=== block 1 ===
==> config.mk <==
export PLATFORM = sky130hd
export DESIGN_NAME = pmem_scheduler
export DESIGN_NICKNAME = d
export VERILOG_FILES = /design/src/rtl/pmem_scheduler.sv
export SDC_FILE = /design/constraint.sdc
export NUM_CORES = 1
export LEC_CHECK = 0
export CAP_MARGIN = 5
export CORE_AREA = 2 2 646 648
export CTS_CLUSTER_DIAMETER = 30
export DETAILED_ROUTE_END_ITERATION = 7
export DIE_AREA = 0 0 648 650
export GPL_TIMING_DRIVEN = 0
export PLACE_DENSITY = 0.3
export SLEW_MARGIN = 20
export SYNTH_ARGS = -nofsm -noshare
export SYNTH_HDL_FRONTEND = slang
export SYNTH_SLANG_ARGS = --single-unit
==> constraint.sdc <==
create_clock -name clk -period 7.55 [get_ports clk]
set_clock_uncertainty 0.2 [all_clocks]
set_input_delay 1.51 -clock clk [delete_from_list [all_inputs] [get_ports clk]]
set_output_delay 1.51 -clock clk [all_outputs]
set_load 0.01 [all_outputs]
==> src/rtl/pmem_scheduler.sv <==
// pmem_scheduler: arbitrates the single cacheline adaptor port between the
// dcache, the icache and the next-line prefetcher. Fixed priority
// dcache > icache > prefetch, with an icache anti-starvation override.
// One transaction at a time, no preemption; request fields are latched at grant.
module pmem_scheduler #(
   parameter int unsigned ADDR_W     = 32,
   parameter int unsigned LINE_W     = 256,
   parameter int unsigned STARVE_MAX = 4
) (
   input  logic              clk,
   input  logic              reset_n,
   // dcache
   input  logic              d_read,
   input  logic              d_write,
   input  logic [ADDR_W-1:0] d_address,
   input  logic [LINE_W-1:0] d_wdata,
   output logic              d_resp,
   output logic [LINE_W-1:0] d_rdata,
   // icache
   input  logic              i_read,
   input  logic [ADDR_W-1:0] i_address,
   output logic              i_resp,
   output logic [LINE_W-1:0] i_rdata,
   // prefetcher
   input  logic              p_read,
   input  logic [ADDR_W-1:0] p_address,
   output logic              p_resp,
   output logic [LINE_W-1:0] p_rdata,
   // cacheline adaptor
   output logic              m_read,
   output logic              m_write,
   output logic [ADDR_W-1:0] m_address,
   output logic [LINE_W-1:0] m_wdata,
   input  logic              m_resp,
   input  logic [LINE_W-1:0] m_rdata,
   // status
   output logic [1:0]        grant_id,
   output logic              busy
);

   localparam int unsigned CNT_W = $clog2(STARVE_MAX + 1);
   localparam logic [CNT_W-1:0] STARVE_LIM = CNT_W'(STARVE_MAX);

   localparam logic [1:0] G_NONE = 2'b00;
   localparam logic [1:0] G_D    = 2'b01;
   localparam logic [1:0] G_I    = 2'b10;
   localparam logic [1:0] G_P    = 2'b11;

   typedef enum logic [1:0] {
      S_IDLE    = 2'd0,
      S_GRANT   = 2'd1,
      S_RECOVER = 2'd2
   } state_e;

   state_e              state_q, state_d;
   logic [1:0]          grant_q, grant_d;
   logic                m_read_q, m_read_d;
   logic                m_write_q, m_write_d;
   logic [ADDR_W-1:0]   addr_q, addr_d;
   logic [LINE_W-1:0]   wdata_q, wdata_d;
   logic [CNT_W-1:0]    starve_q, starve_d;
   logic [1:0]          sel_c;
   logic                done_c;

   // Winner selection among live requests, with the starvation override first
   always_comb begin
      sel_c = G_NONE;
      if ((starve_q == STARVE_LIM) && i_read) begin
         sel_c = G_I;
      end else if (d_read || d_write) begin
         sel_c = G_D;
      end else if (i_read) begin
         sel_c = G_I;
      end else if (p_read) begin
         sel_c = G_P;
      end
   end

   // Next-state, latched request fields and starve counter
   always_comb begin
      state_d   = state_q;
      grant_d   = grant_q;
      m_read_d  = m_read_q;
      m_write_d = m_write_q;
      addr_d    = addr_q;
      wdata_d   = wdata_q;
      starve_d  = starve_q;
      case (state_q)
         S_IDLE: begin
            if (!i_read) begin
               starve_d = '0;
            end
            case (sel_c)
               G_D: begin
                  state_d   = S_GRANT;
                  grant_d   = G_D;
                  // read+write together is illegal; it is served as a write
                  m_write_d = d_write;
                  m_read_d  = !d_write;
                  addr_d    = d_address;
                  wdata_d   = d_wdata;
                  if (i_read && (starve_q != STARVE_LIM)) begin
                     starve_d = starve_q + CNT_W'(1);
                  end
               end
               G_I: begin
                  state_d   = S_GRANT;
                  grant_d   = G_I;
                  m_read_d  = 1'b1;
                  m_write_d = 1'b0;
                  addr_d    = i_address;
                  wdata_d   = '0;
                  starve_d  = '0;
               end
               G_P: begin
                  state_d   = S_GRANT;
                  grant_d   = G_P;
                  m_read_d  = 1'b1;
                  m_write_d = 1'b0;
                  addr_d    = p_address;
                  wdata_d   = '0;
               end
               default: begin
                  state_d = S_IDLE;
               end
            endcase
         end
         S_GRANT: begin
            if (m_resp) begin
               state_d   = S_RECOVER;
               grant_d   = G_NONE;
               m_read_d  = 1'b0;
               m_write_d = 1'b0;
               addr_d    = '0;
               wdata_d   = '0;
            end
         end
         S_RECOVER: begin
            state_d = S_IDLE;
         end
         default: begin
            state_d = S_IDLE;
         end
      endcase
   end

   // State and latched-request registers
   always_ff @(posedge clk or negedge reset_n) begin
      if (!reset_n) begin
         state_q   <= S_IDLE;
         grant_q   <= G_NONE;
         m_read_q  <= 1'b0;
         m_write_q <= 1'b0;
         addr_q    <= '0;
         wdata_q   <= '0;
         starve_q  <= '0;
      end else begin
         state_q   <= state_d;
         grant_q   <= grant_d;
         m_read_q  <= m_read_d;
         m_write_q <= m_write_d;
         addr_q    <= addr_d;
         wdata_q   <= wdata_d;
         starve_q  <= starve_d;
      end
   end

   // Completion is steered to the granted requester in the m_resp cycle itself
   always_comb begin
      done_c  = (state_q == S_GRANT) && m_resp;
      d_resp  = done_c && (grant_q == G_D);
      i_resp  = done_c && (grant_q == G_I);
      p_resp  = done_c && (grant_q == G_P);
      d_rdata = d_resp ? m_rdata : '0;
      i_rdata = i_resp ? m_rdata : '0;
      p_rdata = p_resp ? m_rdata : '0;
   end

   assign m_read    = m_read_q;
   assign m_write   = m_write_q;
   assign m_address = addr_q;
   assign m_wdata   = wdata_q;
   assign grant_id  = grant_q;
   assign busy      = (state_q != S_IDLE);

endmodule

=== block 2 ===
`src/rtl/cu_pkg.sv`:
```
// Shared definitions for the ALU control unit: opcodes, ALU select codes and FSM states.
package cu_pkg;

    localparam logic [3:0] OP_ADD  = 4'h0;
    localparam logic [3:0] OP_SUB  = 4'h1;
    localparam logic [3:0] OP_AND  = 4'h2;
    localparam logic [3:0] OP_OR   = 4'h3;
    localparam logic [3:0] OP_XOR  = 4'h4;
    localparam logic [3:0] OP_SHL  = 4'h5;
    localparam logic [3:0] OP_SHR  = 4'h6;
    localparam logic [3:0] OP_LDI  = 4'h7;
    localparam logic [3:0] OP_JMP  = 4'h8;
    localparam logic [3:0] OP_JZ   = 4'h9;
    localparam logic [3:0] OP_JNZ  = 4'hA;
    localparam logic [3:0] OP_HALT = 4'hF;

    // 3'b001 is reserved on the ALU and never issued.
    localparam logic [2:0] ALU_ADD = 3'b000;
    localparam logic [2:0] ALU_SUB = 3'b010;
    localparam logic [2:0] ALU_AND = 3'b011;
    localparam logic [2:0] ALU_OR  = 3'b100;
    localparam logic [2:0] ALU_XOR = 3'b101;
    localparam logic [2:0] ALU_SHL = 3'b110;
    localparam logic [2:0] ALU_SHR = 3'b111;

    typedef enum logic [1:0] {
        S_FETCH  = 2'd0,
        S_DECODE = 2'd1,
        S_EXEC   = 2'd2,
        S_HALT   = 2'd3
    } state_t;

endpackage

```
`src/rtl/alu_control_unit_if.sv`:
```
// Instruction-fetch port: request/address out of the sequencer, word/valid back from memory.
interface alu_control_unit_if #(
    parameter int PC_W = 8
);
    logic            req;
    logic [PC_W-1:0] addr;
    logic [15:0]     rdata;
    logic            valid;

    modport master (output req, output addr, input rdata, input valid);
    modport slave  (input req, input addr, output rdata, output valid);
endinterface

```
`src/rtl/cu_decoder.sv`:
```
// Combinational opcode decoder: ir[15:12] to ALU select and instruction-class flags.
module cu_decoder
    import cu_pkg::*;
(
    input  logic [3:0] op,
    output logic [2:0] alu_sel,
    output logic       is_alu,
    output logic       is_ldi,
    output logic       is_jmp,
    output logic       is_jz,
    output logic       is_jnz,
    output logic       is_halt,
    output logic       is_illegal
);

    always_comb begin
        // NOTE: every output gets a default before the case so no path can infer a latch.
        alu_sel    = ALU_ADD;
        is_alu     = 1'b0;
        is_ldi     = 1'b0;
        is_jmp     = 1'b0;
        is_jz      = 1'b0;
        is_jnz     = 1'b0;
        is_halt    = 1'b0;
        is_illegal = 1'b0;
        case (op)
            OP_ADD:  begin alu_sel = ALU_ADD; is_alu = 1'b1; end
            OP_SUB:  begin alu_sel = ALU_SUB; is_alu = 1'b1; end
            OP_AND:  begin alu_sel = ALU_AND; is_alu = 1'b1; end
            OP_OR:   begin alu_sel = ALU_OR;  is_alu = 1'b1; end
            OP_XOR:  begin alu_sel = ALU_XOR; is_alu = 1'b1; end
            OP_SHL:  begin alu_sel = ALU_SHL; is_alu = 1'b1; end
            OP_SHR:  begin alu_sel = ALU_SHR; is_alu = 1'b1; end
            OP_LDI:  is_ldi  = 1'b1;
            OP_JMP:  is_jmp  = 1'b1;
            OP_JZ:   is_jz   = 1'b1;
            OP_JNZ:  is_jnz  = 1'b1;
            OP_HALT: is_halt = 1'b1;
            default: is_illegal = 1'b1;
        endcase
    end

endmodule

```
`src/rtl/alu_control_unit.sv`:
```
// Multi-cycle FETCH/DECODE/EXEC sequencer driving ALU select and register-file controls.
// Define CU_ILLEGAL_TRAP_EN to trap opcodes B-E into HALT with a sticky illegal flag.
module alu_control_unit
    import cu_pkg::*;
#(
    parameter int              PC_W     = 8,
    parameter logic [PC_W-1:0] RESET_PC = '0
) (
    input  logic                clk,
    input  logic                rst_n,
    alu_control_unit_if.master  imem,
    output logic [2:0]          alu_sel,
    input  logic                alu_z,
    output logic [2:0]          rf_raddr1,
    output logic [2:0]          rf_raddr2,
    output logic [2:0]          rf_waddr,
    output logic                rf_we,
    output logic                wb_imm,
    output logic [7:0]          imm,
    output logic                z_flag,
    output logic                halted,
    output logic                illegal
);

`ifdef CU_ILLEGAL_TRAP_EN
    localparam bit TRAP_EN = 1'b1;
`else
    localparam bit TRAP_EN = 1'b0;
`endif

    state_t          state, state_nxt;
    logic [PC_W-1:0] pc;
    logic [15:0]     ir;
    logic            z_q;

    logic [2:0] dec_alu_sel;
    logic       is_alu, is_ldi, is_jmp, is_jz, is_jnz, is_halt, is_illegal;
    logic       taken, trap;
    logic [PC_W-1:0] target;

    cu_decoder u_dec (
        .op         (ir[15:12]),
        .alu_sel    (dec_alu_sel),
        .is_alu     (is_alu),
        .is_ldi     (is_ldi),
        .is_jmp     (is_jmp),
        .is_jz      (is_jz),
        .is_jnz     (is_jnz),
        .is_halt    (is_halt),
        .is_illegal (is_illegal)
    );

    assign target = PC_W'(ir[7:0]);
    assign taken  = is_jmp | (is_jz & z_q) | (is_jnz & ~z_q);
    assign trap   = is_illegal & TRAP_EN;

    always_ff @(posedge clk or negedge rst_n) begin
        // NOTE: sequential state uses non-blocking assignments so all registers update together.
        if (!rst_n) state <= S_FETCH;
        else        state <= state_nxt;
    end

    always_comb begin
        state_nxt = state;
        case (state)
            S_FETCH:  if (imem.valid) state_nxt = S_DECODE;
            S_DECODE: state_nxt = S_EXEC;
            S_EXEC:   state_nxt = (is_halt || trap) ? S_HALT : S_FETCH;
            S_HALT:   state_nxt = S_HALT;
            default:  state_nxt = S_FETCH;
        endcase
    end

    always_comb begin
        imem.req = 1'b0;
        alu_sel  = ALU_ADD;
        rf_we    = 1'b0;
        wb_imm   = 1'b0;
        halted   = 1'b0;
        case (state)
            S_FETCH:  imem.req = 1'b1;
            S_DECODE: alu_sel = dec_alu_sel;
            S_EXEC: begin
                alu_sel = dec_alu_sel;
                rf_we   = is_alu | is_ldi;
                wb_imm  = is_ldi;
            end
            S_HALT:   halted = 1'b1;
            default:  ;
        endcase
    end

    // Instruction register, PC and zero flag; HALT and trapped opcodes leave the PC in place.
    always_ff @(posedge clk or negedge rst_n) begin
        if (!rst_n) begin
            pc  <= RESET_PC;
            ir  <= '0;
            z_q <= 1'b0;
        end else begin
            case (state)
                S_FETCH: if (imem.valid) ir <= imem.rdata;
                S_EXEC: begin
                    if (is_alu) z_q <= alu_z;
                    if (!(is_halt || trap)) pc <= taken ? target : pc + PC_W'(1);
                end
                default: ;
            endcase
        end
    end

`ifdef CU_ILLEGAL_TRAP_EN
    logic illegal_q;
    always_ff @(posedge clk or negedge rst_n) begin
        if (!rst_n)                         illegal_q <= 1'b0;
        else if (state == S_EXEC && trap)   illegal_q <= 1'b1;
    end
    assign illegal = illegal_q;
`else
    assign illegal = 1'b0;
`endif

    assign imem.addr = pc;
    assign rf_raddr1 = ir[8:6];
    assign rf_raddr2 = ir[5:3];
    assign rf_waddr  = ir[11:9];
    assign imm       = ir[7:0];
    assign z_flag    = z_q;

endmodule

```
`src/flat_wrapper.sv`:
```
// flat-port wrapper written by rule: the top's interface ports become plain ports
module alu_control_unit_flat import cu_pkg::*;
#(
    parameter int              PC_W     = 8,
    parameter logic [PC_W-1:0] RESET_PC = '0
)
  (clk, rst_n, alu_sel, alu_z, rf_raddr1, rf_raddr2, rf_waddr, rf_we, wb_imm, imm, z_flag, halted, illegal, imem_req, imem_addr, imem_rdata, imem_valid);
  alu_control_unit_if #(.PC_W(PC_W)) imem_i ();
  input  logic clk;
  input  logic rst_n;
  output logic [2:0] alu_sel;
  input  logic alu_z;
  output logic [2:0] rf_raddr1;
  output logic [2:0] rf_raddr2;
  output logic [2:0] rf_waddr;
  output logic rf_we;
  output logic wb_imm;
  output logic [7:0] imm;
  output logic z_flag;
  output logic halted;
  output logic illegal;
  output wire logic [$bits(imem_i.req)-1:0] imem_req;
  output wire logic [$bits(imem_i.addr)-1:0] imem_addr;
  input wire logic [$bits(imem_i.rdata)-1:0] imem_rdata;
  input wire logic [$bits(imem_i.valid)-1:0] imem_valid;
  assign imem_req = imem_i.req;
  assign imem_addr = imem_i.addr;
  assign imem_i.rdata = imem_rdata;
  assign imem_i.valid = imem_valid;
  alu_control_unit #(.PC_W(PC_W), .RESET_PC(RESET_PC)) u_core (.clk(clk), .rst_n(rst_n), .imem(imem_i), .alu_sel(alu_sel), .alu_z(alu_z), .rf_raddr1(rf_raddr1), .rf_raddr2(rf_raddr2), .rf_waddr(rf_waddr), .rf_we(rf_we), .wb_imm(wb_imm), .imm(imm), .z_flag(z_flag), .halted(halted), .illegal(illegal));
endmodule
```
`config.mk`:
```
export PLATFORM = sky130hd
export DESIGN_NAME = alu_control_unit_flat
export DESIGN_NICKNAME = d
export VERILOG_FILES = /design/src/rtl/cu_pkg.sv /design/src/rtl/alu_control_unit_if.sv /design/src/rtl/cu_decoder.sv /design/src/rtl/alu_control_unit.sv /design/src/flat_wrapper.sv
export SDC_FILE = /design/constraint.sdc
export NUM_CORES = 1
export LEC_CHECK = 0
export ABC_AREA = 1
export CAP_MARGIN = 20
export CORE_MARGIN = 5
export CORE_UTILIZATION = 30
export DETAILED_ROUTE_END_ITERATION = 10
export SETUP_SLACK_MARGIN = 0.1
export SLEW_MARGIN = 20
export SYNTH_ARGS = -nofsm -noshare
export SYNTH_HDL_FRONTEND = slang
export SYNTH_SLANG_ARGS = --single-unit
```
`constraint.sdc`:
```
create_clock -name clk -period 1.5 [get_ports clk]
set_input_delay 0.3 -clock clk [delete_from_list [all_inputs] [get_ports clk]]
set_output_delay 0.3 -clock clk [all_outputs]
set_load 0.02 [all_outputs]
```
=== block 3 ===
## src/rtl/disk_pkg.sv

```systemverilog
// Shared types and constants for the IWM drive-side emulation.
package disk_pkg;

    localparam int unsigned BIT_CELL_7M = 28;
    localparam int unsigned BIT_CELL_8M = 32;
    localparam int unsigned TIMER_W     = 6;

    typedef enum logic {
        START,
        SHIFT
    } ser_state_e;

    typedef enum logic [1:0] {
        OFF,
        READ,
        WRITE
    } mode_e;

    // Priority: disabled drive beats write request.
    function automatic mode_e decode_mode(input logic enbl_n, input logic wrreq_n);
        if (enbl_n) begin
            return OFF;
        end
        if (!wrreq_n) begin
            return WRITE;
        end
        return READ;
    endfunction

endpackage

```

## src/rtl/nibble_decoder.sv

```systemverilog
// Recovers nibbles from controller wrdata transitions: synchronizer,
// saturating interval timer and a self-framing 8-bit shifter.
module nibble_decoder
    import disk_pkg::*;
#(
    parameter int unsigned BIT_CELL = BIT_CELL_7M
) (
    input  logic       fclk,
    input  logic       reset,
    input  logic       clear,
    input  logic       wrdata,
    output logic [7:0] wr_byte,
    output logic       wr_valid
);

    localparam int unsigned HALF_CELL = BIT_CELL / 2;
    localparam int unsigned ZERO_TIME = (3 * BIT_CELL) / 2;

    // sync_q[1:0] are the synchronizer stages, sync_q[2] is edge history
    logic [2:0]         sync_q, sync_d;
    logic [TIMER_W-1:0] timer_q, timer_d;
    logic [7:0]         shift_q, shift_d;
    logic [7:0]         wr_byte_q, wr_byte_d;
    logic               wr_valid_q, wr_valid_d;
    logic               edge_c;
    logic               do_shift;
    logic [7:0]         shifted;

    assign edge_c = sync_q[2] ^ sync_q[1];

    always_comb begin
        sync_d     = {sync_q[1:0], wrdata};
        timer_d    = timer_q;
        shift_d    = shift_q;
        wr_byte_d  = wr_byte_q;
        wr_valid_d = 1'b0;
        do_shift   = 1'b0;
        shifted    = shift_q;
        if (clear) begin
            // Preload history with the live level so entry sees no edge
            sync_d  = {3{wrdata}};
            timer_d = '0;
            shift_d = '0;
        end else begin
            if (edge_c) begin
                timer_d = '0;
                if (timer_q >= TIMER_W'(HALF_CELL)) begin
                    shifted  = {shift_q[6:0], 1'b1};
                    do_shift = 1'b1;
                end
            end else if (timer_q >= TIMER_W'(ZERO_TIME)) begin
                shifted  = {shift_q[6:0], 1'b0};
                do_shift = 1'b1;
                timer_d  = TIMER_W'(HALF_CELL);
            end else if (timer_q != '1) begin
                timer_d = timer_q + TIMER_W'(1);
            end
            if (do_shift) begin
                if (shifted[7]) begin
                    wr_byte_d  = shifted;
                    wr_valid_d = 1'b1;
                    shift_d    = '0;
                end else begin
                    shift_d = shifted;
                end
            end
        end
    end

    always_ff @(posedge fclk or posedge reset) begin
        if (reset) begin
            sync_q     <= '0;
            timer_q    <= '0;
            shift_q    <= '0;
            wr_byte_q  <= '0;
            wr_valid_q <= 1'b0;
        end else begin
            sync_q     <= sync_d;
            timer_q    <= timer_d;
            shift_q    <= shift_d;
            wr_byte_q  <= wr_byte_d;
            wr_valid_q <= wr_valid_d;
        end
    end

    assign wr_byte  = wr_byte_q;
    assign wr_valid = wr_valid_q;

endmodule

```

## src/rtl/disk_drive_emu.sv

```systemverilog
// Drive-side IWM endpoint: serializes upstream nibbles onto rddata as
// low flux pulses and decodes wrdata transitions back into nibbles.
module disk_drive_emu
    import disk_pkg::*;
#(
    parameter int unsigned BIT_CELL  = BIT_CELL_7M,
    parameter int unsigned PULSE_LEN = 7
) (
    input  logic       fclk,
    input  logic       reset,
    input  logic       _enbl,
    input  logic       _wrreq,
    input  logic       wrdata,
    input  logic       wp,
    input  logic [7:0] rd_byte,
    input  logic       rd_valid,
    output logic       rd_ready,
    output logic       rddata,
    output logic [7:0] wr_byte,
    output logic       wr_valid,
    output logic       sense,
    output logic [7:0] rd_starve
);

    localparam int unsigned CELL_W = $clog2(BIT_CELL);

    mode_e             mode_c;
    ser_state_e        state_q, state_d;
    logic [CELL_W-1:0] cell_q, cell_d;
    logic [2:0]        bit_q, bit_d;
    logic [7:0]        shift_q, shift_d;
    logic              rddata_q, rddata_d;
    logic [7:0]        starve_q, starve_d;
    logic              cell_last_c;
    logic              load_c;

    assign mode_c      = decode_mode(_enbl, _wrreq);
    assign cell_last_c = (cell_q == CELL_W'(BIT_CELL - 1));
    assign load_c      = !reset && (mode_c == READ)
                         && ((state_q == START) || (cell_last_c && (bit_q == 3'd7)));

    // Serializer: MSB-first cells, pulse at the head of each 1 cell
    always_comb begin
        state_d  = state_q;
        cell_d   = cell_q;
        bit_d    = bit_q;
        shift_d  = shift_q;
        starve_d = starve_q;
        rddata_d = 1'b1;
        if (mode_c != READ) begin
            state_d = START;
            cell_d  = '0;
            bit_d   = '0;
        end else begin
            state_d = SHIFT;
            if (load_c) begin
                cell_d = '0;
                bit_d  = '0;
                if (rd_valid) begin
                    shift_d = rd_byte;
                end else begin
                    shift_d = 8'hFF;
                    if (starve_q != 8'hFF) begin
                        starve_d = starve_q + 8'd1;
                    end
                end
            end else if (cell_last_c) begin
                cell_d  = '0;
                bit_d   = bit_q + 3'd1;
                shift_d = {shift_q[6:0], 1'b0};
            end else begin
                cell_d = cell_q + CELL_W'(1);
            end
            rddata_d = !(shift_d[7] && (cell_d < CELL_W'(PULSE_LEN)));
        end
    end

    always_ff @(posedge fclk or posedge reset) begin
        if (reset) begin
            state_q  <= START;
            cell_q   <= '0;
            bit_q    <= '0;
            shift_q  <= '0;
            rddata_q <= 1'b1;
            starve_q <= '0;
        end else begin
            state_q  <= state_d;
            cell_q   <= cell_d;
            bit_q    <= bit_d;
            shift_q  <= shift_d;
            rddata_q <= rddata_d;
            starve_q <= starve_d;
        end
    end

    nibble_decoder #(
        .BIT_CELL (BIT_CELL)
    ) u_decoder (
        .fclk     (fclk),
        .reset    (reset),
        .clear    (mode_c != WRITE),
        .wrdata   (wrdata),
        .wr_byte  (wr_byte),
        .wr_valid (wr_valid)
    );

    assign rd_ready  = load_c;
    assign rddata    = rddata_q;
    assign rd_starve = starve_q;
    assign sense     = _enbl ? 1'b1 : wp;

endmodule
```

## config.mk

```make
export PLATFORM = sky130hd
export DESIGN_NAME = disk_drive_emu
export DESIGN_NICKNAME = d
export VERILOG_FILES = /design/src/rtl/disk_pkg.sv /design/src/rtl/nibble_decoder.sv /design/src/rtl/disk_drive_emu.sv
export SDC_FILE = /design/constraint.sdc
export NUM_CORES = 1
export LEC_CHECK = 0
export CORE_MARGIN = 5
export CORE_UTILIZATION = 45
export CTS_BUF_LIST = sky130_fd_sc_hd__clkbuf_4
export DETAILED_ROUTE_END_ITERATION = 16
export MAX_ROUTING_LAYER = met4
export PLACE_DENSITY = 0.7
export SLEW_MARGIN = 10
export SYNTH_ARGS = -nofsm -noshare
export SYNTH_HDL_FRONTEND = slang
export SYNTH_SLANG_ARGS = --single-unit
```

## constraint.sdc

```tcl
create_clock -name fclk -period 2 [get_ports fclk]
set_input_delay 0.6 -clock fclk [delete_from_list [all_inputs] [get_ports fclk]]
set_output_delay 0.6 -clock fclk [all_outputs]
set_load 0.01 [all_outputs]
```

Figure 1. Routing congestion (block 1).
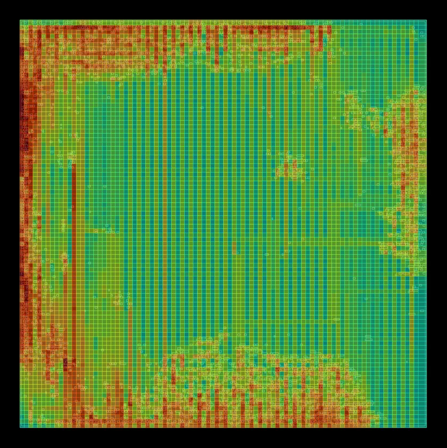
met1 GRT Util: 13.7%
post-layout util: 11.5%

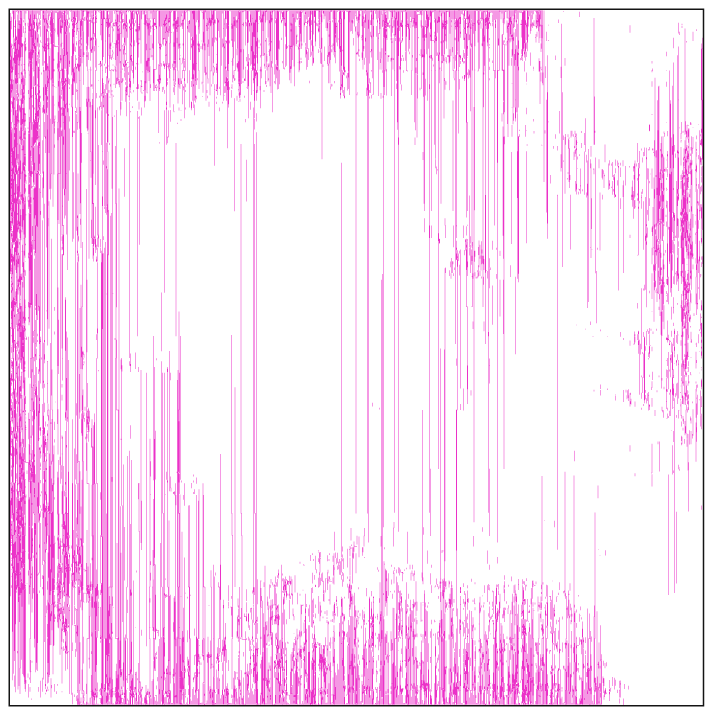
Figure 2: block 1, met2 routing.
nets with wire on the layer = 4073
longest straight run = 498 µm
wire length on this layer = 150 mm
share of all routed wire = 53%
main direction = vertical

==> impl_metrics.yaml, block 1 <==
# implementation run metrics
placement:
  io_buffers: 1677
pwr:
  p_comb_share_pct: 49.6
  p_sw_share_pct: 37.0
run_status:
  status: "completed"
routing:
  vias_per_cell: 2.63
  drt_wl_total_um: 285000
  wl_met2_um: 150000
cts:
  cts_tree: "done"
  cts_sinks: 297
global_routing:
  grt.busiest_layer: "met2"
logic_synthesis:
  ys_seq_share_pct: 37.4
  yosys_most_used_dff: "dfrtp_1"
worst_setup_path:
  cp-startpoint: "m_resp"
  reg2reg_slack_ns: 2.97
  arrival_ns: 5.49
  required_ns: 5.84
final_timing:
  finalHoldViolCount: 0
  rsz0062_at_grt: "no"
run:
  cap_violations: 0
finish:
  stdcell_area_um2: 47700
  final-nonclk-buf-share_pct: 37.8
[block 1: per-stage QoR]
stage          setup WS, ns  hold WS [ns]  utilization, %  total power, W
2_1_floorplan          3.34         0.271               -         0.00573
3_3_place_gp         -11.46         0.294            10.5         0.00997
3_5_place_dp         0.0439         0.294            10.6         0.00998
4_1_cts              0.0251         0.264            11.4          0.0146
5_1_grt              0.0995         0.305            11.5          0.0150
6_report              0.348         0.302            11.5          0.0143
[block 1: kinds of logic after synthesis]
logic type / count (synthesis)
and+or+nand+nor: 1112
DFF: 297
muxes: 260
buffers and inverters: 214
AOI/OAI and AO/OA: 115
adders and majority gates: 7
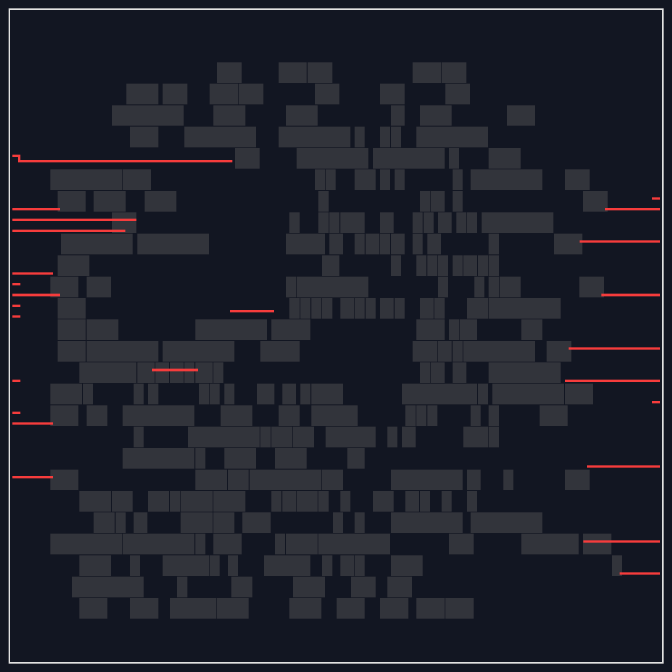
Figure 3: block 2, the metal 3 layer.
nets with wire on the layer = 24
wire length on this layer = 169 µm

==> impl_metrics.yaml, block 2 <==
# implementation run metrics
global_routing:
  grt_pass1_wl_um: 5910
  grt.busiest_layer: "met2"
  overflow: 0
  grt_util_met1_pct: 14.8
run_status:
  violations: "setup timing"
  status: "finished, violations left"
floorplan:
  die_h_um: 82.8
  placementRows: 26
  dieArea_um2: 6850
finish:
  final_cell_mix: "42 x nand2_1, 26 x dfrtp_1, 21 x nor2_1"
  seq_cells: 27
  stdcell_area_um2: 2370
final_timing:
  worst_slack_ns: -0.111
  setup_viol: 5
  fin_crit_sh_pct: 107
logic_synthesis:
  ys_types: 23
  ys_area_um2: 1590
  syn_area_um2: 1590
  ys_cells: 191
cts:
  post_cts_resized: 80
routing:
  vias_per_cell: 4.25
  vias: 1343
[block 2: worst register-to-register path: cells and delay by family (launching register included)]
| kind | cells | cell delay, ns |
|---|---|---|
| and+or+nand+nor | 1 | 0.10 |
| adders and majority gates | 1 | 0.16 |
| buffers and inverters | 2 | 0.22 |
| DFF | 1 | 0.38 |
| muxes | 1 | 0.34 |
[block 2: power by group]
group          switching, W  leakage [nW]  internal, W
registers          0.000273         0.320      0.00109
clock network      0.000229        0.0228     0.000190
logic               0.00186         0.790      0.00153
total               0.00237          1.13      0.00281
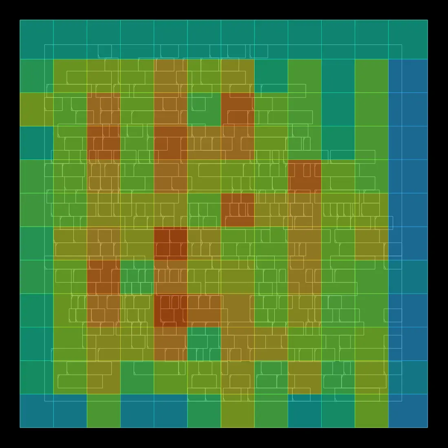
Figure 4: block 3, routing congestion.
total track usage: 15.6%
post-layout util: 59.8%

==> impl_metrics.yaml, block 3 <==
# implementation run metrics
pwr:
  p_seq_w: 0.00115
  pg_clk_w: 0.000448
  power.density_nw_per_um2: 626
worst_setup_path:
  cp-startpoint: "_wrreq"
  worst-path-buf-inv: 3
  crit_chain: "clkdlybuf4s50_1 > and4bb_2 > a22oi_4 > inv_2 > buf_6"
logic_synthesis:
  xor_area_share_pct: 4.27
  ys_sh_aoi_pct: 9.86
  synth-edff-count: 0
  yosys.area.top_type: "dfrtp_1"
run:
  warnings: 30
routing:
  vias_per_cell: 5.13
  firstDrtPassIters: 4
  drcViolationCount: 0
final_timing:
  setup_viol: 1
  clock-skew-final_ns: 0.0124
  worst_slew_pin_slew_ns: 0.626
  worst_slack_ns: -0.287
global_routing:
  antenna_found_initial: 0
hold_path:
  whs_endpoint: "u_decoder.sync_q[1]"
floorplan:
  initCoreUtil_pct: 45.6
run_status:
  violations: "setup timing"
  status: "finished, violations left"
finish:
  fin_cells: 366
block 3: layout make-up:
type                            count  share of cell area (%)
Clock buffer                        5                    1.16
Clock inverter                      3                   0.465
Inverter                            8                    1.05
Multi-Input combinational cell    157                    36.0
Sequential cell                    51                    39.6
Tap cell                           72                    2.79
Timing Repair Buffer               70                    19.0
block 3: registers in the layout, summed over array words and instances, names as in the netlist:
signal / cells
u_decoder.timer_q: 6
cell_q: 5
state_q: 1
rd_starve: 8
rddata: 1
u_decoder.sync_q: 3
u_decoder.shift_q: 7
u_decoder.wr_valid: 1
u_decoder.wr_byte: 8
shift_q: 8
bit_q: 3

=== block 4 ===
Figure 5. Metal 4 (block 4).
Scale bar: 20 µm.
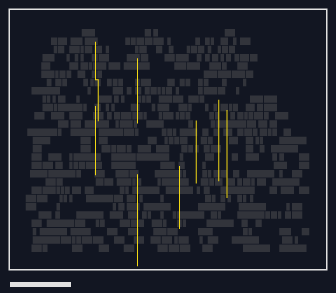

## src/rtl/mtc_ppa_pkg.sv

```systemverilog
// Shared types, default sizes and helpers for the slot controller.
package mtc_ppa_pkg;

    localparam int DEF_WIDTH_N  = 8;
    localparam int DEF_AMOUNT_M = 2;
    // Widest vector the popcount helper accepts; callers zero-extend.
    localparam int POP_MAX      = 256;

    typedef enum logic [1:0] {
        ST_IDLE  = 2'd0,
        ST_ARB   = 2'd1,
        ST_ISSUE = 2'd2
    } slot_state_t;

    function automatic int unsigned popcount(input logic [POP_MAX-1:0] v);
        int unsigned cnt;
        cnt = 0;
        for (int i = 0; i < POP_MAX; i++) begin
            if (v[i]) cnt++;
        end
        return cnt;
    endfunction

endpackage

```

## src/rtl/mtc_ppa_rr_pick.sv

```systemverilog
// Rotating multi-pick: starting at ptr_i, walk pending_i upward with
// wrap-around and take the first free_i set bits. last_idx_o is the index
// of the final bit taken in scan order (0 when nothing is taken).
module mtc_ppa_rr_pick
    import mtc_ppa_pkg::*;
#(
    parameter  int WIDTH_N  = DEF_WIDTH_N,
    parameter  int AMOUNT_M = DEF_AMOUNT_M,
    localparam int PW       = $clog2(WIDTH_N),
    localparam int CW       = $clog2(AMOUNT_M + 1)
) (
    input  logic [WIDTH_N-1:0] pending_i,
    input  logic [PW-1:0]      ptr_i,
    input  logic [CW-1:0]      free_i,
    output logic [WIDTH_N-1:0] pick_o,
    output logic [PW-1:0]      last_idx_o
);

    // Scan all WIDTH_N positions once in rotated order, modulo WIDTH_N.
    always_comb begin : pick_scan
        int taken;
        int idx;
        pick_o     = '0;
        last_idx_o = '0;
        taken      = 0;
        idx        = 0;
        for (int k = 0; k < WIDTH_N; k++) begin
            idx = int'(ptr_i) + k;
            if (idx >= WIDTH_N) idx = idx - WIDTH_N;
            if (pending_i[idx] && (taken < int'(free_i))) begin
                pick_o[idx] = 1'b1;
                last_idx_o  = PW'(idx);
                taken       = taken + 1;
            end
        end
    end

endmodule

```

## src/rtl/mtc_ppa_slot_ctrl.sv

```systemverilog
// Slot controller: hands out up to AMOUNT_M shared slots to WIDTH_N
// requesters in rotating order, issuing each batch of new grants through a
// valid/ready handshake.
// Handshake: gnt_new_o is offered while gnt_vld_o is high and is held
// unchanged until a cycle where gnt_vld_o and gnt_rdy_i are both high; that
// rising edge is the transfer, and the grants become held at the same edge.
module mtc_ppa_slot_ctrl
    import mtc_ppa_pkg::*;
#(
    parameter  int WIDTH_N  = DEF_WIDTH_N,
    parameter  int AMOUNT_M = DEF_AMOUNT_M,
    localparam int PW       = $clog2(WIDTH_N),
    localparam int CW       = $clog2(AMOUNT_M + 1)
) (
    input  logic               clk,
    input  logic               reset,
    input  logic [WIDTH_N-1:0] req_i,
    input  logic [WIDTH_N-1:0] rel_i,
    output logic [WIDTH_N-1:0] gnt_new_o,
    output logic               gnt_vld_o,
    input  logic               gnt_rdy_i,
    output logic [WIDTH_N-1:0] held_o,
    output logic [CW-1:0]      busy_cnt_o,
    output logic               full_o,
    output slot_state_t        dbg_state_o,
    output logic [PW-1:0]      dbg_ptr_o
);

    slot_state_t        state_q, state_d;
    logic [PW-1:0]      ptr_q, ptr_d;
    logic [PW-1:0]      last_q, last_d;
    logic [WIDTH_N-1:0] held_q, held_d;
    logic [WIDTH_N-1:0] gnt_new_q, gnt_new_d;

    logic [WIDTH_N-1:0] pending;
    logic [CW-1:0]      busy_cnt;
    logic [CW-1:0]      free;
    logic [WIDTH_N-1:0] pick;
    logic [PW-1:0]      pick_last;
    logic               hs;

    // Requests already holding a slot, or releasing this cycle, are not eligible.
    assign pending  = req_i & ~held_q & ~rel_i;
    assign busy_cnt = CW'(popcount(POP_MAX'(held_q)));
    assign free     = CW'(AMOUNT_M) - busy_cnt;
    assign hs       = (state_q == ST_ISSUE) && gnt_rdy_i;

    mtc_ppa_rr_pick #(
        .WIDTH_N  (WIDTH_N),
        .AMOUNT_M (AMOUNT_M)
    ) u_pick (
        .pending_i  (pending),
        .ptr_i      (ptr_q),
        .free_i     (free),
        .pick_o     (pick),
        .last_idx_o (pick_last)
    );

    // State register.
    always_ff @(posedge clk or posedge reset) begin
        if (reset) state_q <= ST_IDLE;
        else       state_q <= state_d;
    end

    // Next-state logic; an empty pick in ARB falls back to IDLE silently.
    always_comb begin
        state_d = state_q;
        case (state_q)
            ST_IDLE:  if ((pending != '0) && (free != '0)) state_d = ST_ARB;
            ST_ARB:   state_d = (pick != '0) ? ST_ISSUE : ST_IDLE;
            ST_ISSUE: if (hs) state_d = ST_IDLE;
            default:  state_d = ST_IDLE;
        endcase
    end

    // Output decode, from registers only.
    always_comb begin
        gnt_vld_o   = (state_q == ST_ISSUE);
        gnt_new_o   = gnt_new_q;
        held_o      = held_q;
        busy_cnt_o  = busy_cnt;
        full_o      = (busy_cnt == CW'(AMOUNT_M));
        dbg_state_o = state_q;
        dbg_ptr_o   = ptr_q;
    end

    // Datapath next values: releases always apply; the batch is captured in
    // ARB and merged into held on the handshake (a same-cycle release of a
    // freshly granted bit cannot clear it because the OR comes last).
    always_comb begin
        held_d    = held_q & ~rel_i;
        ptr_d     = ptr_q;
        gnt_new_d = gnt_new_q;
        last_d    = last_q;
        if (state_q == ST_ARB) begin
            gnt_new_d = pick;
            last_d    = pick_last;
        end
        if (hs) begin
            held_d = (held_q & ~rel_i) | gnt_new_q;
            ptr_d  = (last_q == PW'(WIDTH_N - 1)) ? '0 : last_q + PW'(1);
        end
    end

    // Datapath registers.
    always_ff @(posedge clk or posedge reset) begin
        if (reset) begin
            held_q    <= '0;
            ptr_q     <= '0;
            gnt_new_q <= '0;
            last_q    <= '0;
        end else begin
            held_q    <= held_d;
            ptr_q     <= ptr_d;
            gnt_new_q <= gnt_new_d;
            last_q    <= last_d;
        end
    end

endmodule

```

## config.mk

```make
export PLATFORM = sky130hd
export DESIGN_NAME = mtc_ppa_slot_ctrl
export DESIGN_NICKNAME = d
export VERILOG_FILES = /design/src/rtl/mtc_ppa_pkg.sv /design/src/rtl/mtc_ppa_rr_pick.sv /design/src/rtl/mtc_ppa_slot_ctrl.sv
export SDC_FILE = /design/constraint.sdc
export NUM_CORES = 1
export LEC_CHECK = 0
export CAP_MARGIN = 20
export CORE_ASPECT_RATIO = 0.8
export CORE_MARGIN = 5
export CORE_UTILIZATION = 45
export DETAILED_ROUTE_END_ITERATION = 8
export HOLD_SLACK_MARGIN = 0.03
export PLACE_DENSITY_LB_ADDON = 0.05
export SLEW_MARGIN = 0
export SYNTH_ARGS = -nofsm -noshare
export SYNTH_HDL_FRONTEND = slang
export SYNTH_SLANG_ARGS = --single-unit
```

## constraint.sdc

```tcl
create_clock -name clk -period 35.2 [get_ports clk]
set_input_delay 10.56 -clock clk [delete_from_list [all_inputs] [get_ports clk]]
set_output_delay 10.56 -clock clk [all_outputs]
set_load 0.01 [all_outputs]
```

=== block 5 ===
## config.mk

```make
export PLATFORM = sky130hd
export DESIGN_NAME = if_fetch_unit
export DESIGN_NICKNAME = d
export VERILOG_FILES = /design/src/rtl/if_fetch_unit.sv
export SDC_FILE = /design/constraint.sdc
export NUM_CORES = 1
export LEC_CHECK = 0
export CORE_MARGIN = 2
export CORE_UTILIZATION = 35
export CTS_CLUSTER_SIZE = 10
export DETAILED_ROUTE_END_ITERATION = 7
export SLEW_MARGIN = 20
export SYNTH_ARGS = -nofsm -noshare
export SYNTH_HDL_FRONTEND = slang
export SYNTH_SLANG_ARGS = --single-unit
```

## constraint.sdc

```tcl
create_clock -name clk -period 3.2 [get_ports clk]
set_input_delay 0.64 -clock clk [delete_from_list [all_inputs] [get_ports clk]]
set_output_delay 0.64 -clock clk [all_outputs]
set_load 0.01 [all_outputs]
```

## src/rtl/if_fetch_unit.sv

```systemverilog
// Instruction fetch stage: owns the PC, issues in-order word reads, buffers returned
// words in a small ring and presents them to IF/ID, honouring stall and redirect.
module if_fetch_unit #(
  parameter logic [31:0] RESET_PC  = 32'h0000_0000,
  parameter int          BUF_DEPTH = 2
) (
  input  logic        clk,
  input  logic        reset,
  input  logic        stall,
  input  logic        redirect,
  input  logic [31:0] redirect_pc,
  output logic        imem_req_valid,
  input  logic        imem_req_ready,
  output logic [31:0] imem_addr,
  input  logic        imem_rsp_valid,
  input  logic [31:0] imem_rsp_data,
  output logic        if_valid,
  output logic [31:0] pc_plus4_out,
  output logic [31:0] instruction_out,
  output logic        flush_out
);
  localparam int PTR_W = (BUF_DEPTH > 1) ? $clog2(BUF_DEPTH) : 1;
  localparam int CNT_W = $clog2(BUF_DEPTH + 1);
  localparam int SUM_W = CNT_W + 1;

  typedef logic [PTR_W-1:0] ptr_t;
  typedef logic [CNT_W-1:0] cnt_t;

  logic [31:0]          fetch_pc;
  logic [31:0]          addr_q [BUF_DEPTH];
  logic [31:0]          data_q [BUF_DEPTH];
  logic [BUF_DEPTH-1:0] filled_q;
  ptr_t                 alloc_ptr, fill_ptr, head_ptr;
  cnt_t                 occupancy, discard_cnt;
  cnt_t                 filled_cnt, unfilled_cnt;
  logic                 req_fire, rsp_live, rsp_fill, consume;
  logic [1:0]           unused_pc_lsb;

  assign unused_pc_lsb = redirect_pc[1:0];

  // Entries allocated but still waiting for their response
  always_comb begin
    filled_cnt = '0;
    for (int i = 0; i < BUF_DEPTH; i++) begin
      filled_cnt = filled_cnt + cnt_t'(filled_q[i]);
    end
  end
  assign unfilled_cnt = occupancy - filled_cnt;

  assign imem_req_valid = !reset && !redirect &&
                          ((SUM_W'(occupancy) + SUM_W'(discard_cnt)) < SUM_W'(BUF_DEPTH));
  assign imem_addr      = fetch_pc;
  assign req_fire       = imem_req_valid && imem_req_ready;

  // A response with nothing in flight is a protocol error and is ignored
  assign rsp_live = imem_rsp_valid && ((discard_cnt != '0) || (unfilled_cnt != '0));
  assign rsp_fill = rsp_live && !reset && !redirect && (discard_cnt == '0);

  assign if_valid        = !reset && !redirect && filled_q[head_ptr];
  assign pc_plus4_out    = if_valid ? (addr_q[head_ptr] + 32'd4) : '0;
  assign instruction_out = if_valid ? data_q[head_ptr] : '0;
  assign consume         = if_valid && !stall;
  assign flush_out       = redirect;

  always_ff @(posedge clk) begin
    if (reset) begin
      fetch_pc    <= RESET_PC;
      alloc_ptr   <= '0;
      fill_ptr    <= '0;
      head_ptr    <= '0;
      occupancy   <= '0;
      discard_cnt <= '0;
      filled_q    <= '0;
    end else if (redirect) begin
      // Squashed in-flight requests still return; their words must be dropped
      fetch_pc    <= {redirect_pc[31:2], 2'b00};
      alloc_ptr   <= '0;
      fill_ptr    <= '0;
      head_ptr    <= '0;
      occupancy   <= '0;
      filled_q    <= '0;
      discard_cnt <= discard_cnt + unfilled_cnt - cnt_t'(rsp_live);
    end else begin
      if (req_fire) begin
        alloc_ptr <= alloc_ptr + ptr_t'(1);
        fetch_pc  <= fetch_pc + 32'd4;
      end
      if (rsp_live && (discard_cnt != '0)) begin
        discard_cnt <= discard_cnt - cnt_t'(1);
      end
      if (rsp_fill) begin
        filled_q[fill_ptr] <= 1'b1;
        fill_ptr           <= fill_ptr + ptr_t'(1);
      end
      if (consume) begin
        filled_q[head_ptr] <= 1'b0;
        head_ptr           <= head_ptr + ptr_t'(1);
      end
      occupancy <= occupancy + cnt_t'(req_fire) - cnt_t'(consume);
    end
  end

  // Payload storage carries no reset; validity lives in filled_q
  always_ff @(posedge clk) begin
    if (req_fire) begin
      addr_q[alloc_ptr] <= fetch_pc;
    end
    if (rsp_fill) begin
      data_q[fill_ptr] <= imem_rsp_data;
    end
  end
endmodule
```

Figure 6. Met2 routing (block 4).
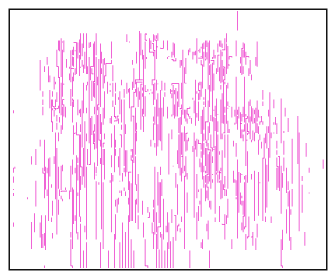
wire length on this layer = 3940 µm
share of all routed wire = 42%
longest straight run = 35.0 µm
nets with wire on the layer = 381
main direction = vertical

Notes on Figure 5 above:
wire length on this layer = 196 µm
main direction = vertical
longest straight run = 29.9 µm
nets with wire on the layer = 8
vias post-DR: 3129
routed wire length: 9480 µm

==> impl_metrics.yaml, block 4 <==
# implementation run metrics
placement:
  gp_congestion: 0.953
run:
  warnings: 36
routing:
  vias_per_cell: 6.23
cts:
  clkLatencyLatePin_ns: 0.28
  h-tree-depth: 1
run_status:
  status: "completed"
worst_setup_path:
  critPathKind: "input port to register"
  reg2reg_slack_ns: 22.17
  cp_num_cells: 41
  start_kind: "input port"
final_timing:
  min_period_ns: 21.81
logic_synthesis:
  simple_gate_area_share_pct: 22.3
  netlist_instances: 385
  syn_area_um2: 3170
finish:
  fin_nets: 461
block 4: registers in the layout, summed over array words and instances (netlist names):
register	count
held_o	8
dbg_ptr_o	3
gnt_new_o	8
dbg_state_o	2
last_q	3
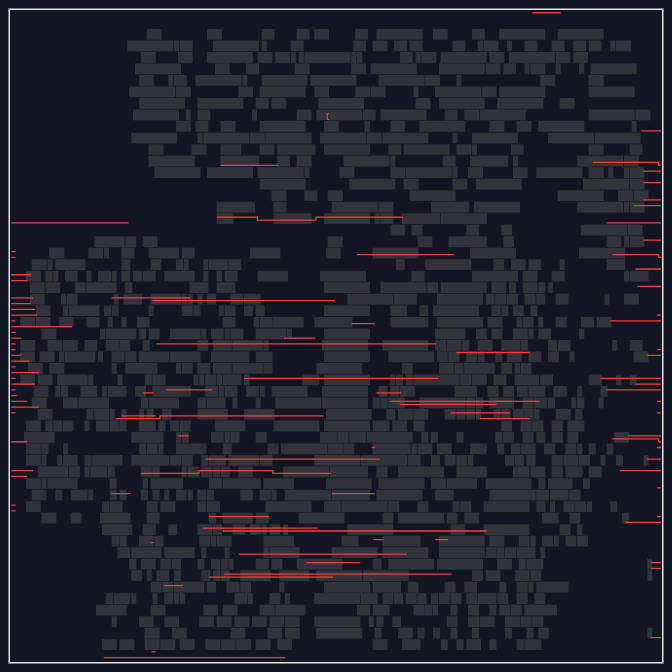
Figure 7: block 5, the metal 3 layer.
wire length on this layer = 1140 µm
nets with wire on the layer = 89
GRT met3 Usage: 2.96%
vias post-DR: 5959

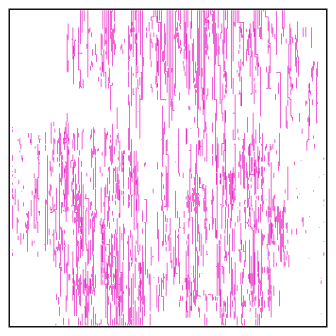
Figure 8: block 5, met2 routing.
main direction = vertical
longest straight run = 69.7 µm
share of all routed wire = 48%
routed wire length: 20300 µm
met2 usage: 27.5%

==> impl_metrics.yaml, block 5 <==
# implementation run metrics
routing:
  wl_met1_um: 9190
  initialDrtViolationCount: 293
  vias_per_cell: 4.94
run_status:
  violations: "setup timing"
  status: "finished, violations left"
global_routing:
  grt_max_degree: 34
final_timing:
  worst_slew_pin_slew_ns: 0.540
  worst_slack_ns: -0.0656
  setup_viol: 4
hold_path:
  hold_path_class: "register to register"
worst_setup_path:
  rr_worst_depth: 15
finish:
  final_cell_mix: "124 x edfxtp_1, 107 x clkdlybuf4s50_1, 77 x nor2_1"
  nNonClkInverters: 18
floorplan:
  initCoreUtil_pct: 35.9
placement:
  dp_slack_ns: -0.207
logic_synthesis:
  yosys_most_used_dff: "edfxtp_1"
  topCombFamilyByArea: "simple AND/OR/NAND/NOR gates"
  ys_sh_mux_pct: 8.84
[block 5: cells by family after synthesis]
family	Yosys count
compound gates	88
xor+xnor	38
fa+ha+maj	11
buf+inv	56
flops	164
mux	68
other cells	1
simple gates	253

=== block 6 ===
===== src/rtl/ahb_pkg.sv =====
// Bus encodings and slave FSM states, shared by ahb_slave and AHB_master.
package ahb_pkg;

  localparam logic [1:0] HTRANS_IDLE   = 2'b00;
  localparam logic [1:0] HTRANS_BUSY   = 2'b01;
  localparam logic [1:0] HTRANS_NONSEQ = 2'b10;
  localparam logic [1:0] HTRANS_SEQ    = 2'b11;

  localparam logic [1:0] HRESP_OKAY  = 2'b00;
  localparam logic [1:0] HRESP_ERROR = 2'b01;
  localparam logic [1:0] HRESP_RETRY = 2'b10;
  localparam logic [1:0] HRESP_SPLIT = 2'b11;

  typedef enum logic [1:0] {
    ST_IDLE = 2'd0,
    ST_DATA = 2'd1,
    ST_ERR1 = 2'd2,
    ST_ERR2 = 2'd3
  } slv_state_t;

endpackage


===== src/rtl/ahb_slave_mem.sv =====
// Word array behind the AHB slave: synchronous write, asynchronous read, cleared on reset.
module ahb_slave_mem #(
  parameter int unsigned MEM_AW = 6
) (
  input  logic              hclk,
  input  logic              hresetn,
  input  logic              we,
  input  logic [MEM_AW-1:0] waddr,
  input  logic [31:0]       wdata,
  input  logic [MEM_AW-1:0] raddr,
  output logic [31:0]       rdata
);

  logic [31:0] mem [2**MEM_AW];

  always_ff @(posedge hclk) begin
    if (!hresetn) begin
      for (int i = 0; i < 2**MEM_AW; i++) mem[i] <= '0;
    end else if (we) begin
      mem[waddr] <= wdata;
    end
  end

  assign rdata = mem[raddr];

endmodule


===== src/rtl/ahb_slave.sv =====
// AHB-Lite memory responder: wait-state insertion, range/alignment checking,
// two-cycle ERROR response and write-to-read forwarding on pipelined accesses.
//
// state   | meaning
// --------+-----------------------------------------------
// ST_IDLE | no data phase pending
// ST_DATA | legal transfer in data phase, wcnt wait cycles left
// ST_ERR1 | first ERROR cycle, hreadyout low
// ST_ERR2 | second ERROR cycle, hreadyout high
module ahb_slave
  import ahb_pkg::*;
#(
  parameter int unsigned MEM_AW      = 6,
  parameter int unsigned WAIT_STATES = 1
) (
  input  logic        hclk,
  input  logic        hresetn,
  input  logic        hsel,
  input  logic [31:0] haddr,
  input  logic        hwrite,
  input  logic [1:0]  htrans,
  input  logic [31:0] hwdata,
  input  logic        hready,
  output logic        hreadyout,
  output logic [1:0]  hresp,
  output logic [31:0] hrdata
);

  localparam logic [7:0] WS_INIT = 8'(WAIT_STATES);

  slv_state_t        state;
  logic [7:0]        wcnt;
  logic              write_q;
  logic [MEM_AW-1:0] idx_q;
  logic [MEM_AW-1:0] idx;
  logic              accept;
  logic              legal;
  logic              done;
  logic              mem_we;
  logic [31:0]       mem_rdata;

  assign idx    = haddr[MEM_AW+1:2];
  assign accept = hsel & hready & ((htrans == HTRANS_NONSEQ) || (htrans == HTRANS_SEQ));
  assign legal  = (haddr[1:0] == 2'b00) && ((haddr >> (MEM_AW + 2)) == 32'd0);
  // A new address may be taken whenever no data phase is still stalling.
  assign done   = (state == ST_IDLE) || (state == ST_ERR2) ||
                  ((state == ST_DATA) && (wcnt == 8'd0));
  assign mem_we = (state == ST_DATA) && (wcnt == 8'd0) && write_q;

  ahb_slave_mem #(.MEM_AW(MEM_AW)) u_mem (
    .hclk    (hclk),
    .hresetn (hresetn),
    .we      (mem_we),
    .waddr   (idx_q),
    .wdata   (hwdata),
    .raddr   (idx),
    .rdata   (mem_rdata)
  );

  always_ff @(posedge hclk) begin
    if (!hresetn) begin
      state     <= ST_IDLE;
      hreadyout <= 1'b1;
      hresp     <= HRESP_OKAY;
      hrdata    <= '0;
      wcnt      <= '0;
      write_q   <= 1'b0;
      idx_q     <= '0;
    end else if (done) begin
      if (accept && legal) begin
        state     <= ST_DATA;
        wcnt      <= WS_INIT;
        hreadyout <= (WS_INIT == 8'd0);
        hresp     <= HRESP_OKAY;
        write_q   <= hwrite;
        idx_q     <= idx;
        // The array has not yet seen a write retiring on this same edge.
        if (!hwrite) hrdata <= (mem_we && (idx_q == idx)) ? hwdata : mem_rdata;
      end else if (accept) begin
        state     <= ST_ERR1;
        wcnt      <= '0;
        hreadyout <= 1'b0;
        hresp     <= HRESP_ERROR;
        write_q   <= 1'b0;
      end else begin
        state     <= ST_IDLE;
        hreadyout <= 1'b1;
        hresp     <= HRESP_OKAY;
        write_q   <= 1'b0;
      end
    end else if (state == ST_ERR1) begin
      state     <= ST_ERR2;
      hreadyout <= 1'b1;
      hresp     <= HRESP_ERROR;
    end else begin
      wcnt      <= wcnt - 8'd1;
      hreadyout <= (wcnt == 8'd1);
    end
  end

endmodule

===== config.mk =====
export PLATFORM = sky130hd
export DESIGN_NAME = ahb_slave
export DESIGN_NICKNAME = d
export VERILOG_FILES = /design/src/rtl/ahb_pkg.sv /design/src/rtl/ahb_slave_mem.sv /design/src/rtl/ahb_slave.sv
export SDC_FILE = /design/constraint.sdc
export NUM_CORES = 2
export LEC_CHECK = 0
export CORE_ASPECT_RATIO = 0.5
export CORE_MARGIN = 2
export CORE_UTILIZATION = 66
export CTS_CLUSTER_DIAMETER = 120
export DETAILED_ROUTE_END_ITERATION = 10
export DONT_BUFFER_PORTS = 1
export PLACE_DENSITY = 0.9
export SKIP_LAST_GASP = 1
export SLEW_MARGIN = 5
export SYNTH_ARGS = -nofsm -noshare
export SYNTH_HDL_FRONTEND = slang
export SYNTH_SLANG_ARGS = --single-unit

===== constraint.sdc =====
create_clock -name hclk -period 11 [get_ports hclk]
set_input_delay 2.75 -clock hclk [delete_from_list [all_inputs] [get_ports hclk]]
set_output_delay 2.75 -clock hclk [all_outputs]
set_load 0.03 [all_outputs]

=== block 7 ===
### src/rtl/nfifo_arb_pkg.sv
// ---------------------------------------------------------------------------
// nfifo_arb_pkg
// Shared types and helpers for the round-robin FIFO drain scheduler.
//   arb_state_t   : packet-lock FSM states (ARB / LOCK)
//   pick_t        : result of a rotating-priority search (any + index)
//   onehot_to_idx : one-hot vector -> binary index
//   rr_pick       : first set request at or after a pointer, wrapping at n-1
// Helpers work on MAX_N-wide vectors; callers zero-extend narrower requests.
// ---------------------------------------------------------------------------
package nfifo_arb_pkg;

    localparam int unsigned MAX_N = 32'd32;
    localparam int unsigned IDX_W = 32'd5;

    typedef enum logic [0:0] {
        ARB  = 1'b0,
        LOCK = 1'b1
    } arb_state_t;

    typedef struct packed {
        logic             any;
        logic [IDX_W-1:0] idx;
    } pick_t;

    function automatic logic [IDX_W-1:0] onehot_to_idx(input logic [MAX_N-1:0] oh);
        logic [IDX_W-1:0] idx;
        idx = {IDX_W{1'b0}};
        for (int k = 0; k < int'(MAX_N); k++) begin
            idx = idx | (IDX_W'(k) & {IDX_W{oh[k]}});
        end
        return idx;
    endfunction

    // Only the first n request bits take part; the index wraps n-1 -> 0
    // explicitly so a non-power-of-two n never produces an out-of-range pick.
    function automatic pick_t rr_pick(input logic [MAX_N-1:0] req,
                                      input logic [IDX_W-1:0] ptr,
                                      input int unsigned      n);
        pick_t       res;
        int unsigned j;
        res = '{any: 1'b0, idx: {IDX_W{1'b0}}};
        for (int unsigned i = 32'd0; i < MAX_N; i++) begin
            if (i < n) begin
                j = 32'(ptr) + i;
                if (j >= n) begin
                    j = j - n;
                end else begin
                    j = j;
                end
                if (!res.any && req[j[IDX_W-1:0]]) begin
                    res.any = 1'b1;
                    res.idx = j[IDX_W-1:0];
                end else begin
                    res = res;
                end
            end else begin
                res = res;
            end
        end
        return res;
    endfunction

endpackage

### src/rtl/rr_pick_n.sv
// ---------------------------------------------------------------------------
// rr_pick_n
// Combinational rotating-priority picker.
//   req_i [N]   : request vector
//   ptr_i [IW]  : highest-priority position this cycle
//   gnt_o [N]   : one-hot grant (zero when no request)
//   idx_o [IW]  : binary index of the grant
//   any_o       : at least one request present
// ---------------------------------------------------------------------------
module rr_pick_n
    import nfifo_arb_pkg::*;
#(
    parameter  int unsigned N  = 32'd4,
    localparam int unsigned IW = $clog2(N)
) (
    input  logic [N-1:0]  req_i,
    input  logic [IW-1:0] ptr_i,
    output logic [N-1:0]  gnt_o,
    output logic [IW-1:0] idx_o,
    output logic          any_o
);

    pick_t            pick_s;
    logic [IDX_W-1:0] idx_full_s;
    logic             unused_idx_s;

    assign pick_s = rr_pick(MAX_N'(req_i), IDX_W'(ptr_i), N);

    // Expand the winning index into a one-hot grant.
    always_comb begin
        gnt_o = {N{1'b0}};
        for (int k = 0; k < int'(N); k++) begin
            gnt_o[k] = pick_s.any & (pick_s.idx == IDX_W'(k));
        end
    end

    assign idx_full_s   = onehot_to_idx(MAX_N'(gnt_o));
    assign idx_o        = idx_full_s[IW-1:0];
    assign any_o        = pick_s.any;
    // Upper index bits are always zero for N below MAX_N.
    assign unused_idx_s = ^idx_full_s;

endmodule

### src/rtl/nfifo_rr_drain.sv
// ---------------------------------------------------------------------------
// nfifo_rr_drain
// Round-robin drain of N router input FIFOs onto one valid/ready link, with
// optional wormhole lock that holds the grant until a tail word is issued.
//   clk_i, rst_i        : clock, synchronous active-high reset
//   fifo_empty_i [N]    : per-FIFO empty flag
//   fifo_data_i [N*W]   : per-FIFO head word, slice k = [k*width +: width]
//   fifo_read_o [N]     : one-hot pop strobe (combinational)
//   out_valid_o/ready_i : output handshake
//   out_data_o, out_src_o : registered output word and its source FIFO
//   locked_o            : packet lock active
// A popped FIFO only shows its next head one cycle later, so it is masked
// (cooldown) for the cycle right after its read.
// ---------------------------------------------------------------------------
module nfifo_rr_drain
    import nfifo_arb_pkg::*;
#(
    parameter  int unsigned N        = 32'd4,
    parameter  int unsigned width    = 32'd32,
    parameter  int unsigned LOCK_PKT = 32'd0,
    parameter  int unsigned TAIL_BIT = 32'd31,
    localparam int unsigned IW       = $clog2(N)
) (
    input  logic                 clk_i,
    input  logic                 rst_i,
    input  logic [N-1:0]         fifo_empty_i,
    input  logic [N*width-1:0]   fifo_data_i,
    output logic [N-1:0]         fifo_read_o,
    output logic                 out_valid_o,
    input  logic                 out_ready_i,
    output logic [width-1:0]     out_data_o,
    output logic [IW-1:0]        out_src_o,
    output logic                 locked_o
);

    logic [N-1:0]     elig_s, gnt_s, cool_q, cool_d;
    logic [IW-1:0]    win_s, nxt_ptr_s, ptr_q, ptr_d, lock_idx_q;
    logic [IW-1:0]    out_src_q, out_src_d;
    logic [width-1:0] win_data_s, out_data_q, out_data_d;
    logic             any_s, slot_free_s, issue_s, tail_s, advance_s;
    logic             out_valid_q, out_valid_d, locked_q;
    arb_state_t       state_q;

    // Eligibility: non-empty, not just popped, and the locked FIFO when locked.
    always_comb begin
        elig_s = {N{1'b0}};
        for (int k = 0; k < int'(N); k++) begin
            elig_s[k] = ~fifo_empty_i[k] & ~cool_q[k] &
                        (~locked_q | (lock_idx_q == IW'(k)));
        end
    end

    rr_pick_n #(.N(N)) u_pick (
        .req_i (elig_s),
        .ptr_i (ptr_q),
        .gnt_o (gnt_s),
        .idx_o (win_s),
        .any_o (any_s)
    );

    // AND-OR mux of the winning FIFO's head word.
    always_comb begin
        win_data_s = {width{1'b0}};
        for (int k = 0; k < int'(N); k++) begin
            win_data_s = win_data_s | (fifo_data_i[k*width +: width] & {width{gnt_s[k]}});
        end
    end

    // Slot frees in the same cycle the held word is consumed, so no bubble.
    assign slot_free_s = ~out_valid_q | out_ready_i;
    assign issue_s     = slot_free_s & any_s & ~rst_i;
    assign fifo_read_o = gnt_s & {N{issue_s}};
    assign tail_s      = win_data_s[TAIL_BIT];
    assign nxt_ptr_s   = (win_s == IW'(N - 32'd1)) ? {IW{1'b0}} : (win_s + IW'(32'd1));
    // Inside a locked packet the pointer stays put until the tail goes out.
    assign advance_s   = (LOCK_PKT == 32'd0) || tail_s;

    // Next-state for output register, cooldown mask and rr pointer.
    always_comb begin
        cool_d      = {N{1'b0}};
        ptr_d       = ptr_q;
        out_valid_d = out_valid_q;
        out_data_d  = out_data_q;
        out_src_d   = out_src_q;
        if (issue_s) begin
            cool_d      = gnt_s;
            out_valid_d = 1'b1;
            out_data_d  = win_data_s;
            out_src_d   = win_s;
            if (advance_s) begin
                ptr_d = nxt_ptr_s;
            end else begin
                ptr_d = ptr_q;
            end
        end else if (out_ready_i) begin
            out_valid_d = 1'b0;
        end else begin
            out_valid_d = out_valid_q;
        end
    end

    // Datapath registers.
    always_ff @(posedge clk_i) begin
        if (rst_i) begin
            cool_q      <= {N{1'b0}};
            ptr_q       <= {IW{1'b0}};
            out_valid_q <= 1'b0;
            out_data_q  <= {width{1'b0}};
            out_src_q   <= {IW{1'b0}};
        end else begin
            cool_q      <= cool_d;
            ptr_q       <= ptr_d;
            out_valid_q <= out_valid_d;
            out_data_q  <= out_data_d;
            out_src_q   <= out_src_d;
        end
    end

    // Packet-lock FSM: a non-tail word locks onto its FIFO, a tail releases.
    always_ff @(posedge clk_i) begin
        if (rst_i) begin
            state_q    <= ARB;
            locked_q   <= 1'b0;
            lock_idx_q <= {IW{1'b0}};
        end else if ((LOCK_PKT != 32'd0) && issue_s) begin
            case (state_q)
                ARB: begin
                    if (!tail_s) begin
                        state_q    <= LOCK;
                        locked_q   <= 1'b1;
                        lock_idx_q <= win_s;
                    end else begin
                        state_q    <= ARB;
                        locked_q   <= 1'b0;
                    end
                end
                LOCK: begin
                    if (tail_s) begin
                        state_q  <= ARB;
                        locked_q <= 1'b0;
                    end else begin
                        state_q  <= LOCK;
                        locked_q <= 1'b1;
                    end
                end
                default: begin
                    state_q  <= ARB;
                    locked_q <= 1'b0;
                end
            endcase
        end else begin
            state_q <= state_q;
        end
    end

    assign out_valid_o = out_valid_q;
    assign out_data_o  = out_data_q;
    assign out_src_o   = out_src_q;
    assign locked_o    = locked_q;

endmodule
### config.mk
export PLATFORM = sky130hd
export DESIGN_NAME = nfifo_rr_drain
export DESIGN_NICKNAME = d
export VERILOG_FILES = /design/src/rtl/nfifo_arb_pkg.sv /design/src/rtl/rr_pick_n.sv /design/src/rtl/nfifo_rr_drain.sv
export SDC_FILE = /design/constraint.sdc
export NUM_CORES = 1
export LEC_CHECK = 0
export ABC_AREA = 1
export CAP_MARGIN = 20
export CORE_ASPECT_RATIO = 0.8
export CORE_MARGIN = 2
export CORE_UTILIZATION = 35
export CTS_CLUSTER_SIZE = 8
export DETAILED_ROUTE_END_ITERATION = 16
export GPL_TIMING_DRIVEN = 0
export PLACE_DENSITY = 0.76
export SYNTH_ARGS = -nofsm -noshare
export SYNTH_HDL_FRONTEND = slang
export SYNTH_SLANG_ARGS = --single-unit
### constraint.sdc
create_clock -name clk_i -period 6.2 [get_ports clk_i]
set_clock_uncertainty 0.1 [all_clocks]
set_input_delay 0.62 -clock clk_i [delete_from_list [all_inputs] [get_ports clk_i]]
set_output_delay 0.62 -clock clk_i [all_outputs]
set_load 0.02 [all_outputs]
Figure 9. Routing congestion (block 7).
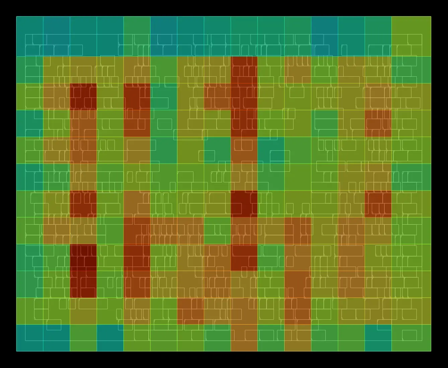
met2 usage: 43.3%
post-layout util: 61.1%
GRT met3 Usage: 6.02%
DR WL/cell: 15.0 µm
most used routing layer: met2

==> impl_metrics.yaml, block 7 <==
# implementation run metrics
routing:
  vias: 3668
  wl_met1_um: 4670
  met3_length_um: 1160
  wl_met2_um: 5300
  firstDrtPassIters: 4
worst_setup_path:
  required_ns: 5.48
  crit_chain: "inv_2 > ha_1 > inv_1 > nand3_1 > nand2_2 > nand2_2 > nor2_4 > nand3_1 > nand2_4 > buf_6 > buf_6 > nand2_1 > a21oi_1 > clkdlybuf4s50_1"
  cp_num_cells: 14
  r2r-start: "ptr_q[0]"
  worst-path-buf-inv: 5
logic_synthesis:
  yosys.area_share.adder_pct: 1.27
  topCombFamilyByArea: "simple AND/OR/NAND/NOR gates"
  ys_types: 24
  synth-seq-cells: 41
  ys_cells: 459
  synthTopCellsByCount: "160 x nand2_1, 108 x nand3_1, 41 x dfxtp_1"
  synth.avg_cell_area_um2: 6.44
  syn_area_um2: 2960
  top_cell: "nand2_1"
pwr:
  power.density_nw_per_um2: 598
  maxPowerGroup: "combinational cells"
finish:
  final_common_cell: "clkdlybuf4s50_1"
  diodes: 0
  final_cell_mix: "173 x clkdlybuf4s50_1, 160 x nand2_1, 108 x nand3_1"
  fin_cells: 748
  stdcell_area_um2: 4920
final_timing:
  worst_slack_ns: 2.24
  rsz0062_at_grt: "no"
  drv_slew: 0
  fin_crit_sh_pct: 63.9
floorplan:
  boundaryPins: 175
cts:
  cts_buffer_depth: 2
  h-tree-depth: 2
  numCtsBuffers: 5
  cts_tree: "done"
  post-cts-setup-buffer-count: 0
global_routing:
  grt_util_met1_pct: 28.6
  track_usage_pct: 23.8
  grt_pass1_vias: 3642
placement:
  dpl.hpwl_um: 8690
hold_path:
  min_path_cells: 2
run_status:
  status: "completed"
-- block 7: metrics by stage --
stage	utilization (%)	power, W	hold slack (ns)
2_1_floorplan	-	0.00201	0.434
5_1_grt	61.1	0.00320	0.397
3_3_place_gp	59.9	0.00269	0.357
3_5_place_dp	59.9	0.00275	0.363
4_1_cts	61.1	0.00295	0.375
6_report	61.1	0.00294	0.374
-- block 7: cell type report --
type,instances,share of cell area [%]
Sequential cell,41,16.7
Timing Repair Buffer,173,35.2
Inverter,16,1.22
Clock inverter,1,0.102
Tap cell,108,2.74
Clock buffer,7,1.96
Multi-Input combinational cell,367,37.4
Buffer,35,4.70
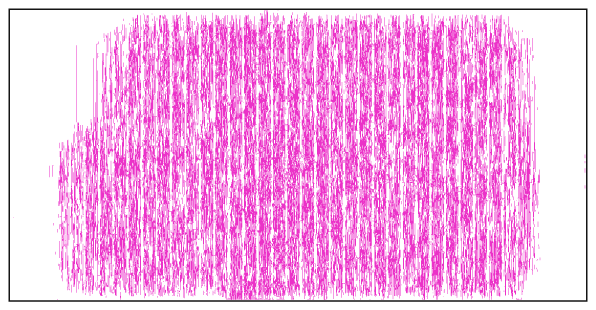
Figure 10: block 6, met2 routing.
longest straight run = 122 µm
wire length on this layer = 121 mm
met2 usage: 55.0%
routed wire length: 270000 µm
vias post-DR: 57200

==> impl_metrics.yaml, block 6 <==
# implementation run metrics
global_routing:
  grtUsageMet3_pct: 15.3
  grt_pass1_wl_um: 387000
logic_synthesis:
  ys_sh_aoi_pct: 2.32
  async_flop_share_pct: 0
  netlist_instances: 6148
finish:
  largest_reg_flops: 2048
  comb_area_share_pct: 30.2
  area_delta_synth_final_pct: 7.38
worst_setup_path:
  start_kind: "input port"
  r2r_end: "u_mem.mem[28][3]"
pwr:
  switchingPower_w: 0.00368
floorplan:
  boundaryPins: 106
  core_area_um2: 143000
run_status:
  status: "completed"
cts:
  cts_tree: "done"
  ctsHoldBuffers: 0
placement:
  io_buffers: 0
-- block 6: cell families (layout without fill, tap and decap cells) --
logic type | count (synthesis) | in the layout
AND/OR/NAND/NOR | 2312 | 2312
flip-flops | 2098 | 2098
multiplexers | 733 | 733
buffers and inverters | 678 | 492
AND-OR/OR-AND | 311 | 311
XOR/XNOR | 10 | 10
adder cells (fa/ha/maj) | 5 | 5
other | 1 | 8

## Gallery

The metal 3 layer.
(a)
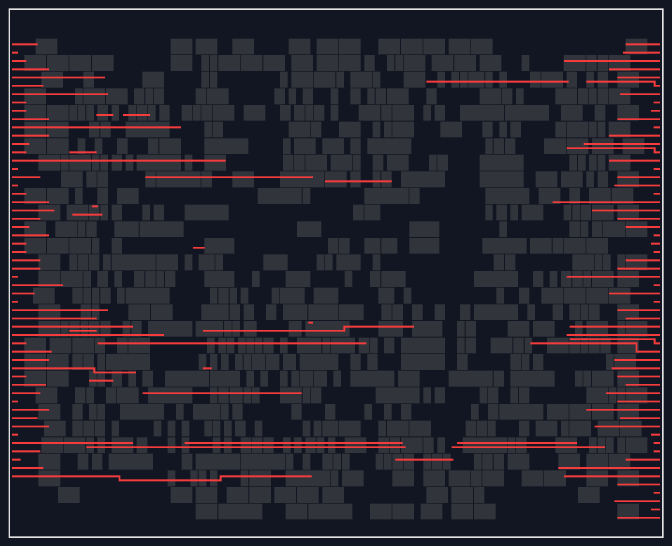
(b)
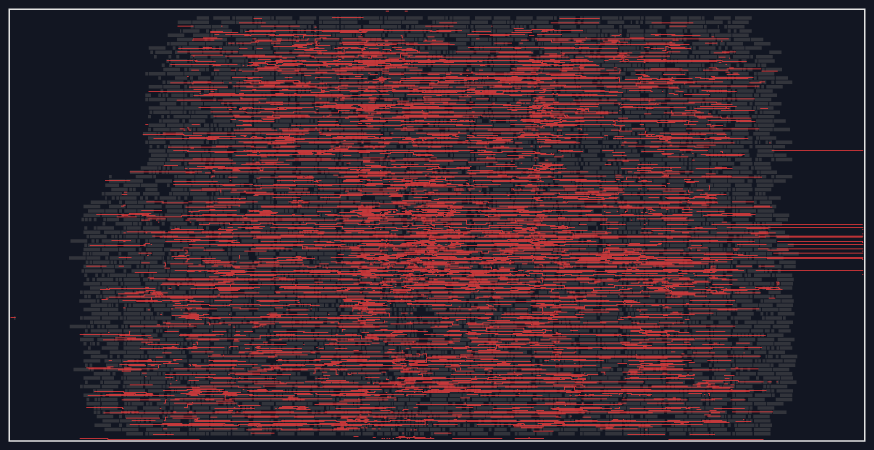
(b) -> block 6
(a) -> block 7


=== block 8 ===
Figure 11. Met1 routing (block 8).
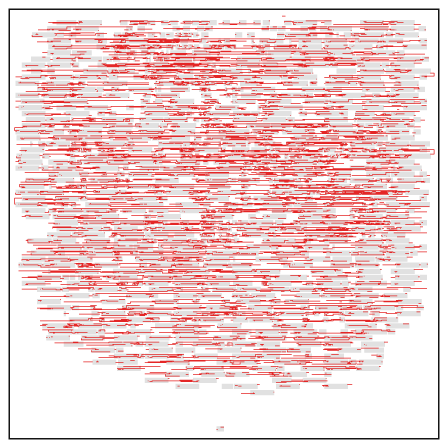

--- config.mk ---
export PLATFORM = sky130hd
export DESIGN_NAME = branch_target_table
export DESIGN_NICKNAME = d
export VERILOG_FILES = /design/src/rtl/branch_target_table_pkg.sv /design/src/rtl/branch_table_mem.sv /design/src/rtl/branch_target_table.sv
export SDC_FILE = /design/constraint.sdc
export NUM_CORES = 1
export LEC_CHECK = 0
export ABC_CLOCK_PERIOD_IN_PS = 6900
export CAP_MARGIN = 40
export CORE_MARGIN = 2
export CORE_UTILIZATION = 50
export DETAILED_ROUTE_END_ITERATION = 8
export HOLD_SLACK_MARGIN = 0.02
export PLACE_DENSITY = 0.67
export SETUP_SLACK_MARGIN = 0.02
export SLEW_MARGIN = 20
export SYNTH_ARGS = -nofsm -noshare
export SYNTH_HDL_FRONTEND = slang
export SYNTH_SLANG_ARGS = --single-unit
--- constraint.sdc ---
create_clock -name clk -period 6.9 [get_ports clk]
set_input_delay 1.38 -clock clk [delete_from_list [all_inputs] [get_ports clk]]
set_output_delay 1.38 -clock clk [all_outputs]
set_load 0.005 [all_outputs]
--- src/rtl/branch_target_table_pkg.sv ---
// Shared definitions for the branch-target table: default widths, FSM states
// and the power-on branch map loaded by the init sweep.
package branch_pkg;

  localparam int KEY_W_DEF  = 5;
  localparam int ADDR_W_DEF = 12;
  localparam int MAP_DEPTH  = 2 ** KEY_W_DEF;

  typedef enum logic {
    INIT,
    RUN
  } btt_state_t;

  localparam logic [ADDR_W_DEF-1:0] DEFAULT_MAP [MAP_DEPTH] = '{
    0: 12'd4,  1: 12'd6,  2: 12'd108, 3: 12'd18, 4: 12'd78, 5: 12'd82,
    6: 12'd52, 7: 12'd53, 8: 12'd61,  9: 12'd68, 10: 12'd73,
    default: 12'd0
  };

  localparam logic [MAP_DEPTH-1:0] DEFAULT_VALID = 32'h0000_07ff;

  // Entries beyond the stored map (larger key spaces) default to invalid/0.
  function automatic logic [ADDR_W_DEF-1:0] default_target(input int idx);
    logic [ADDR_W_DEF-1:0] t;
    t = '0;
    if (idx >= 0 && idx < MAP_DEPTH) t = DEFAULT_MAP[idx[KEY_W_DEF-1:0]];
    return t;
  endfunction

  function automatic logic default_valid(input int idx);
    logic v;
    v = 1'b0;
    if (idx >= 0 && idx < MAP_DEPTH) v = DEFAULT_VALID[idx[KEY_W_DEF-1:0]];
    return v;
  endfunction

endpackage

--- src/rtl/branch_table_mem.sv ---
// Target array plus valid vector: one synchronous write port and one registered
// read port with write-first bypass. Read outputs hold when no read is issued.
module branch_table_mem #(
  parameter int KEY_W  = 5,
  parameter int ADDR_W = 12,
  parameter int DEPTH  = 32
) (
  input  logic              clk,
  input  logic              reset,
  input  logic              wr_en,
  input  logic [KEY_W-1:0]  wr_key,
  input  logic [ADDR_W-1:0] wr_data,
  input  logic              wr_valid,
  input  logic              rd_en,
  input  logic [KEY_W-1:0]  rd_key,
  output logic              rd_hit,
  output logic [ADDR_W-1:0] rd_data
);

  localparam int IDX_W = (DEPTH > 1) ? $clog2(DEPTH) : 1;

  logic [ADDR_W-1:0] mem_q [DEPTH];
  logic [DEPTH-1:0]  valid_q;
  logic              rd_hit_q, rd_hit_d;
  logic [ADDR_W-1:0] rd_data_q, rd_data_d;
  logic              wr_in_range, rd_in_range, bypass;
  logic [IDX_W-1:0]  wr_idx, rd_idx;

  assign wr_in_range = (32'(wr_key) < 32'(DEPTH));
  assign rd_in_range = (32'(rd_key) < 32'(DEPTH));
  assign wr_idx      = wr_key[IDX_W-1:0];
  assign rd_idx      = rd_key[IDX_W-1:0];
  assign bypass      = wr_en && wr_in_range && (wr_key == rd_key);

  always_ff @(posedge clk) begin
    if (wr_en && wr_in_range) begin
      mem_q[wr_idx]   <= wr_data;
      valid_q[wr_idx] <= wr_valid;
    end
  end

  always_comb begin
    rd_hit_d  = rd_hit_q;
    rd_data_d = rd_data_q;
    if (rd_en) begin
      if (!rd_in_range) begin
        rd_hit_d  = 1'b0;
        rd_data_d = '0;
      end else if (bypass) begin
        rd_hit_d  = wr_valid;
        rd_data_d = wr_valid ? wr_data : '0;
      end else begin
        rd_hit_d  = valid_q[rd_idx];
        rd_data_d = valid_q[rd_idx] ? mem_q[rd_idx] : '0;
      end
    end
  end

  always_ff @(posedge clk) begin
    if (reset) begin
      rd_hit_q  <= 1'b0;
      rd_data_q <= '0;
    end else begin
      rd_hit_q  <= rd_hit_d;
      rd_data_q <= rd_data_d;
    end
  end

  assign rd_hit  = rd_hit_q;
  assign rd_data = rd_data_q;

endmodule

--- src/rtl/branch_target_table.sv ---
// Programmable branch-target table: sweeps the default map in after reset,
// then serves registered lookups and run-time writes/invalidations.
module branch_target_table
  import branch_pkg::*;
#(
  parameter int KEY_W  = KEY_W_DEF,
  parameter int ADDR_W = ADDR_W_DEF,
  parameter int DEPTH  = 32
) (
  input  logic              clk,
  input  logic              reset,
  output logic              init_done,
  input  logic              lu_en,
  input  logic [KEY_W-1:0]  lu_key,
  output logic              lu_valid,
  output logic              lu_hit,
  output logic [ADDR_W-1:0] lu_target,
  input  logic              wr_en,
  input  logic              wr_clear,
  input  logic [KEY_W-1:0]  wr_key,
  input  logic [ADDR_W-1:0] wr_target
);

  localparam int IDX_W = (DEPTH > 1) ? $clog2(DEPTH) : 1;

  btt_state_t        state_q, state_d;
  logic [IDX_W-1:0]  cnt_q, cnt_d;
  logic              lu_valid_q, lu_valid_d;
  logic              mem_wr_en, mem_wr_valid, mem_rd_en;
  logic [KEY_W-1:0]  mem_wr_key;
  logic [ADDR_W-1:0] mem_wr_data;

  always_comb begin
    state_d      = state_q;
    cnt_d        = cnt_q;
    lu_valid_d   = 1'b0;
    mem_wr_en    = 1'b0;
    mem_wr_key   = '0;
    mem_wr_data  = '0;
    mem_wr_valid = 1'b0;
    mem_rd_en    = 1'b0;
    case (state_q)
      RUN: begin
        // wr_en has priority: a simultaneous clear is a plain write.
        mem_wr_en    = wr_en | wr_clear;
        mem_wr_key   = wr_key;
        mem_wr_data  = wr_en ? wr_target : '0;
        mem_wr_valid = wr_en;
        mem_rd_en    = lu_en;
        lu_valid_d   = lu_en;
      end
      default: begin
        mem_wr_en    = 1'b1;
        mem_wr_key   = KEY_W'(cnt_q);
        mem_wr_data  = ADDR_W'(default_target(int'(cnt_q)));
        mem_wr_valid = default_valid(int'(cnt_q));
        cnt_d        = cnt_q + IDX_W'(1);
        if (cnt_q == IDX_W'(DEPTH - 1)) begin
          state_d = RUN;
          cnt_d   = '0;
        end
      end
    endcase
  end

  always_ff @(posedge clk) begin
    if (reset) begin
      state_q    <= INIT;
      cnt_q      <= '0;
      lu_valid_q <= 1'b0;
    end else begin
      state_q    <= state_d;
      cnt_q      <= cnt_d;
      lu_valid_q <= lu_valid_d;
    end
  end

  branch_table_mem #(
    .KEY_W (KEY_W),
    .ADDR_W(ADDR_W),
    .DEPTH (DEPTH)
  ) u_mem (
    .clk     (clk),
    .reset   (reset),
    .wr_en   (mem_wr_en),
    .wr_key  (mem_wr_key),
    .wr_data (mem_wr_data),
    .wr_valid(mem_wr_valid),
    .rd_en   (mem_rd_en),
    .rd_key  (lu_key),
    .rd_hit  (lu_hit),
    .rd_data (lu_target)
  );

  assign init_done = (state_q == RUN);
  assign lu_valid  = lu_valid_q;

endmodule

=== block 9 ===
File: config.mk
export PLATFORM = sky130hd
export DESIGN_NAME = mem_arbiter_flat
export DESIGN_NICKNAME = d
export VERILOG_FILES = /design/src/rtl/mem_arbiter_if.sv /design/src/rtl/mem_arbiter.sv /design/src/flat_wrapper.sv
export SDC_FILE = /design/constraint.sdc
export NUM_CORES = 1
export LEC_CHECK = 0
export CAP_MARGIN = 10
export CORE_MARGIN = 3
export CORE_UTILIZATION = 41
export DETAILED_ROUTE_END_ITERATION = 8
export PLACE_DENSITY = 0.79
export SLEW_MARGIN = 20
export SYNTH_ARGS = -nofsm -noshare
export SYNTH_HDL_FRONTEND = slang
export SYNTH_SLANG_ARGS = --single-unit
export TNS_END_PERCENT = 10
File: constraint.sdc
create_clock -name clk -period 2 [get_ports clk]
set_input_delay 0.4 -clock clk [delete_from_list [all_inputs] [get_ports clk]]
set_output_delay 0.4 -clock clk [all_outputs]
set_load 0.05 [all_outputs]
File: src/rtl/mem_arbiter_if.sv
// Shared memory-port bus between two masters, the arbiter and the memory block.
// The arbiter uses the slave view; the masters/memory side use the master view.
interface mem_arbiter_if #(
    parameter int ADDR_WIDTH = 8,
    parameter int DATA_WIDTH = 8
);
    logic                  req0, req1;
    logic                  write0, write1;
    logic                  lock0, lock1;
    logic [ADDR_WIDTH-1:0] addr0, addr1;
    logic [DATA_WIDTH-1:0] wdata0, wdata1;
    logic                  gnt0, gnt1;
    logic                  ack0, ack1;
    logic [DATA_WIDTH-1:0] rdata;
    logic [ADDR_WIDTH-1:0] mem_address;
    logic [DATA_WIDTH-1:0] mem_data_in;
    logic                  mem_write;
    logic [DATA_WIDTH-1:0] mem_data_out;
    logic                  busy;

    modport slave (
        input  req0, req1, write0, write1, lock0, lock1,
        input  addr0, addr1, wdata0, wdata1, mem_data_out,
        output gnt0, gnt1, ack0, ack1, rdata,
        output mem_address, mem_data_in, mem_write, busy
    );

    modport master (
        output req0, req1, write0, write1, lock0, lock1,
        output addr0, addr1, wdata0, wdata1, mem_data_out,
        input  gnt0, gnt1, ack0, ack1, rdata,
        input  mem_address, mem_data_in, mem_write, busy
    );
endinterface

File: src/rtl/mem_arbiter.sv
// Round-robin two-master arbiter for the shared 8-bit memory/IO port, with a
// bounded lock so one master can run atomic read-modify-write sequences.
module mem_arbiter #(
    parameter int ADDR_WIDTH = 8,
    parameter int DATA_WIDTH = 8,
    parameter int LOCK_LIMIT = 4
) (
    input  logic          clk,
    input  logic          reset,
    mem_arbiter_if.slave  bus
);
    typedef enum logic [1:0] {IDLE, ACCESS, ACK} state_t;

    localparam logic [3:0] LIMIT = 4'(LOCK_LIMIT);

    state_t     state;
    logic       cur;
    logic       last_gnt;
    logic       lock_valid;
    logic       lock_owner;
    logic [3:0] lock_cnt;
    logic       write_q;

    logic       pick_valid;
    logic       pick;
    logic       lock_clear;
    logic       owner_req;
    logic       other_req;
    logic       cur_lock;

    assign owner_req = lock_owner ? bus.req1 : bus.req0;
    assign other_req = lock_owner ? bus.req0 : bus.req1;
    assign cur_lock  = cur ? bus.lock1 : bus.lock0;

    always_comb begin
        pick_valid = bus.req0 | bus.req1;
        pick       = (bus.req0 && bus.req1) ? ~last_gnt : bus.req1;
        lock_clear = 1'b0;
        if (lock_valid) begin
            if (owner_req && other_req && lock_cnt == LIMIT) begin
                // Lock budget spent: hand one transaction to the waiting master.
                pick       = ~lock_owner;
                lock_clear = 1'b1;
            end else if (owner_req) begin
                pick = lock_owner;
            end else begin
                lock_clear = 1'b1;
            end
        end
    end

    always_ff @(posedge clk) begin
        if (!reset) begin
            state       <= IDLE;
            cur         <= 1'b0;
            last_gnt    <= 1'b1;
            lock_valid  <= 1'b0;
            lock_owner  <= 1'b0;
            lock_cnt    <= 4'd0;
            write_q     <= 1'b0;
            bus.gnt0    <= 1'b0;
            bus.gnt1    <= 1'b0;
            bus.ack0    <= 1'b0;
            bus.ack1    <= 1'b0;
            bus.mem_address <= '0;
            bus.mem_data_in <= '0;
        end else begin
            case (state)
                IDLE: begin
                    if (lock_clear) begin
                        lock_valid <= 1'b0;
                        lock_cnt   <= 4'd0;
                    end
                    if (pick_valid) begin
                        state           <= ACCESS;
                        cur             <= pick;
                        last_gnt        <= pick;
                        bus.gnt0        <= ~pick;
                        bus.gnt1        <= pick;
                        bus.mem_address <= pick ? bus.addr1  : bus.addr0;
                        bus.mem_data_in <= pick ? bus.wdata1 : bus.wdata0;
                        write_q         <= pick ? bus.write1 : bus.write0;
                    end
                end
                ACCESS: begin
                    state    <= ACK;
                    write_q  <= 1'b0;
                    bus.ack0 <= ~cur;
                    bus.ack1 <= cur;
                end
                ACK: begin
                    state    <= IDLE;
                    bus.gnt0 <= 1'b0;
                    bus.gnt1 <= 1'b0;
                    bus.ack0 <= 1'b0;
                    bus.ack1 <= 1'b0;
                    if (cur_lock) begin
                        lock_valid <= 1'b1;
                        lock_owner <= cur;
                        // Saturate so the equality test against LIMIT cannot be skipped.
                        if (lock_cnt < LIMIT) lock_cnt <= lock_cnt + 4'd1;
                    end else begin
                        lock_valid <= 1'b0;
                        lock_cnt   <= 4'd0;
                    end
                end
                default: state <= IDLE;
            endcase
        end
    end

    // Gating with reset kills a write whose ACCESS cycle coincides with reset,
    // since the memory samples mem_write on that same edge.
    assign bus.mem_write = write_q & reset;
    assign bus.rdata     = (state == ACK) ? bus.mem_data_out : '0;
    assign bus.busy      = (state != IDLE);
endmodule

File: src/flat_wrapper.sv
// flat-port wrapper written by rule: the top's interface ports become plain ports
module mem_arbiter_flat 
#(
    parameter int ADDR_WIDTH = 8,
    parameter int DATA_WIDTH = 8,
    parameter int LOCK_LIMIT = 4
)
  (clk, reset, bus_req0, bus_req1, bus_write0, bus_write1, bus_lock0, bus_lock1, bus_addr0, bus_addr1, bus_wdata0, bus_wdata1, bus_mem_data_out, bus_gnt0, bus_gnt1, bus_ack0, bus_ack1, bus_rdata, bus_mem_address, bus_mem_data_in, bus_mem_write, bus_busy);
  mem_arbiter_if #(.ADDR_WIDTH(ADDR_WIDTH), .DATA_WIDTH(DATA_WIDTH)) bus_i ();
  input  logic clk;
  input  logic reset;
  input wire logic [$bits(bus_i.req0)-1:0] bus_req0;
  input wire logic [$bits(bus_i.req1)-1:0] bus_req1;
  input wire logic [$bits(bus_i.write0)-1:0] bus_write0;
  input wire logic [$bits(bus_i.write1)-1:0] bus_write1;
  input wire logic [$bits(bus_i.lock0)-1:0] bus_lock0;
  input wire logic [$bits(bus_i.lock1)-1:0] bus_lock1;
  input wire logic [$bits(bus_i.addr0)-1:0] bus_addr0;
  input wire logic [$bits(bus_i.addr1)-1:0] bus_addr1;
  input wire logic [$bits(bus_i.wdata0)-1:0] bus_wdata0;
  input wire logic [$bits(bus_i.wdata1)-1:0] bus_wdata1;
  input wire logic [$bits(bus_i.mem_data_out)-1:0] bus_mem_data_out;
  output wire logic [$bits(bus_i.gnt0)-1:0] bus_gnt0;
  output wire logic [$bits(bus_i.gnt1)-1:0] bus_gnt1;
  output wire logic [$bits(bus_i.ack0)-1:0] bus_ack0;
  output wire logic [$bits(bus_i.ack1)-1:0] bus_ack1;
  output wire logic [$bits(bus_i.rdata)-1:0] bus_rdata;
  output wire logic [$bits(bus_i.mem_address)-1:0] bus_mem_address;
  output wire logic [$bits(bus_i.mem_data_in)-1:0] bus_mem_data_in;
  output wire logic [$bits(bus_i.mem_write)-1:0] bus_mem_write;
  output wire logic [$bits(bus_i.busy)-1:0] bus_busy;
  assign bus_i.req0 = bus_req0;
  assign bus_i.req1 = bus_req1;
  assign bus_i.write0 = bus_write0;
  assign bus_i.write1 = bus_write1;
  assign bus_i.lock0 = bus_lock0;
  assign bus_i.lock1 = bus_lock1;
  assign bus_i.addr0 = bus_addr0;
  assign bus_i.addr1 = bus_addr1;
  assign bus_i.wdata0 = bus_wdata0;
  assign bus_i.wdata1 = bus_wdata1;
  assign bus_i.mem_data_out = bus_mem_data_out;
  assign bus_gnt0 = bus_i.gnt0;
  assign bus_gnt1 = bus_i.gnt1;
  assign bus_ack0 = bus_i.ack0;
  assign bus_ack1 = bus_i.ack1;
  assign bus_rdata = bus_i.rdata;
  assign bus_mem_address = bus_i.mem_address;
  assign bus_mem_data_in = bus_i.mem_data_in;
  assign bus_mem_write = bus_i.mem_write;
  assign bus_busy = bus_i.busy;
  mem_arbiter #(.ADDR_WIDTH(ADDR_WIDTH), .DATA_WIDTH(DATA_WIDTH), .LOCK_LIMIT(LOCK_LIMIT)) u_core (.clk(clk), .reset(reset), .bus(bus_i));
endmodule
=== block 10 ===
<file path="src/rtl/alu_pkg.sv">
// alu_pkg: opcodes, flag bit positions and control states shared by alu_pipe and its multiplier
package alu_pkg;
  typedef enum logic [3:0] {
    OP_ADD, OP_SUB, OP_AND, OP_OR, OP_XOR, OP_NAND, OP_NOR, OP_NOT,
    OP_SHL, OP_SHR, OP_SRA, OP_PASS, OP_MUL
  } op_e;
  localparam int FLAG_Z = 0;
  localparam int FLAG_C = 1;
  localparam int FLAG_V = 2;
  localparam int FLAG_N = 3;
  typedef enum logic [1:0] {ST_IDLE, ST_MUL_BUSY, ST_HOLD} state_e;
endpackage

</file>
<file path="src/rtl/alu_mul_seq.sv">
// alu_mul_seq: shift-add multiplier, one partial-product bit per cycle, done after WIDTH cycles
module alu_mul_seq #(
  parameter int WIDTH = 16
) (
  input  logic             clk,
  input  logic             rst,
  input  logic             start,
  input  logic [WIDTH-1:0] a,
  input  logic [WIDTH-1:0] b,
  output logic             done,
  output logic [WIDTH-1:0] product
);
  localparam int CW = $clog2(WIDTH) + 1;
  logic [WIDTH-1:0] acc_q, acc_d, mcand_q, mcand_d, mplier_q, mplier_d;
  logic [CW-1:0] cnt_q, cnt_d;
  logic run_q, run_d;
  assign done = run_q && cnt_q == CW'(WIDTH);
  assign product = acc_q;
  // bit 0 is folded in on the start edge so the product is complete after WIDTH cycles
  always_comb begin
    acc_d = acc_q;
    mcand_d = mcand_q;
    mplier_d = mplier_q;
    cnt_d = cnt_q;
    run_d = run_q;
    if (start) begin
      acc_d = b[0] ? a : '0;
      mcand_d = a << 1;
      mplier_d = b >> 1;
      cnt_d = CW'(1);
      run_d = 1'b1;
    end else if (done) begin
      run_d = 1'b0;
    end else if (run_q) begin
      acc_d = acc_q + (mplier_q[0] ? mcand_q : '0);
      mcand_d = mcand_q << 1;
      mplier_d = mplier_q >> 1;
      cnt_d = cnt_q + 1'b1;
    end
  end
  // iteration registers; reset aborts any multiply in flight
  always_ff @(posedge clk) begin
    if (rst) begin
      acc_q <= '0;
      mcand_q <= '0;
      mplier_q <= '0;
      cnt_q <= '0;
      run_q <= 1'b0;
    end else begin
      acc_q <= acc_d;
      mcand_q <= mcand_d;
      mplier_q <= mplier_d;
      cnt_q <= cnt_d;
      run_q <= run_d;
    end
  end
endmodule

</file>
<file path="src/rtl/alu_pipe.sv">
// alu_pipe: handshaked ALU with registered result/flags; ALU_PIPE_MUL_EN adds a sequential MUL (opcode 12)
module alu_pipe
  import alu_pkg::*;
#(
  parameter int WIDTH = 16,
  parameter int OPW = 4
) (
  input  logic             clk,
  input  logic             rst,
  input  logic             in_valid,
  output logic             in_ready,
  input  logic [WIDTH-1:0] a,
  input  logic [WIDTH-1:0] b,
  input  logic [OPW-1:0]   opcode,
  output logic             out_valid,
  input  logic             out_ready,
  output logic [WIDTH-1:0] result,
  output logic [3:0]       flags,
  output logic             illegal
);
  localparam int SHW = $clog2(WIDTH);
  state_e state_q, state_d;
  logic [WIDTH-1:0] result_q, result_d, res_c, res_s, sub_w, mul_p;
  logic [3:0] flags_q, flags_d, flg_s;
  logic illegal_q, illegal_d, c_c, v_c, ill_c, ill_s, is_mul, busy, accept, op_hi, mul_done;
  logic [WIDTH:0] add_w, shl_w, shr_w, sra_w;
  logic signed [WIDTH:0] a_ext;
  logic [SHW-1:0] sh;
  op_e op;
  assign op = op_e'(opcode[3:0]);
  assign op_hi = (opcode >> 4) != '0;
  assign sh = b[SHW-1:0];
  assign add_w = {1'b0, a} + {1'b0, b};
  assign sub_w = a - b;
  assign shl_w = {1'b0, a} << sh;
  assign shr_w = {a, 1'b0} >> sh;
  assign a_ext = {a, 1'b0};
  assign sra_w = a_ext >>> sh;
  assign busy = state_q == ST_MUL_BUSY;
  assign out_valid = state_q == ST_HOLD;
  assign in_ready = !busy && (!out_valid || out_ready);
  assign accept = in_valid && in_ready;
  assign result = result_q;
  assign flags = flags_q;
  assign illegal = illegal_q;
`ifdef ALU_PIPE_MUL_EN
  alu_mul_seq #(.WIDTH(WIDTH)) u_mul (
    .clk(clk), .rst(rst), .start(accept && is_mul), .a(a), .b(b),
    .done(mul_done), .product(mul_p)
  );
`else
  assign mul_done = 1'b0;
  assign mul_p = '0;
`endif
  // opcode decode: single-cycle result plus carry/overflow; the widened shifts expose the last bit out
  always_comb begin
    res_c = '0;
    c_c = 1'b0;
    v_c = 1'b0;
    ill_c = 1'b0;
    is_mul = 1'b0;
    case (op)
      OP_ADD: begin
        res_c = add_w[WIDTH-1:0];
        c_c = add_w[WIDTH];
        v_c = (a[WIDTH-1] == b[WIDTH-1]) && (add_w[WIDTH-1] != a[WIDTH-1]);
      end
      OP_SUB: begin
        res_c = sub_w;
        c_c = a < b;
        v_c = (a[WIDTH-1] != b[WIDTH-1]) && (sub_w[WIDTH-1] != a[WIDTH-1]);
      end
      OP_AND:  res_c = a & b;
      OP_OR:   res_c = a | b;
      OP_XOR:  res_c = a ^ b;
      OP_NAND: res_c = ~(a & b);
      OP_NOR:  res_c = ~(a | b);
      OP_NOT:  res_c = ~a;
      OP_SHL:  {c_c, res_c} = shl_w;
      OP_SHR:  {res_c, c_c} = shr_w;
      OP_SRA:  {res_c, c_c} = sra_w;
      OP_PASS: res_c = b;
`ifdef ALU_PIPE_MUL_EN
      OP_MUL:  is_mul = 1'b1;
`endif
      default: ill_c = 1'b1;
    endcase
    if (op_hi) begin
      res_c = '0;
      c_c = 1'b0;
      v_c = 1'b0;
      ill_c = 1'b1;
      is_mul = 1'b0;
    end
  end
  // one flag generator serves both the ALU and the multiplier result; illegal ops clear everything
  always_comb begin
    res_s = busy ? mul_p : res_c;
    ill_s = !busy && ill_c;
    flg_s = '0;
    flg_s[FLAG_Z] = res_s == '0;
    flg_s[FLAG_N] = res_s[WIDTH-1];
    flg_s[FLAG_C] = !busy && c_c;
    flg_s[FLAG_V] = !busy && v_c;
    if (ill_s) flg_s = '0;
  end
  // handshake control: load on finished op, start multiply, or drain the output stage
  always_comb begin
    state_d = state_q;
    result_d = result_q;
    flags_d = flags_q;
    illegal_d = illegal_q;
    if (busy ? mul_done : accept && !is_mul) begin
      state_d = ST_HOLD;
      result_d = res_s;
      flags_d = flg_s;
      illegal_d = ill_s;
    end else if (accept) begin
      state_d = ST_MUL_BUSY;
    end else if (out_valid && out_ready) begin
      state_d = ST_IDLE;
    end
  end
  // state and output stage registers
  always_ff @(posedge clk) begin
    if (rst) begin
      state_q <= ST_IDLE;
      result_q <= '0;
      flags_q <= '0;
      illegal_q <= 1'b0;
    end else begin
      state_q <= state_d;
      result_q <= result_d;
      flags_q <= flags_d;
      illegal_q <= illegal_d;
    end
  end
endmodule
</file>
<file path="config.mk">
export PLATFORM = sky130hd
export DESIGN_NAME = alu_pipe
export DESIGN_NICKNAME = d
export VERILOG_FILES = /design/src/rtl/alu_pkg.sv /design/src/rtl/alu_mul_seq.sv /design/src/rtl/alu_pipe.sv
export SDC_FILE = /design/constraint.sdc
export NUM_CORES = 1
export LEC_CHECK = 0
export ABC_AREA = 1
export CAP_MARGIN = 30
export CORE_AREA = 2 2 125 127
export DETAILED_ROUTE_END_ITERATION = 10
export DIE_AREA = 0 0 127 129
export PLACE_DENSITY = 0.63
export SYNTH_ARGS = -nofsm -noshare
export SYNTH_HDL_FRONTEND = slang
export SYNTH_HIERARCHICAL = 1
export SYNTH_SLANG_ARGS = --single-unit
</file>
<file path="constraint.sdc">
create_clock -name clk -period 2.9 [get_ports clk]
set_input_delay 0.435 -clock clk [delete_from_list [all_inputs] [get_ports clk]]
set_output_delay 0.435 -clock clk [all_outputs]
set_load 0.02 [all_outputs]
</file>
=== block 11 ===
### src/rtl/vga_pkg.sv
`default_nettype none
// +----------------------------------------------------------------------+
// | vga_pkg                                                              |
// | 640x480@60 raster timing constants and the shared coordinate type.   |
// | Rev 1.0                                                              |
// +----------------------------------------------------------------------+
package vga_pkg;

    localparam int unsigned COORD_W   = 10;

    localparam int unsigned H_DISPLAY = 640;
    localparam int unsigned H_FRONT   = 16;
    localparam int unsigned H_SYNC    = 96;
    localparam int unsigned H_BACK    = 48;
    localparam int unsigned V_DISPLAY = 480;
    localparam int unsigned V_FRONT   = 10;
    localparam int unsigned V_SYNC    = 2;
    localparam int unsigned V_BACK    = 33;
    localparam int unsigned CLK_DIV   = 4;

    localparam int unsigned H_TOTAL   = H_DISPLAY + H_FRONT + H_SYNC + H_BACK;
    localparam int unsigned V_TOTAL   = V_DISPLAY + V_FRONT + V_SYNC + V_BACK;

    localparam int unsigned H_SYNC_START = H_DISPLAY + H_FRONT;
    localparam int unsigned H_SYNC_END   = H_SYNC_START + H_SYNC - 1;
    localparam int unsigned V_SYNC_START = V_DISPLAY + V_FRONT;
    localparam int unsigned V_SYNC_END   = V_SYNC_START + V_SYNC - 1;

    typedef logic [COORD_W-1:0] coord_t;

    // Inclusive range test used for the active-low sync windows.
    function automatic logic in_range(input coord_t v, input coord_t lo, input coord_t hi);
        return (v >= lo) && (v <= hi);
    endfunction

endpackage
`default_nettype wire

### src/rtl/vga_sync_if.sv
`default_nettype none
// +----------------------------------------------------------------------+
// | vga_sync_if                                                          |
// | Raster coordinates, sync pulses and ticks fanned out to renderers.   |
// | Rev 1.0                                                              |
// +----------------------------------------------------------------------+
interface vga_sync_if;
    import vga_pkg::coord_t;

    coord_t x;
    coord_t y;
    logic   p_tick;
    logic   hsync;
    logic   vsync;
    logic   video_on;
    logic   frame_tick;

    modport master (
        output x, y, p_tick, hsync, vsync, video_on, frame_tick
    );

    modport slave (
        input  x, y, p_tick, hsync, vsync, video_on, frame_tick
    );

endinterface
`default_nettype wire

### src/rtl/vga_sync_pix_tick_gen.sv
`default_nettype none
// +----------------------------------------------------------------------+
// | pix_tick_gen                                                         |
// | Divides clk by CLK_DIV (>= 2) into a one-cycle pixel-enable pulse.   |
// | Rev 1.0                                                              |
// +----------------------------------------------------------------------+
module pix_tick_gen #(
    parameter int unsigned CLK_DIV = 4
) (
    input  logic clk,
    input  logic reset,
    output logic p_tick_o
);

    localparam int unsigned           DIV_W     = $clog2(CLK_DIV);
    localparam logic [DIV_W-1:0]      c_DIV_MAX = DIV_W'(CLK_DIV - 1);

    logic [DIV_W-1:0] div_q;
    logic [DIV_W-1:0] div_d;

    // >= rather than == so an out-of-range divider value recovers in one step.
    always_comb begin
        div_d = div_q + 1'b1;
        if (div_q >= c_DIV_MAX) begin
            div_d = '0;
        end
    end

    always_ff @(posedge clk or posedge reset) begin
        if (reset) begin
            div_q <= '0;
        end else begin
            div_q <= div_d;
        end
    end

    assign p_tick_o = (div_q == c_DIV_MAX);

endmodule
`default_nettype wire

### src/rtl/vga_sync.sv
`default_nettype none
// +----------------------------------------------------------------------+
// | vga_sync                                                             |
// | Horizontal/vertical raster counters, sync pulses and frame tick.     |
// | Rev 1.0                                                              |
// +----------------------------------------------------------------------+
module vga_sync #(
    parameter int unsigned H_DISPLAY = vga_pkg::H_DISPLAY,
    parameter int unsigned H_FRONT   = vga_pkg::H_FRONT,
    parameter int unsigned H_SYNC    = vga_pkg::H_SYNC,
    parameter int unsigned H_BACK    = vga_pkg::H_BACK,
    parameter int unsigned V_DISPLAY = vga_pkg::V_DISPLAY,
    parameter int unsigned V_FRONT   = vga_pkg::V_FRONT,
    parameter int unsigned V_SYNC    = vga_pkg::V_SYNC,
    parameter int unsigned V_BACK    = vga_pkg::V_BACK,
    parameter int unsigned CLK_DIV   = vga_pkg::CLK_DIV
) (
    input  logic       clk,
    input  logic       reset,
    vga_sync_if.master vga
);

    typedef vga_pkg::coord_t coord_t;

    localparam int unsigned c_H_TOTAL = H_DISPLAY + H_FRONT + H_SYNC + H_BACK;
    localparam int unsigned c_V_TOTAL = V_DISPLAY + V_FRONT + V_SYNC + V_BACK;

    localparam coord_t c_H_MAX      = coord_t'(c_H_TOTAL - 1);
    localparam coord_t c_V_MAX      = coord_t'(c_V_TOTAL - 1);
    localparam coord_t c_H_DISP     = coord_t'(H_DISPLAY);
    localparam coord_t c_V_DISP     = coord_t'(V_DISPLAY);
    localparam coord_t c_HS_START   = coord_t'(H_DISPLAY + H_FRONT);
    localparam coord_t c_HS_END     = coord_t'(H_DISPLAY + H_FRONT + H_SYNC - 1);
    localparam coord_t c_VS_START   = coord_t'(V_DISPLAY + V_FRONT);
    localparam coord_t c_VS_END     = coord_t'(V_DISPLAY + V_FRONT + V_SYNC - 1);

    logic   w_p_tick;
    coord_t h_q, h_d;
    coord_t v_q, v_d;
    logic   hs_q, hs_d;
    logic   vs_q, vs_d;

    pix_tick_gen #(
        .CLK_DIV (CLK_DIV)
    ) u_pix_tick_gen (
        .clk      (clk),
        .reset    (reset),
        .p_tick_o (w_p_tick)
    );

    // Syncs are decoded from the next-state counters so they switch on
    // exactly the same edge as x/y.
    always_comb begin
        h_d = h_q;
        v_d = v_q;
        if (w_p_tick) begin
            if (h_q >= c_H_MAX) begin
                h_d = '0;
                if (v_q >= c_V_MAX) begin
                    v_d = '0;
                end else begin
                    v_d = v_q + 1'b1;
                end
            end else begin
                h_d = h_q + 1'b1;
            end
        end
        hs_d = !vga_pkg::in_range(h_d, c_HS_START, c_HS_END);
        vs_d = !vga_pkg::in_range(v_d, c_VS_START, c_VS_END);
    end

    always_ff @(posedge clk or posedge reset) begin
        if (reset) begin
            h_q  <= '0;
            v_q  <= '0;
            hs_q <= 1'b1;
            vs_q <= 1'b1;
        end else begin
            h_q  <= h_d;
            v_q  <= v_d;
            hs_q <= hs_d;
            vs_q <= vs_d;
        end
    end

    assign vga.x          = h_q;
    assign vga.y          = v_q;
    assign vga.p_tick     = w_p_tick;
    assign vga.hsync      = hs_q;
    assign vga.vsync      = vs_q;
    assign vga.video_on   = (h_q < c_H_DISP) && (v_q < c_V_DISP);
    assign vga.frame_tick = w_p_tick && (h_q == c_H_MAX) && (v_q == c_V_MAX);

endmodule
`default_nettype wire

### src/flat_wrapper.sv
// flat-port wrapper written by rule: the top's interface ports become plain ports
module vga_sync_flat 
#(
    parameter int unsigned H_DISPLAY = vga_pkg::H_DISPLAY,
    parameter int unsigned H_FRONT   = vga_pkg::H_FRONT,
    parameter int unsigned H_SYNC    = vga_pkg::H_SYNC,
    parameter int unsigned H_BACK    = vga_pkg::H_BACK,
    parameter int unsigned V_DISPLAY = vga_pkg::V_DISPLAY,
    parameter int unsigned V_FRONT   = vga_pkg::V_FRONT,
    parameter int unsigned V_SYNC    = vga_pkg::V_SYNC,
    parameter int unsigned V_BACK    = vga_pkg::V_BACK,
    parameter int unsigned CLK_DIV   = vga_pkg::CLK_DIV
)
  (clk, reset, vga_x, vga_y, vga_p_tick, vga_hsync, vga_vsync, vga_video_on, vga_frame_tick);
  vga_sync_if vga_i ();
  input  logic clk;
  input  logic reset;
  output wire logic [$bits(vga_i.x)-1:0] vga_x;
  output wire logic [$bits(vga_i.y)-1:0] vga_y;
  output wire logic [$bits(vga_i.p_tick)-1:0] vga_p_tick;
  output wire logic [$bits(vga_i.hsync)-1:0] vga_hsync;
  output wire logic [$bits(vga_i.vsync)-1:0] vga_vsync;
  output wire logic [$bits(vga_i.video_on)-1:0] vga_video_on;
  output wire logic [$bits(vga_i.frame_tick)-1:0] vga_frame_tick;
  assign vga_x = vga_i.x;
  assign vga_y = vga_i.y;
  assign vga_p_tick = vga_i.p_tick;
  assign vga_hsync = vga_i.hsync;
  assign vga_vsync = vga_i.vsync;
  assign vga_video_on = vga_i.video_on;
  assign vga_frame_tick = vga_i.frame_tick;
  vga_sync #(.H_DISPLAY(H_DISPLAY), .H_FRONT(H_FRONT), .H_SYNC(H_SYNC), .H_BACK(H_BACK), .V_DISPLAY(V_DISPLAY), .V_FRONT(V_FRONT), .V_SYNC(V_SYNC), .V_BACK(V_BACK), .CLK_DIV(CLK_DIV)) u_core (.clk(clk), .reset(reset), .vga(vga_i));
endmodule
### config.mk
export PLATFORM = sky130hd
export DESIGN_NAME = vga_sync_flat
export DESIGN_NICKNAME = d
export VERILOG_FILES = /design/src/rtl/vga_pkg.sv /design/src/rtl/vga_sync_if.sv /design/src/rtl/vga_sync_pix_tick_gen.sv /design/src/rtl/vga_sync.sv /design/src/flat_wrapper.sv
export SDC_FILE = /design/constraint.sdc
export NUM_CORES = 1
export LEC_CHECK = 0
export ABC_CLOCK_PERIOD_IN_PS = 2000
export CORE_UTILIZATION = 25
export CTS_CLUSTER_DIAMETER = 60
export DETAILED_ROUTE_END_ITERATION = 6
export RECOVER_POWER = 100
export SYNTH_ARGS = -nofsm -noshare
export SYNTH_HDL_FRONTEND = slang
export SYNTH_SLANG_ARGS = --single-unit
### constraint.sdc
create_clock -name clk -period 2 [get_ports clk]
set_clock_uncertainty 0.15 [all_clocks]
set_input_delay 0.3 -clock clk [delete_from_list [all_inputs] [get_ports clk]]
set_output_delay 0.3 -clock clk [all_outputs]
set_load 0.05 [all_outputs]

==> gallery <==
Routing congestion.
Plate I
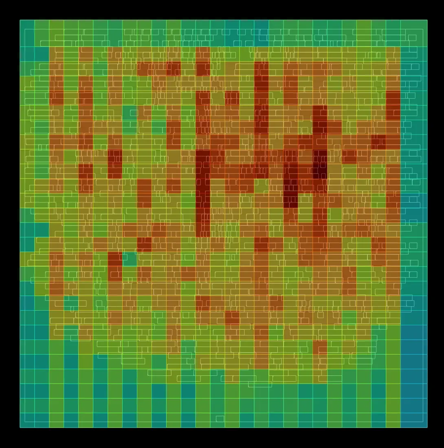
Plate II
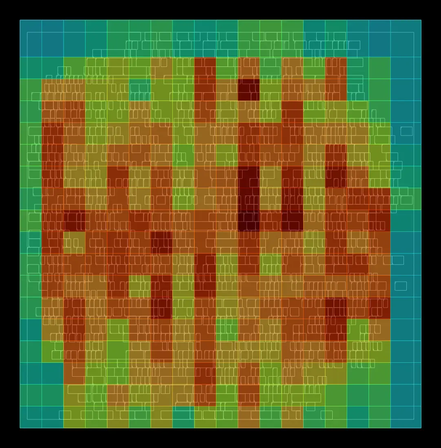
Plate III
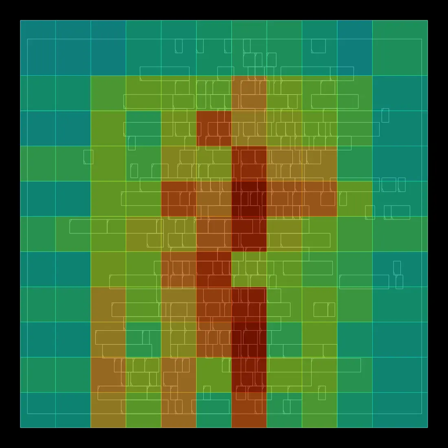
Plate IV
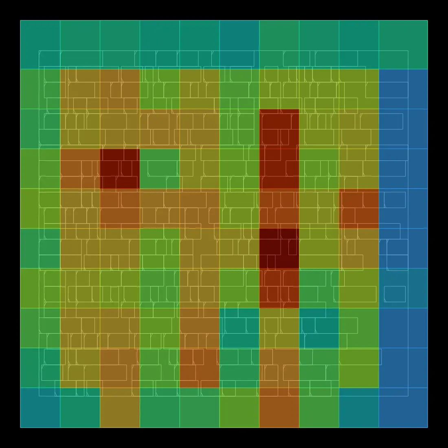
Block 8 is Plate I.
Block 11 is Plate III.
Block 9 is Plate IV.
Block 10 is Plate II.

Figure 12. Met2 routing (block 10).
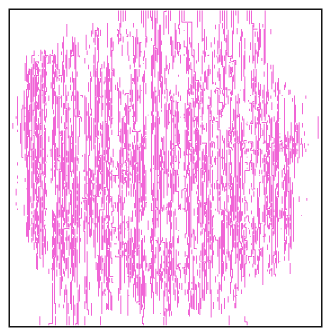
wire length on this layer = 11700 µm
nets with wire on the layer = 1172
share of all routed wire = 44%
met2 usage: 52.6%
routed wire length: 26500 µm

==> impl_metrics.yaml, block 10 <==
# implementation run metrics
cts:
  numCtsBuffers: 3
pwr:
  power.density_nw_per_um2: 239
  comb_cell_power_w: 0.00140
  power.share.clock_pct: 14.5
  peakVddDrop_mv: 0.200
routing:
  ant_nets: 0
  drcViolationCount: 0
run_status:
  status: "completed"
final_timing:
  worst_slew_pin_slew_ns: 0.558
  rsz0062_at_grt: "no"
  relSlewSlack_pct: 62.7
finish:
  drive_gt1_share_pct: 19.9
  final_core_util_pct: 57.4
  final_cell_mix: "478 x nand2_1, 214 x buf_4, 143 x nand3_1"
  regArea_um2: 460
hold_path:
  hold_path_class: "register to register"
  whs_endpoint: "flags[1]"
worst_setup_path:
  endpoint: "flags[0]"
  reg2reg_slack_ns: 0.78
  r2r-start: "state_q[1]"
  start_kind: "input port"
floorplan:
  die_h_um: 129
  core_area_um2: 15000
  initCoreUtil_pct: 39.4
global_routing:
  grtUsageMet3_pct: 3.99
logic_synthesis:
  syn_area_um2: 5900
  ys_seq_share_pct: 7.80
  synthesis.nets: 1289
  ys_sh_aoi_pct: 11.3
block 10: worst max-delay path, stage by stage:
cell	delay, ns
clkdlybuf4s50_1	0.44
buf_4	0.17
fa_2	0.39
nand2_1	0.08
nand2_1	0.09
and2_1	0.16
buf_4	0.14
nand2_1	0.07
nand4_1	0.09
nand3_1	0.10
nand3_2	0.12
o21bai_1	0.24
nand2_1	0.09
nor2_2	0.13
nand2_1	0.08
a21oi_1	0.11
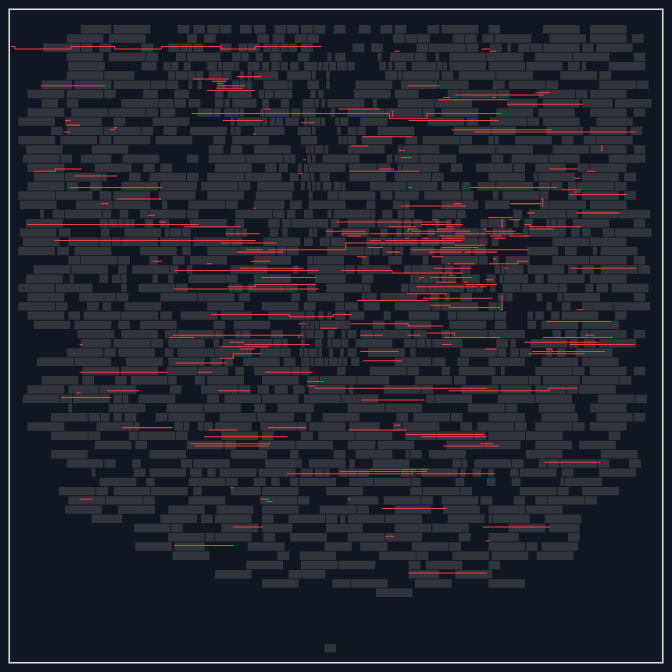
Figure 13: block 8, the metal 3 layer.
share of all routed wire = 6.2%
longest straight run = 58.9 µm
nets with wire on the layer = 119
main direction = horizontal
GRT met3 Usage: 3.27%
vias post-DR: 9860

Notes on Figure 11 above:
longest straight run = 87.9 µm
share of all routed wire = 42%
met1 GRT Util: 32.6%
routed wire length: 42300 µm

==> impl_metrics.yaml, block 8 <==
# implementation run metrics
cts:
  numCtsBuffers: 43
finish:
  sh_seq_area_pct: 64.2
  regArea_um2: 12900
  largest_register: "u_mem.mem_q"
placement:
  place_area_um2: 18800
  dpl.hpwl_um: 26700
  dp_cells: 1539
global_routing:
  grt.busiest_layer: "met2"
  grtUsageMet2_pct: 37.8
pwr:
  power_leakage_nw: 7.21
  switchingPower_w: 0.00117
  pg_clk_w: 0.00220
run:
  cap_violations: 0
run_status:
  status: "completed"
final_timing:
  fmax_mhz: 253
  worst_slack_ns: 2.95
logic_synthesis:
  yosys_warnings: 0
worst_setup_path:
  crit_slowest_cell: "clkdlybuf4s50_1"
[block 8: worst reg2reg max path, stage by stage (launching register included)]
cell and delay [ns]:
dfxtp_1 0.67, buf_8 0.24, mux2i_1 0.45, nand2_1 0.33, nor2_1 0.68, buf_4 0.31
[block 8: cell families (layout without fill, tap and decap cells)]
logic type	count (synthesis)	after routing	share of synthesized area (%)
flops	437	437	73.1
xor+xnor	6	6	0.297
buf+inv	69	170	1.89
mux	219	219	13.1
simple gates	169	169	4.64
fa+ha+maj	8	8	0.566
compound gates	148	148	6.48
other cells	0	1	0
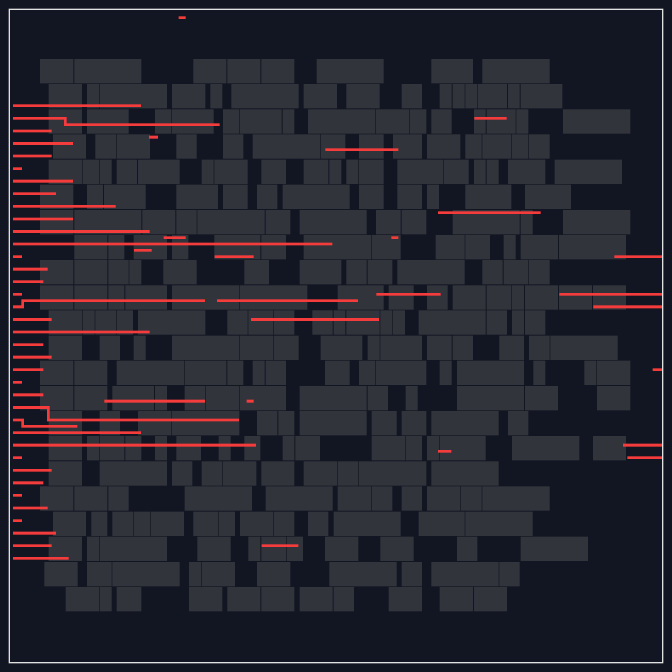
Figure 14: block 9, the metal 3 layer.
wire length on this layer = 399 µm
longest straight run = 34.3 µm
vias post-DR: 1814
GRT met3 Usage: 8.24%
routed wire length: 4920 µm

==> impl_metrics.yaml, block 9 <==
# implementation run metrics
final_timing:
  relSlewSlack_pct: 65.0
  whs_ns: 0.478
  clock-skew-final_ns: 0.00690
pwr:
  switchingPower_w: 0.000803
  internal-power_w: 0.00140
  p_comb_share_pct: 41.7
  pg_clk_w: 0.000549
  comb_cell_power_w: 0.000917
worst_setup_path:
  crit_family: "buffers and inverters"
  cpPeakStageDelay_ns: 0.36
  r2r_end: "u_core.bus.mem_data_in[4]"
  cp-startpoint: "u_core.state[0]"
  critPathKind: "register to output port"
run:
  warnings: 30
global_routing:
  grt_pass1_vias: 1775
finish:
  largest_cell_class: "buffers"
  final_cell_mix: "67 x clkdlybuf4s50_1, 31 x dfxtp_1, 20 x nor2_1"
  diodes: 0
  final-nonclk-buf-share_pct: 36.4
  seq_cells: 31
run_status:
  status: "completed"
logic_synthesis:
  synth_top_area_share_pct: 36.3
  ys_types: 39
  synthTopCellsByCount: "31 x dfxtp_1, 20 x nor2_1, 17 x nor4_1, 17 x o21ai_0"
  synth-edff-count: 0
  synth.area.top_cells: "dfxtp_1 36%, a211oi_2 6.6%, nor4_1 6.2%"
cts:
  h-tree-depth: 2
  cts_sinks: 31
[block 9: per-stage QoR]
step	area (µm²)	setup slack, ns
after floorplan	1710	0.146
after global routing	2840	0.0662
after CTS	2830	0.0549
after global placement	2730	0.0316
final	2840	0.137
after detailed placement	2730	0.00310
[block 9: metal layers]
metal	GRT usage [%]	up-vias	part of all wire (%)
li1	-	900	-
met1	24.2	839	43
met2	31.7	61	47
met3	8.24	14	8.1
met4	7.10	0	2.2
met5	0	-	0
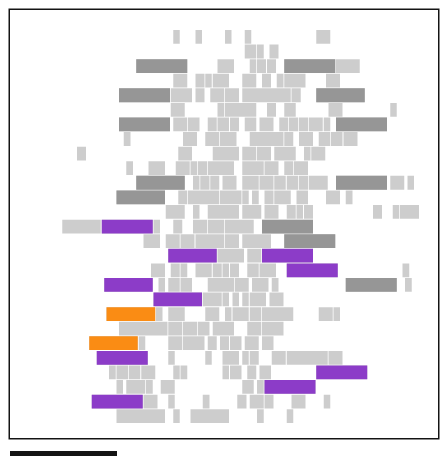
Figure 15: block 11, register map, names as in the netlist.
Scale bar: 20 µm.
purple -> u_core.vga.x  # flops 10
orange -> u_core.u_pix_tick_gen.div_q  # flops 2
flop share of the area: 28.2%
sequential power: 0.000485 W
Reg area: 621 µm²
post-layout util: 38.8%

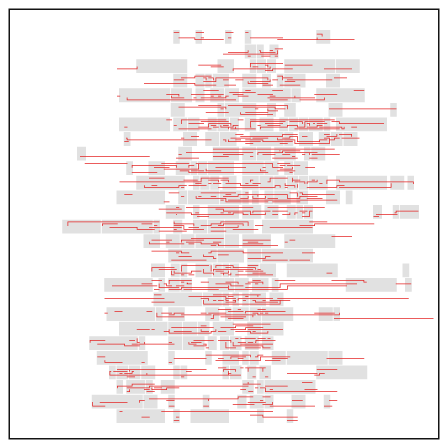
Figure 16: block 11, met1 routing.
main direction = horizontal
share of all routed wire = 46%

==> impl_metrics.yaml, block 11 <==
# implementation run metrics
final_timing:
  worst_slack_ns: -0.0818
  setup_viol: 2
  fmax_mhz: 480
  relSlewSlack_pct: 59.0
  rsz0062_at_grt: "yes"
cts:
  clkLatencyLatePin_ns: 0.27
  cts-root-buf: "clkbuf_8"
  h-tree-depth: 1
  path_clk_slew_ns: 0.09
floorplan:
  boundaryPins: 27
  die_w_um: 79.8
worst_setup_path:
  r2r-start: "u_core.vga.y[7]"
logic_synthesis:
  yosys.area.top_type: "dfrtp_1"
  synth-edff-count: 0
  synth_top_area_share_pct: 36.4
run_status:
  status: "finished, violations left"
  violations: "setup timing"
placement:
  dpl.hpwl_um: 3200
pwr:
  power_leakage_nw: 0.866
finish:
  stdcell_area_um2: 2200
global_routing:
  grt_util_met1_pct: 19.0
[block 11: critical path: stages (launching register included)]
cell and delay [ns]:
dfrtp_1 0.40, ha_4 0.15, buf_6 0.10, and4_4 0.20, and2_4 0.15, and4_4 0.22, buf_12 0.13
[block 11: kinds of logic (layout without fill, tap and decap cells)]
family                   count (synthesis)  after routing  synth area share (%)
buffers and inverters                   17             79                  5.95
adder cells (fa/ha/maj)                  4              4                  3.31
multiplexers                             2              2                  1.40
AND-OR/OR-AND                           45             45                  20.5
XOR/XNOR                                 6              6                  3.47
flip-flops                              24             24                  39.8
AND/OR/NAND/NOR                         71             71                  25.5


==> notes/layouts.md <==
Pictures saved along the way, in no particular order.

Met2 routing.
shot_01.png
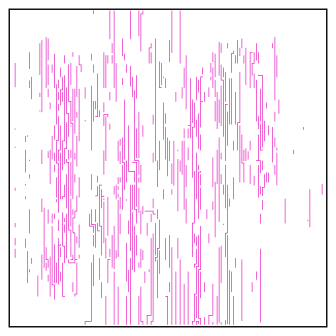
shot_02.png
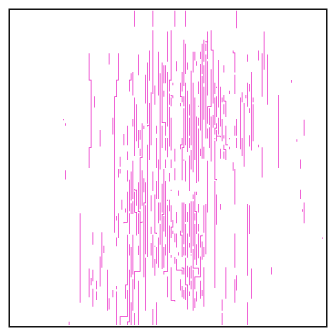
shot_03.png
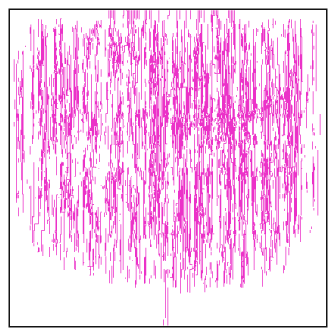
shot_04.png
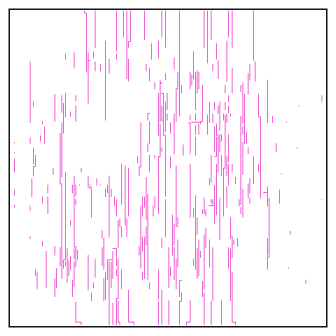
shot_05.png
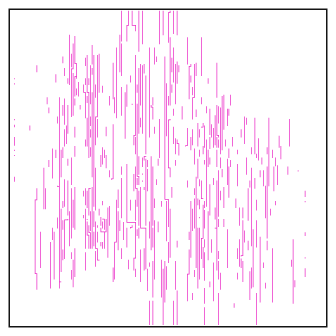
shot_06.png
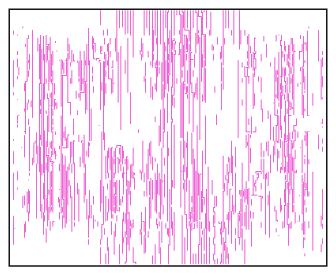
- block 7 = shot_06.png
- block 11 = shot_02.png
- block 9 = shot_01.png
- block 8 = shot_03.png
- block 3 = shot_05.png
- block 2 = shot_04.png


==> gallery <==
Met1 routing.
image #1
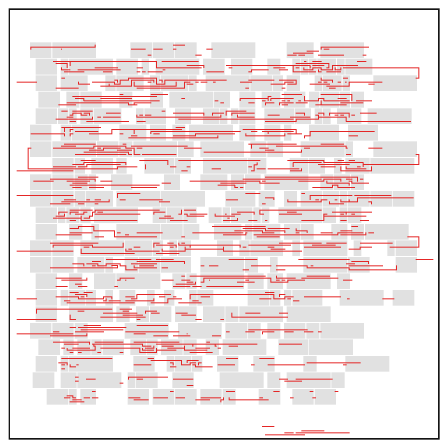
image #2
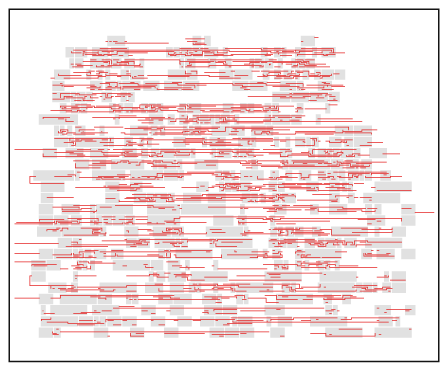
image #3
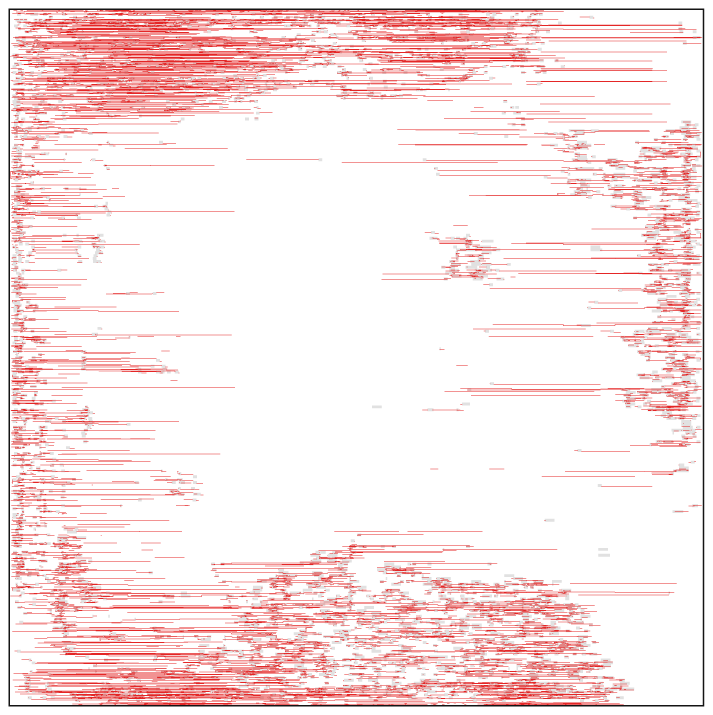
image #4
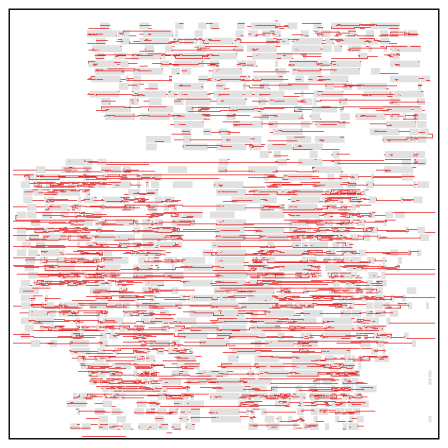
image #5
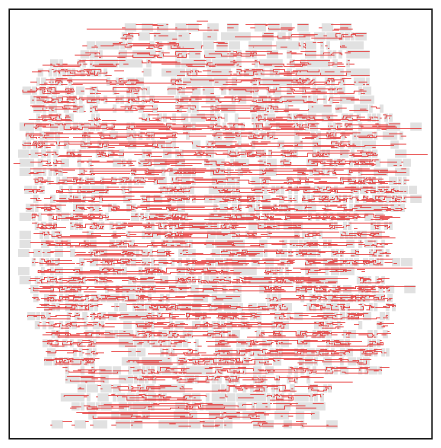
image #6
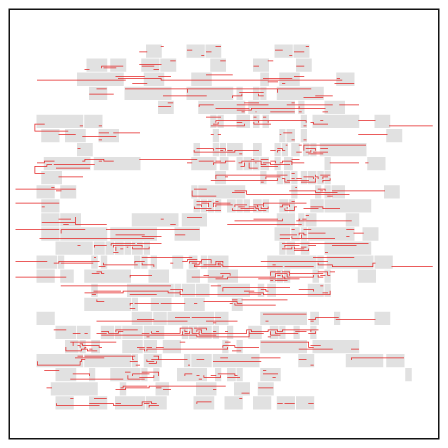
- block 10 = image #5
- block 2 = image #6
- block 1 = image #3
- block 5 = image #4
- block 9 = image #1
- block 4 = image #2

Key to image #1:
share of all routed wire = 43%
longest straight run = 18.9 µm

Power is estimated from default activity; no workload was simulated.
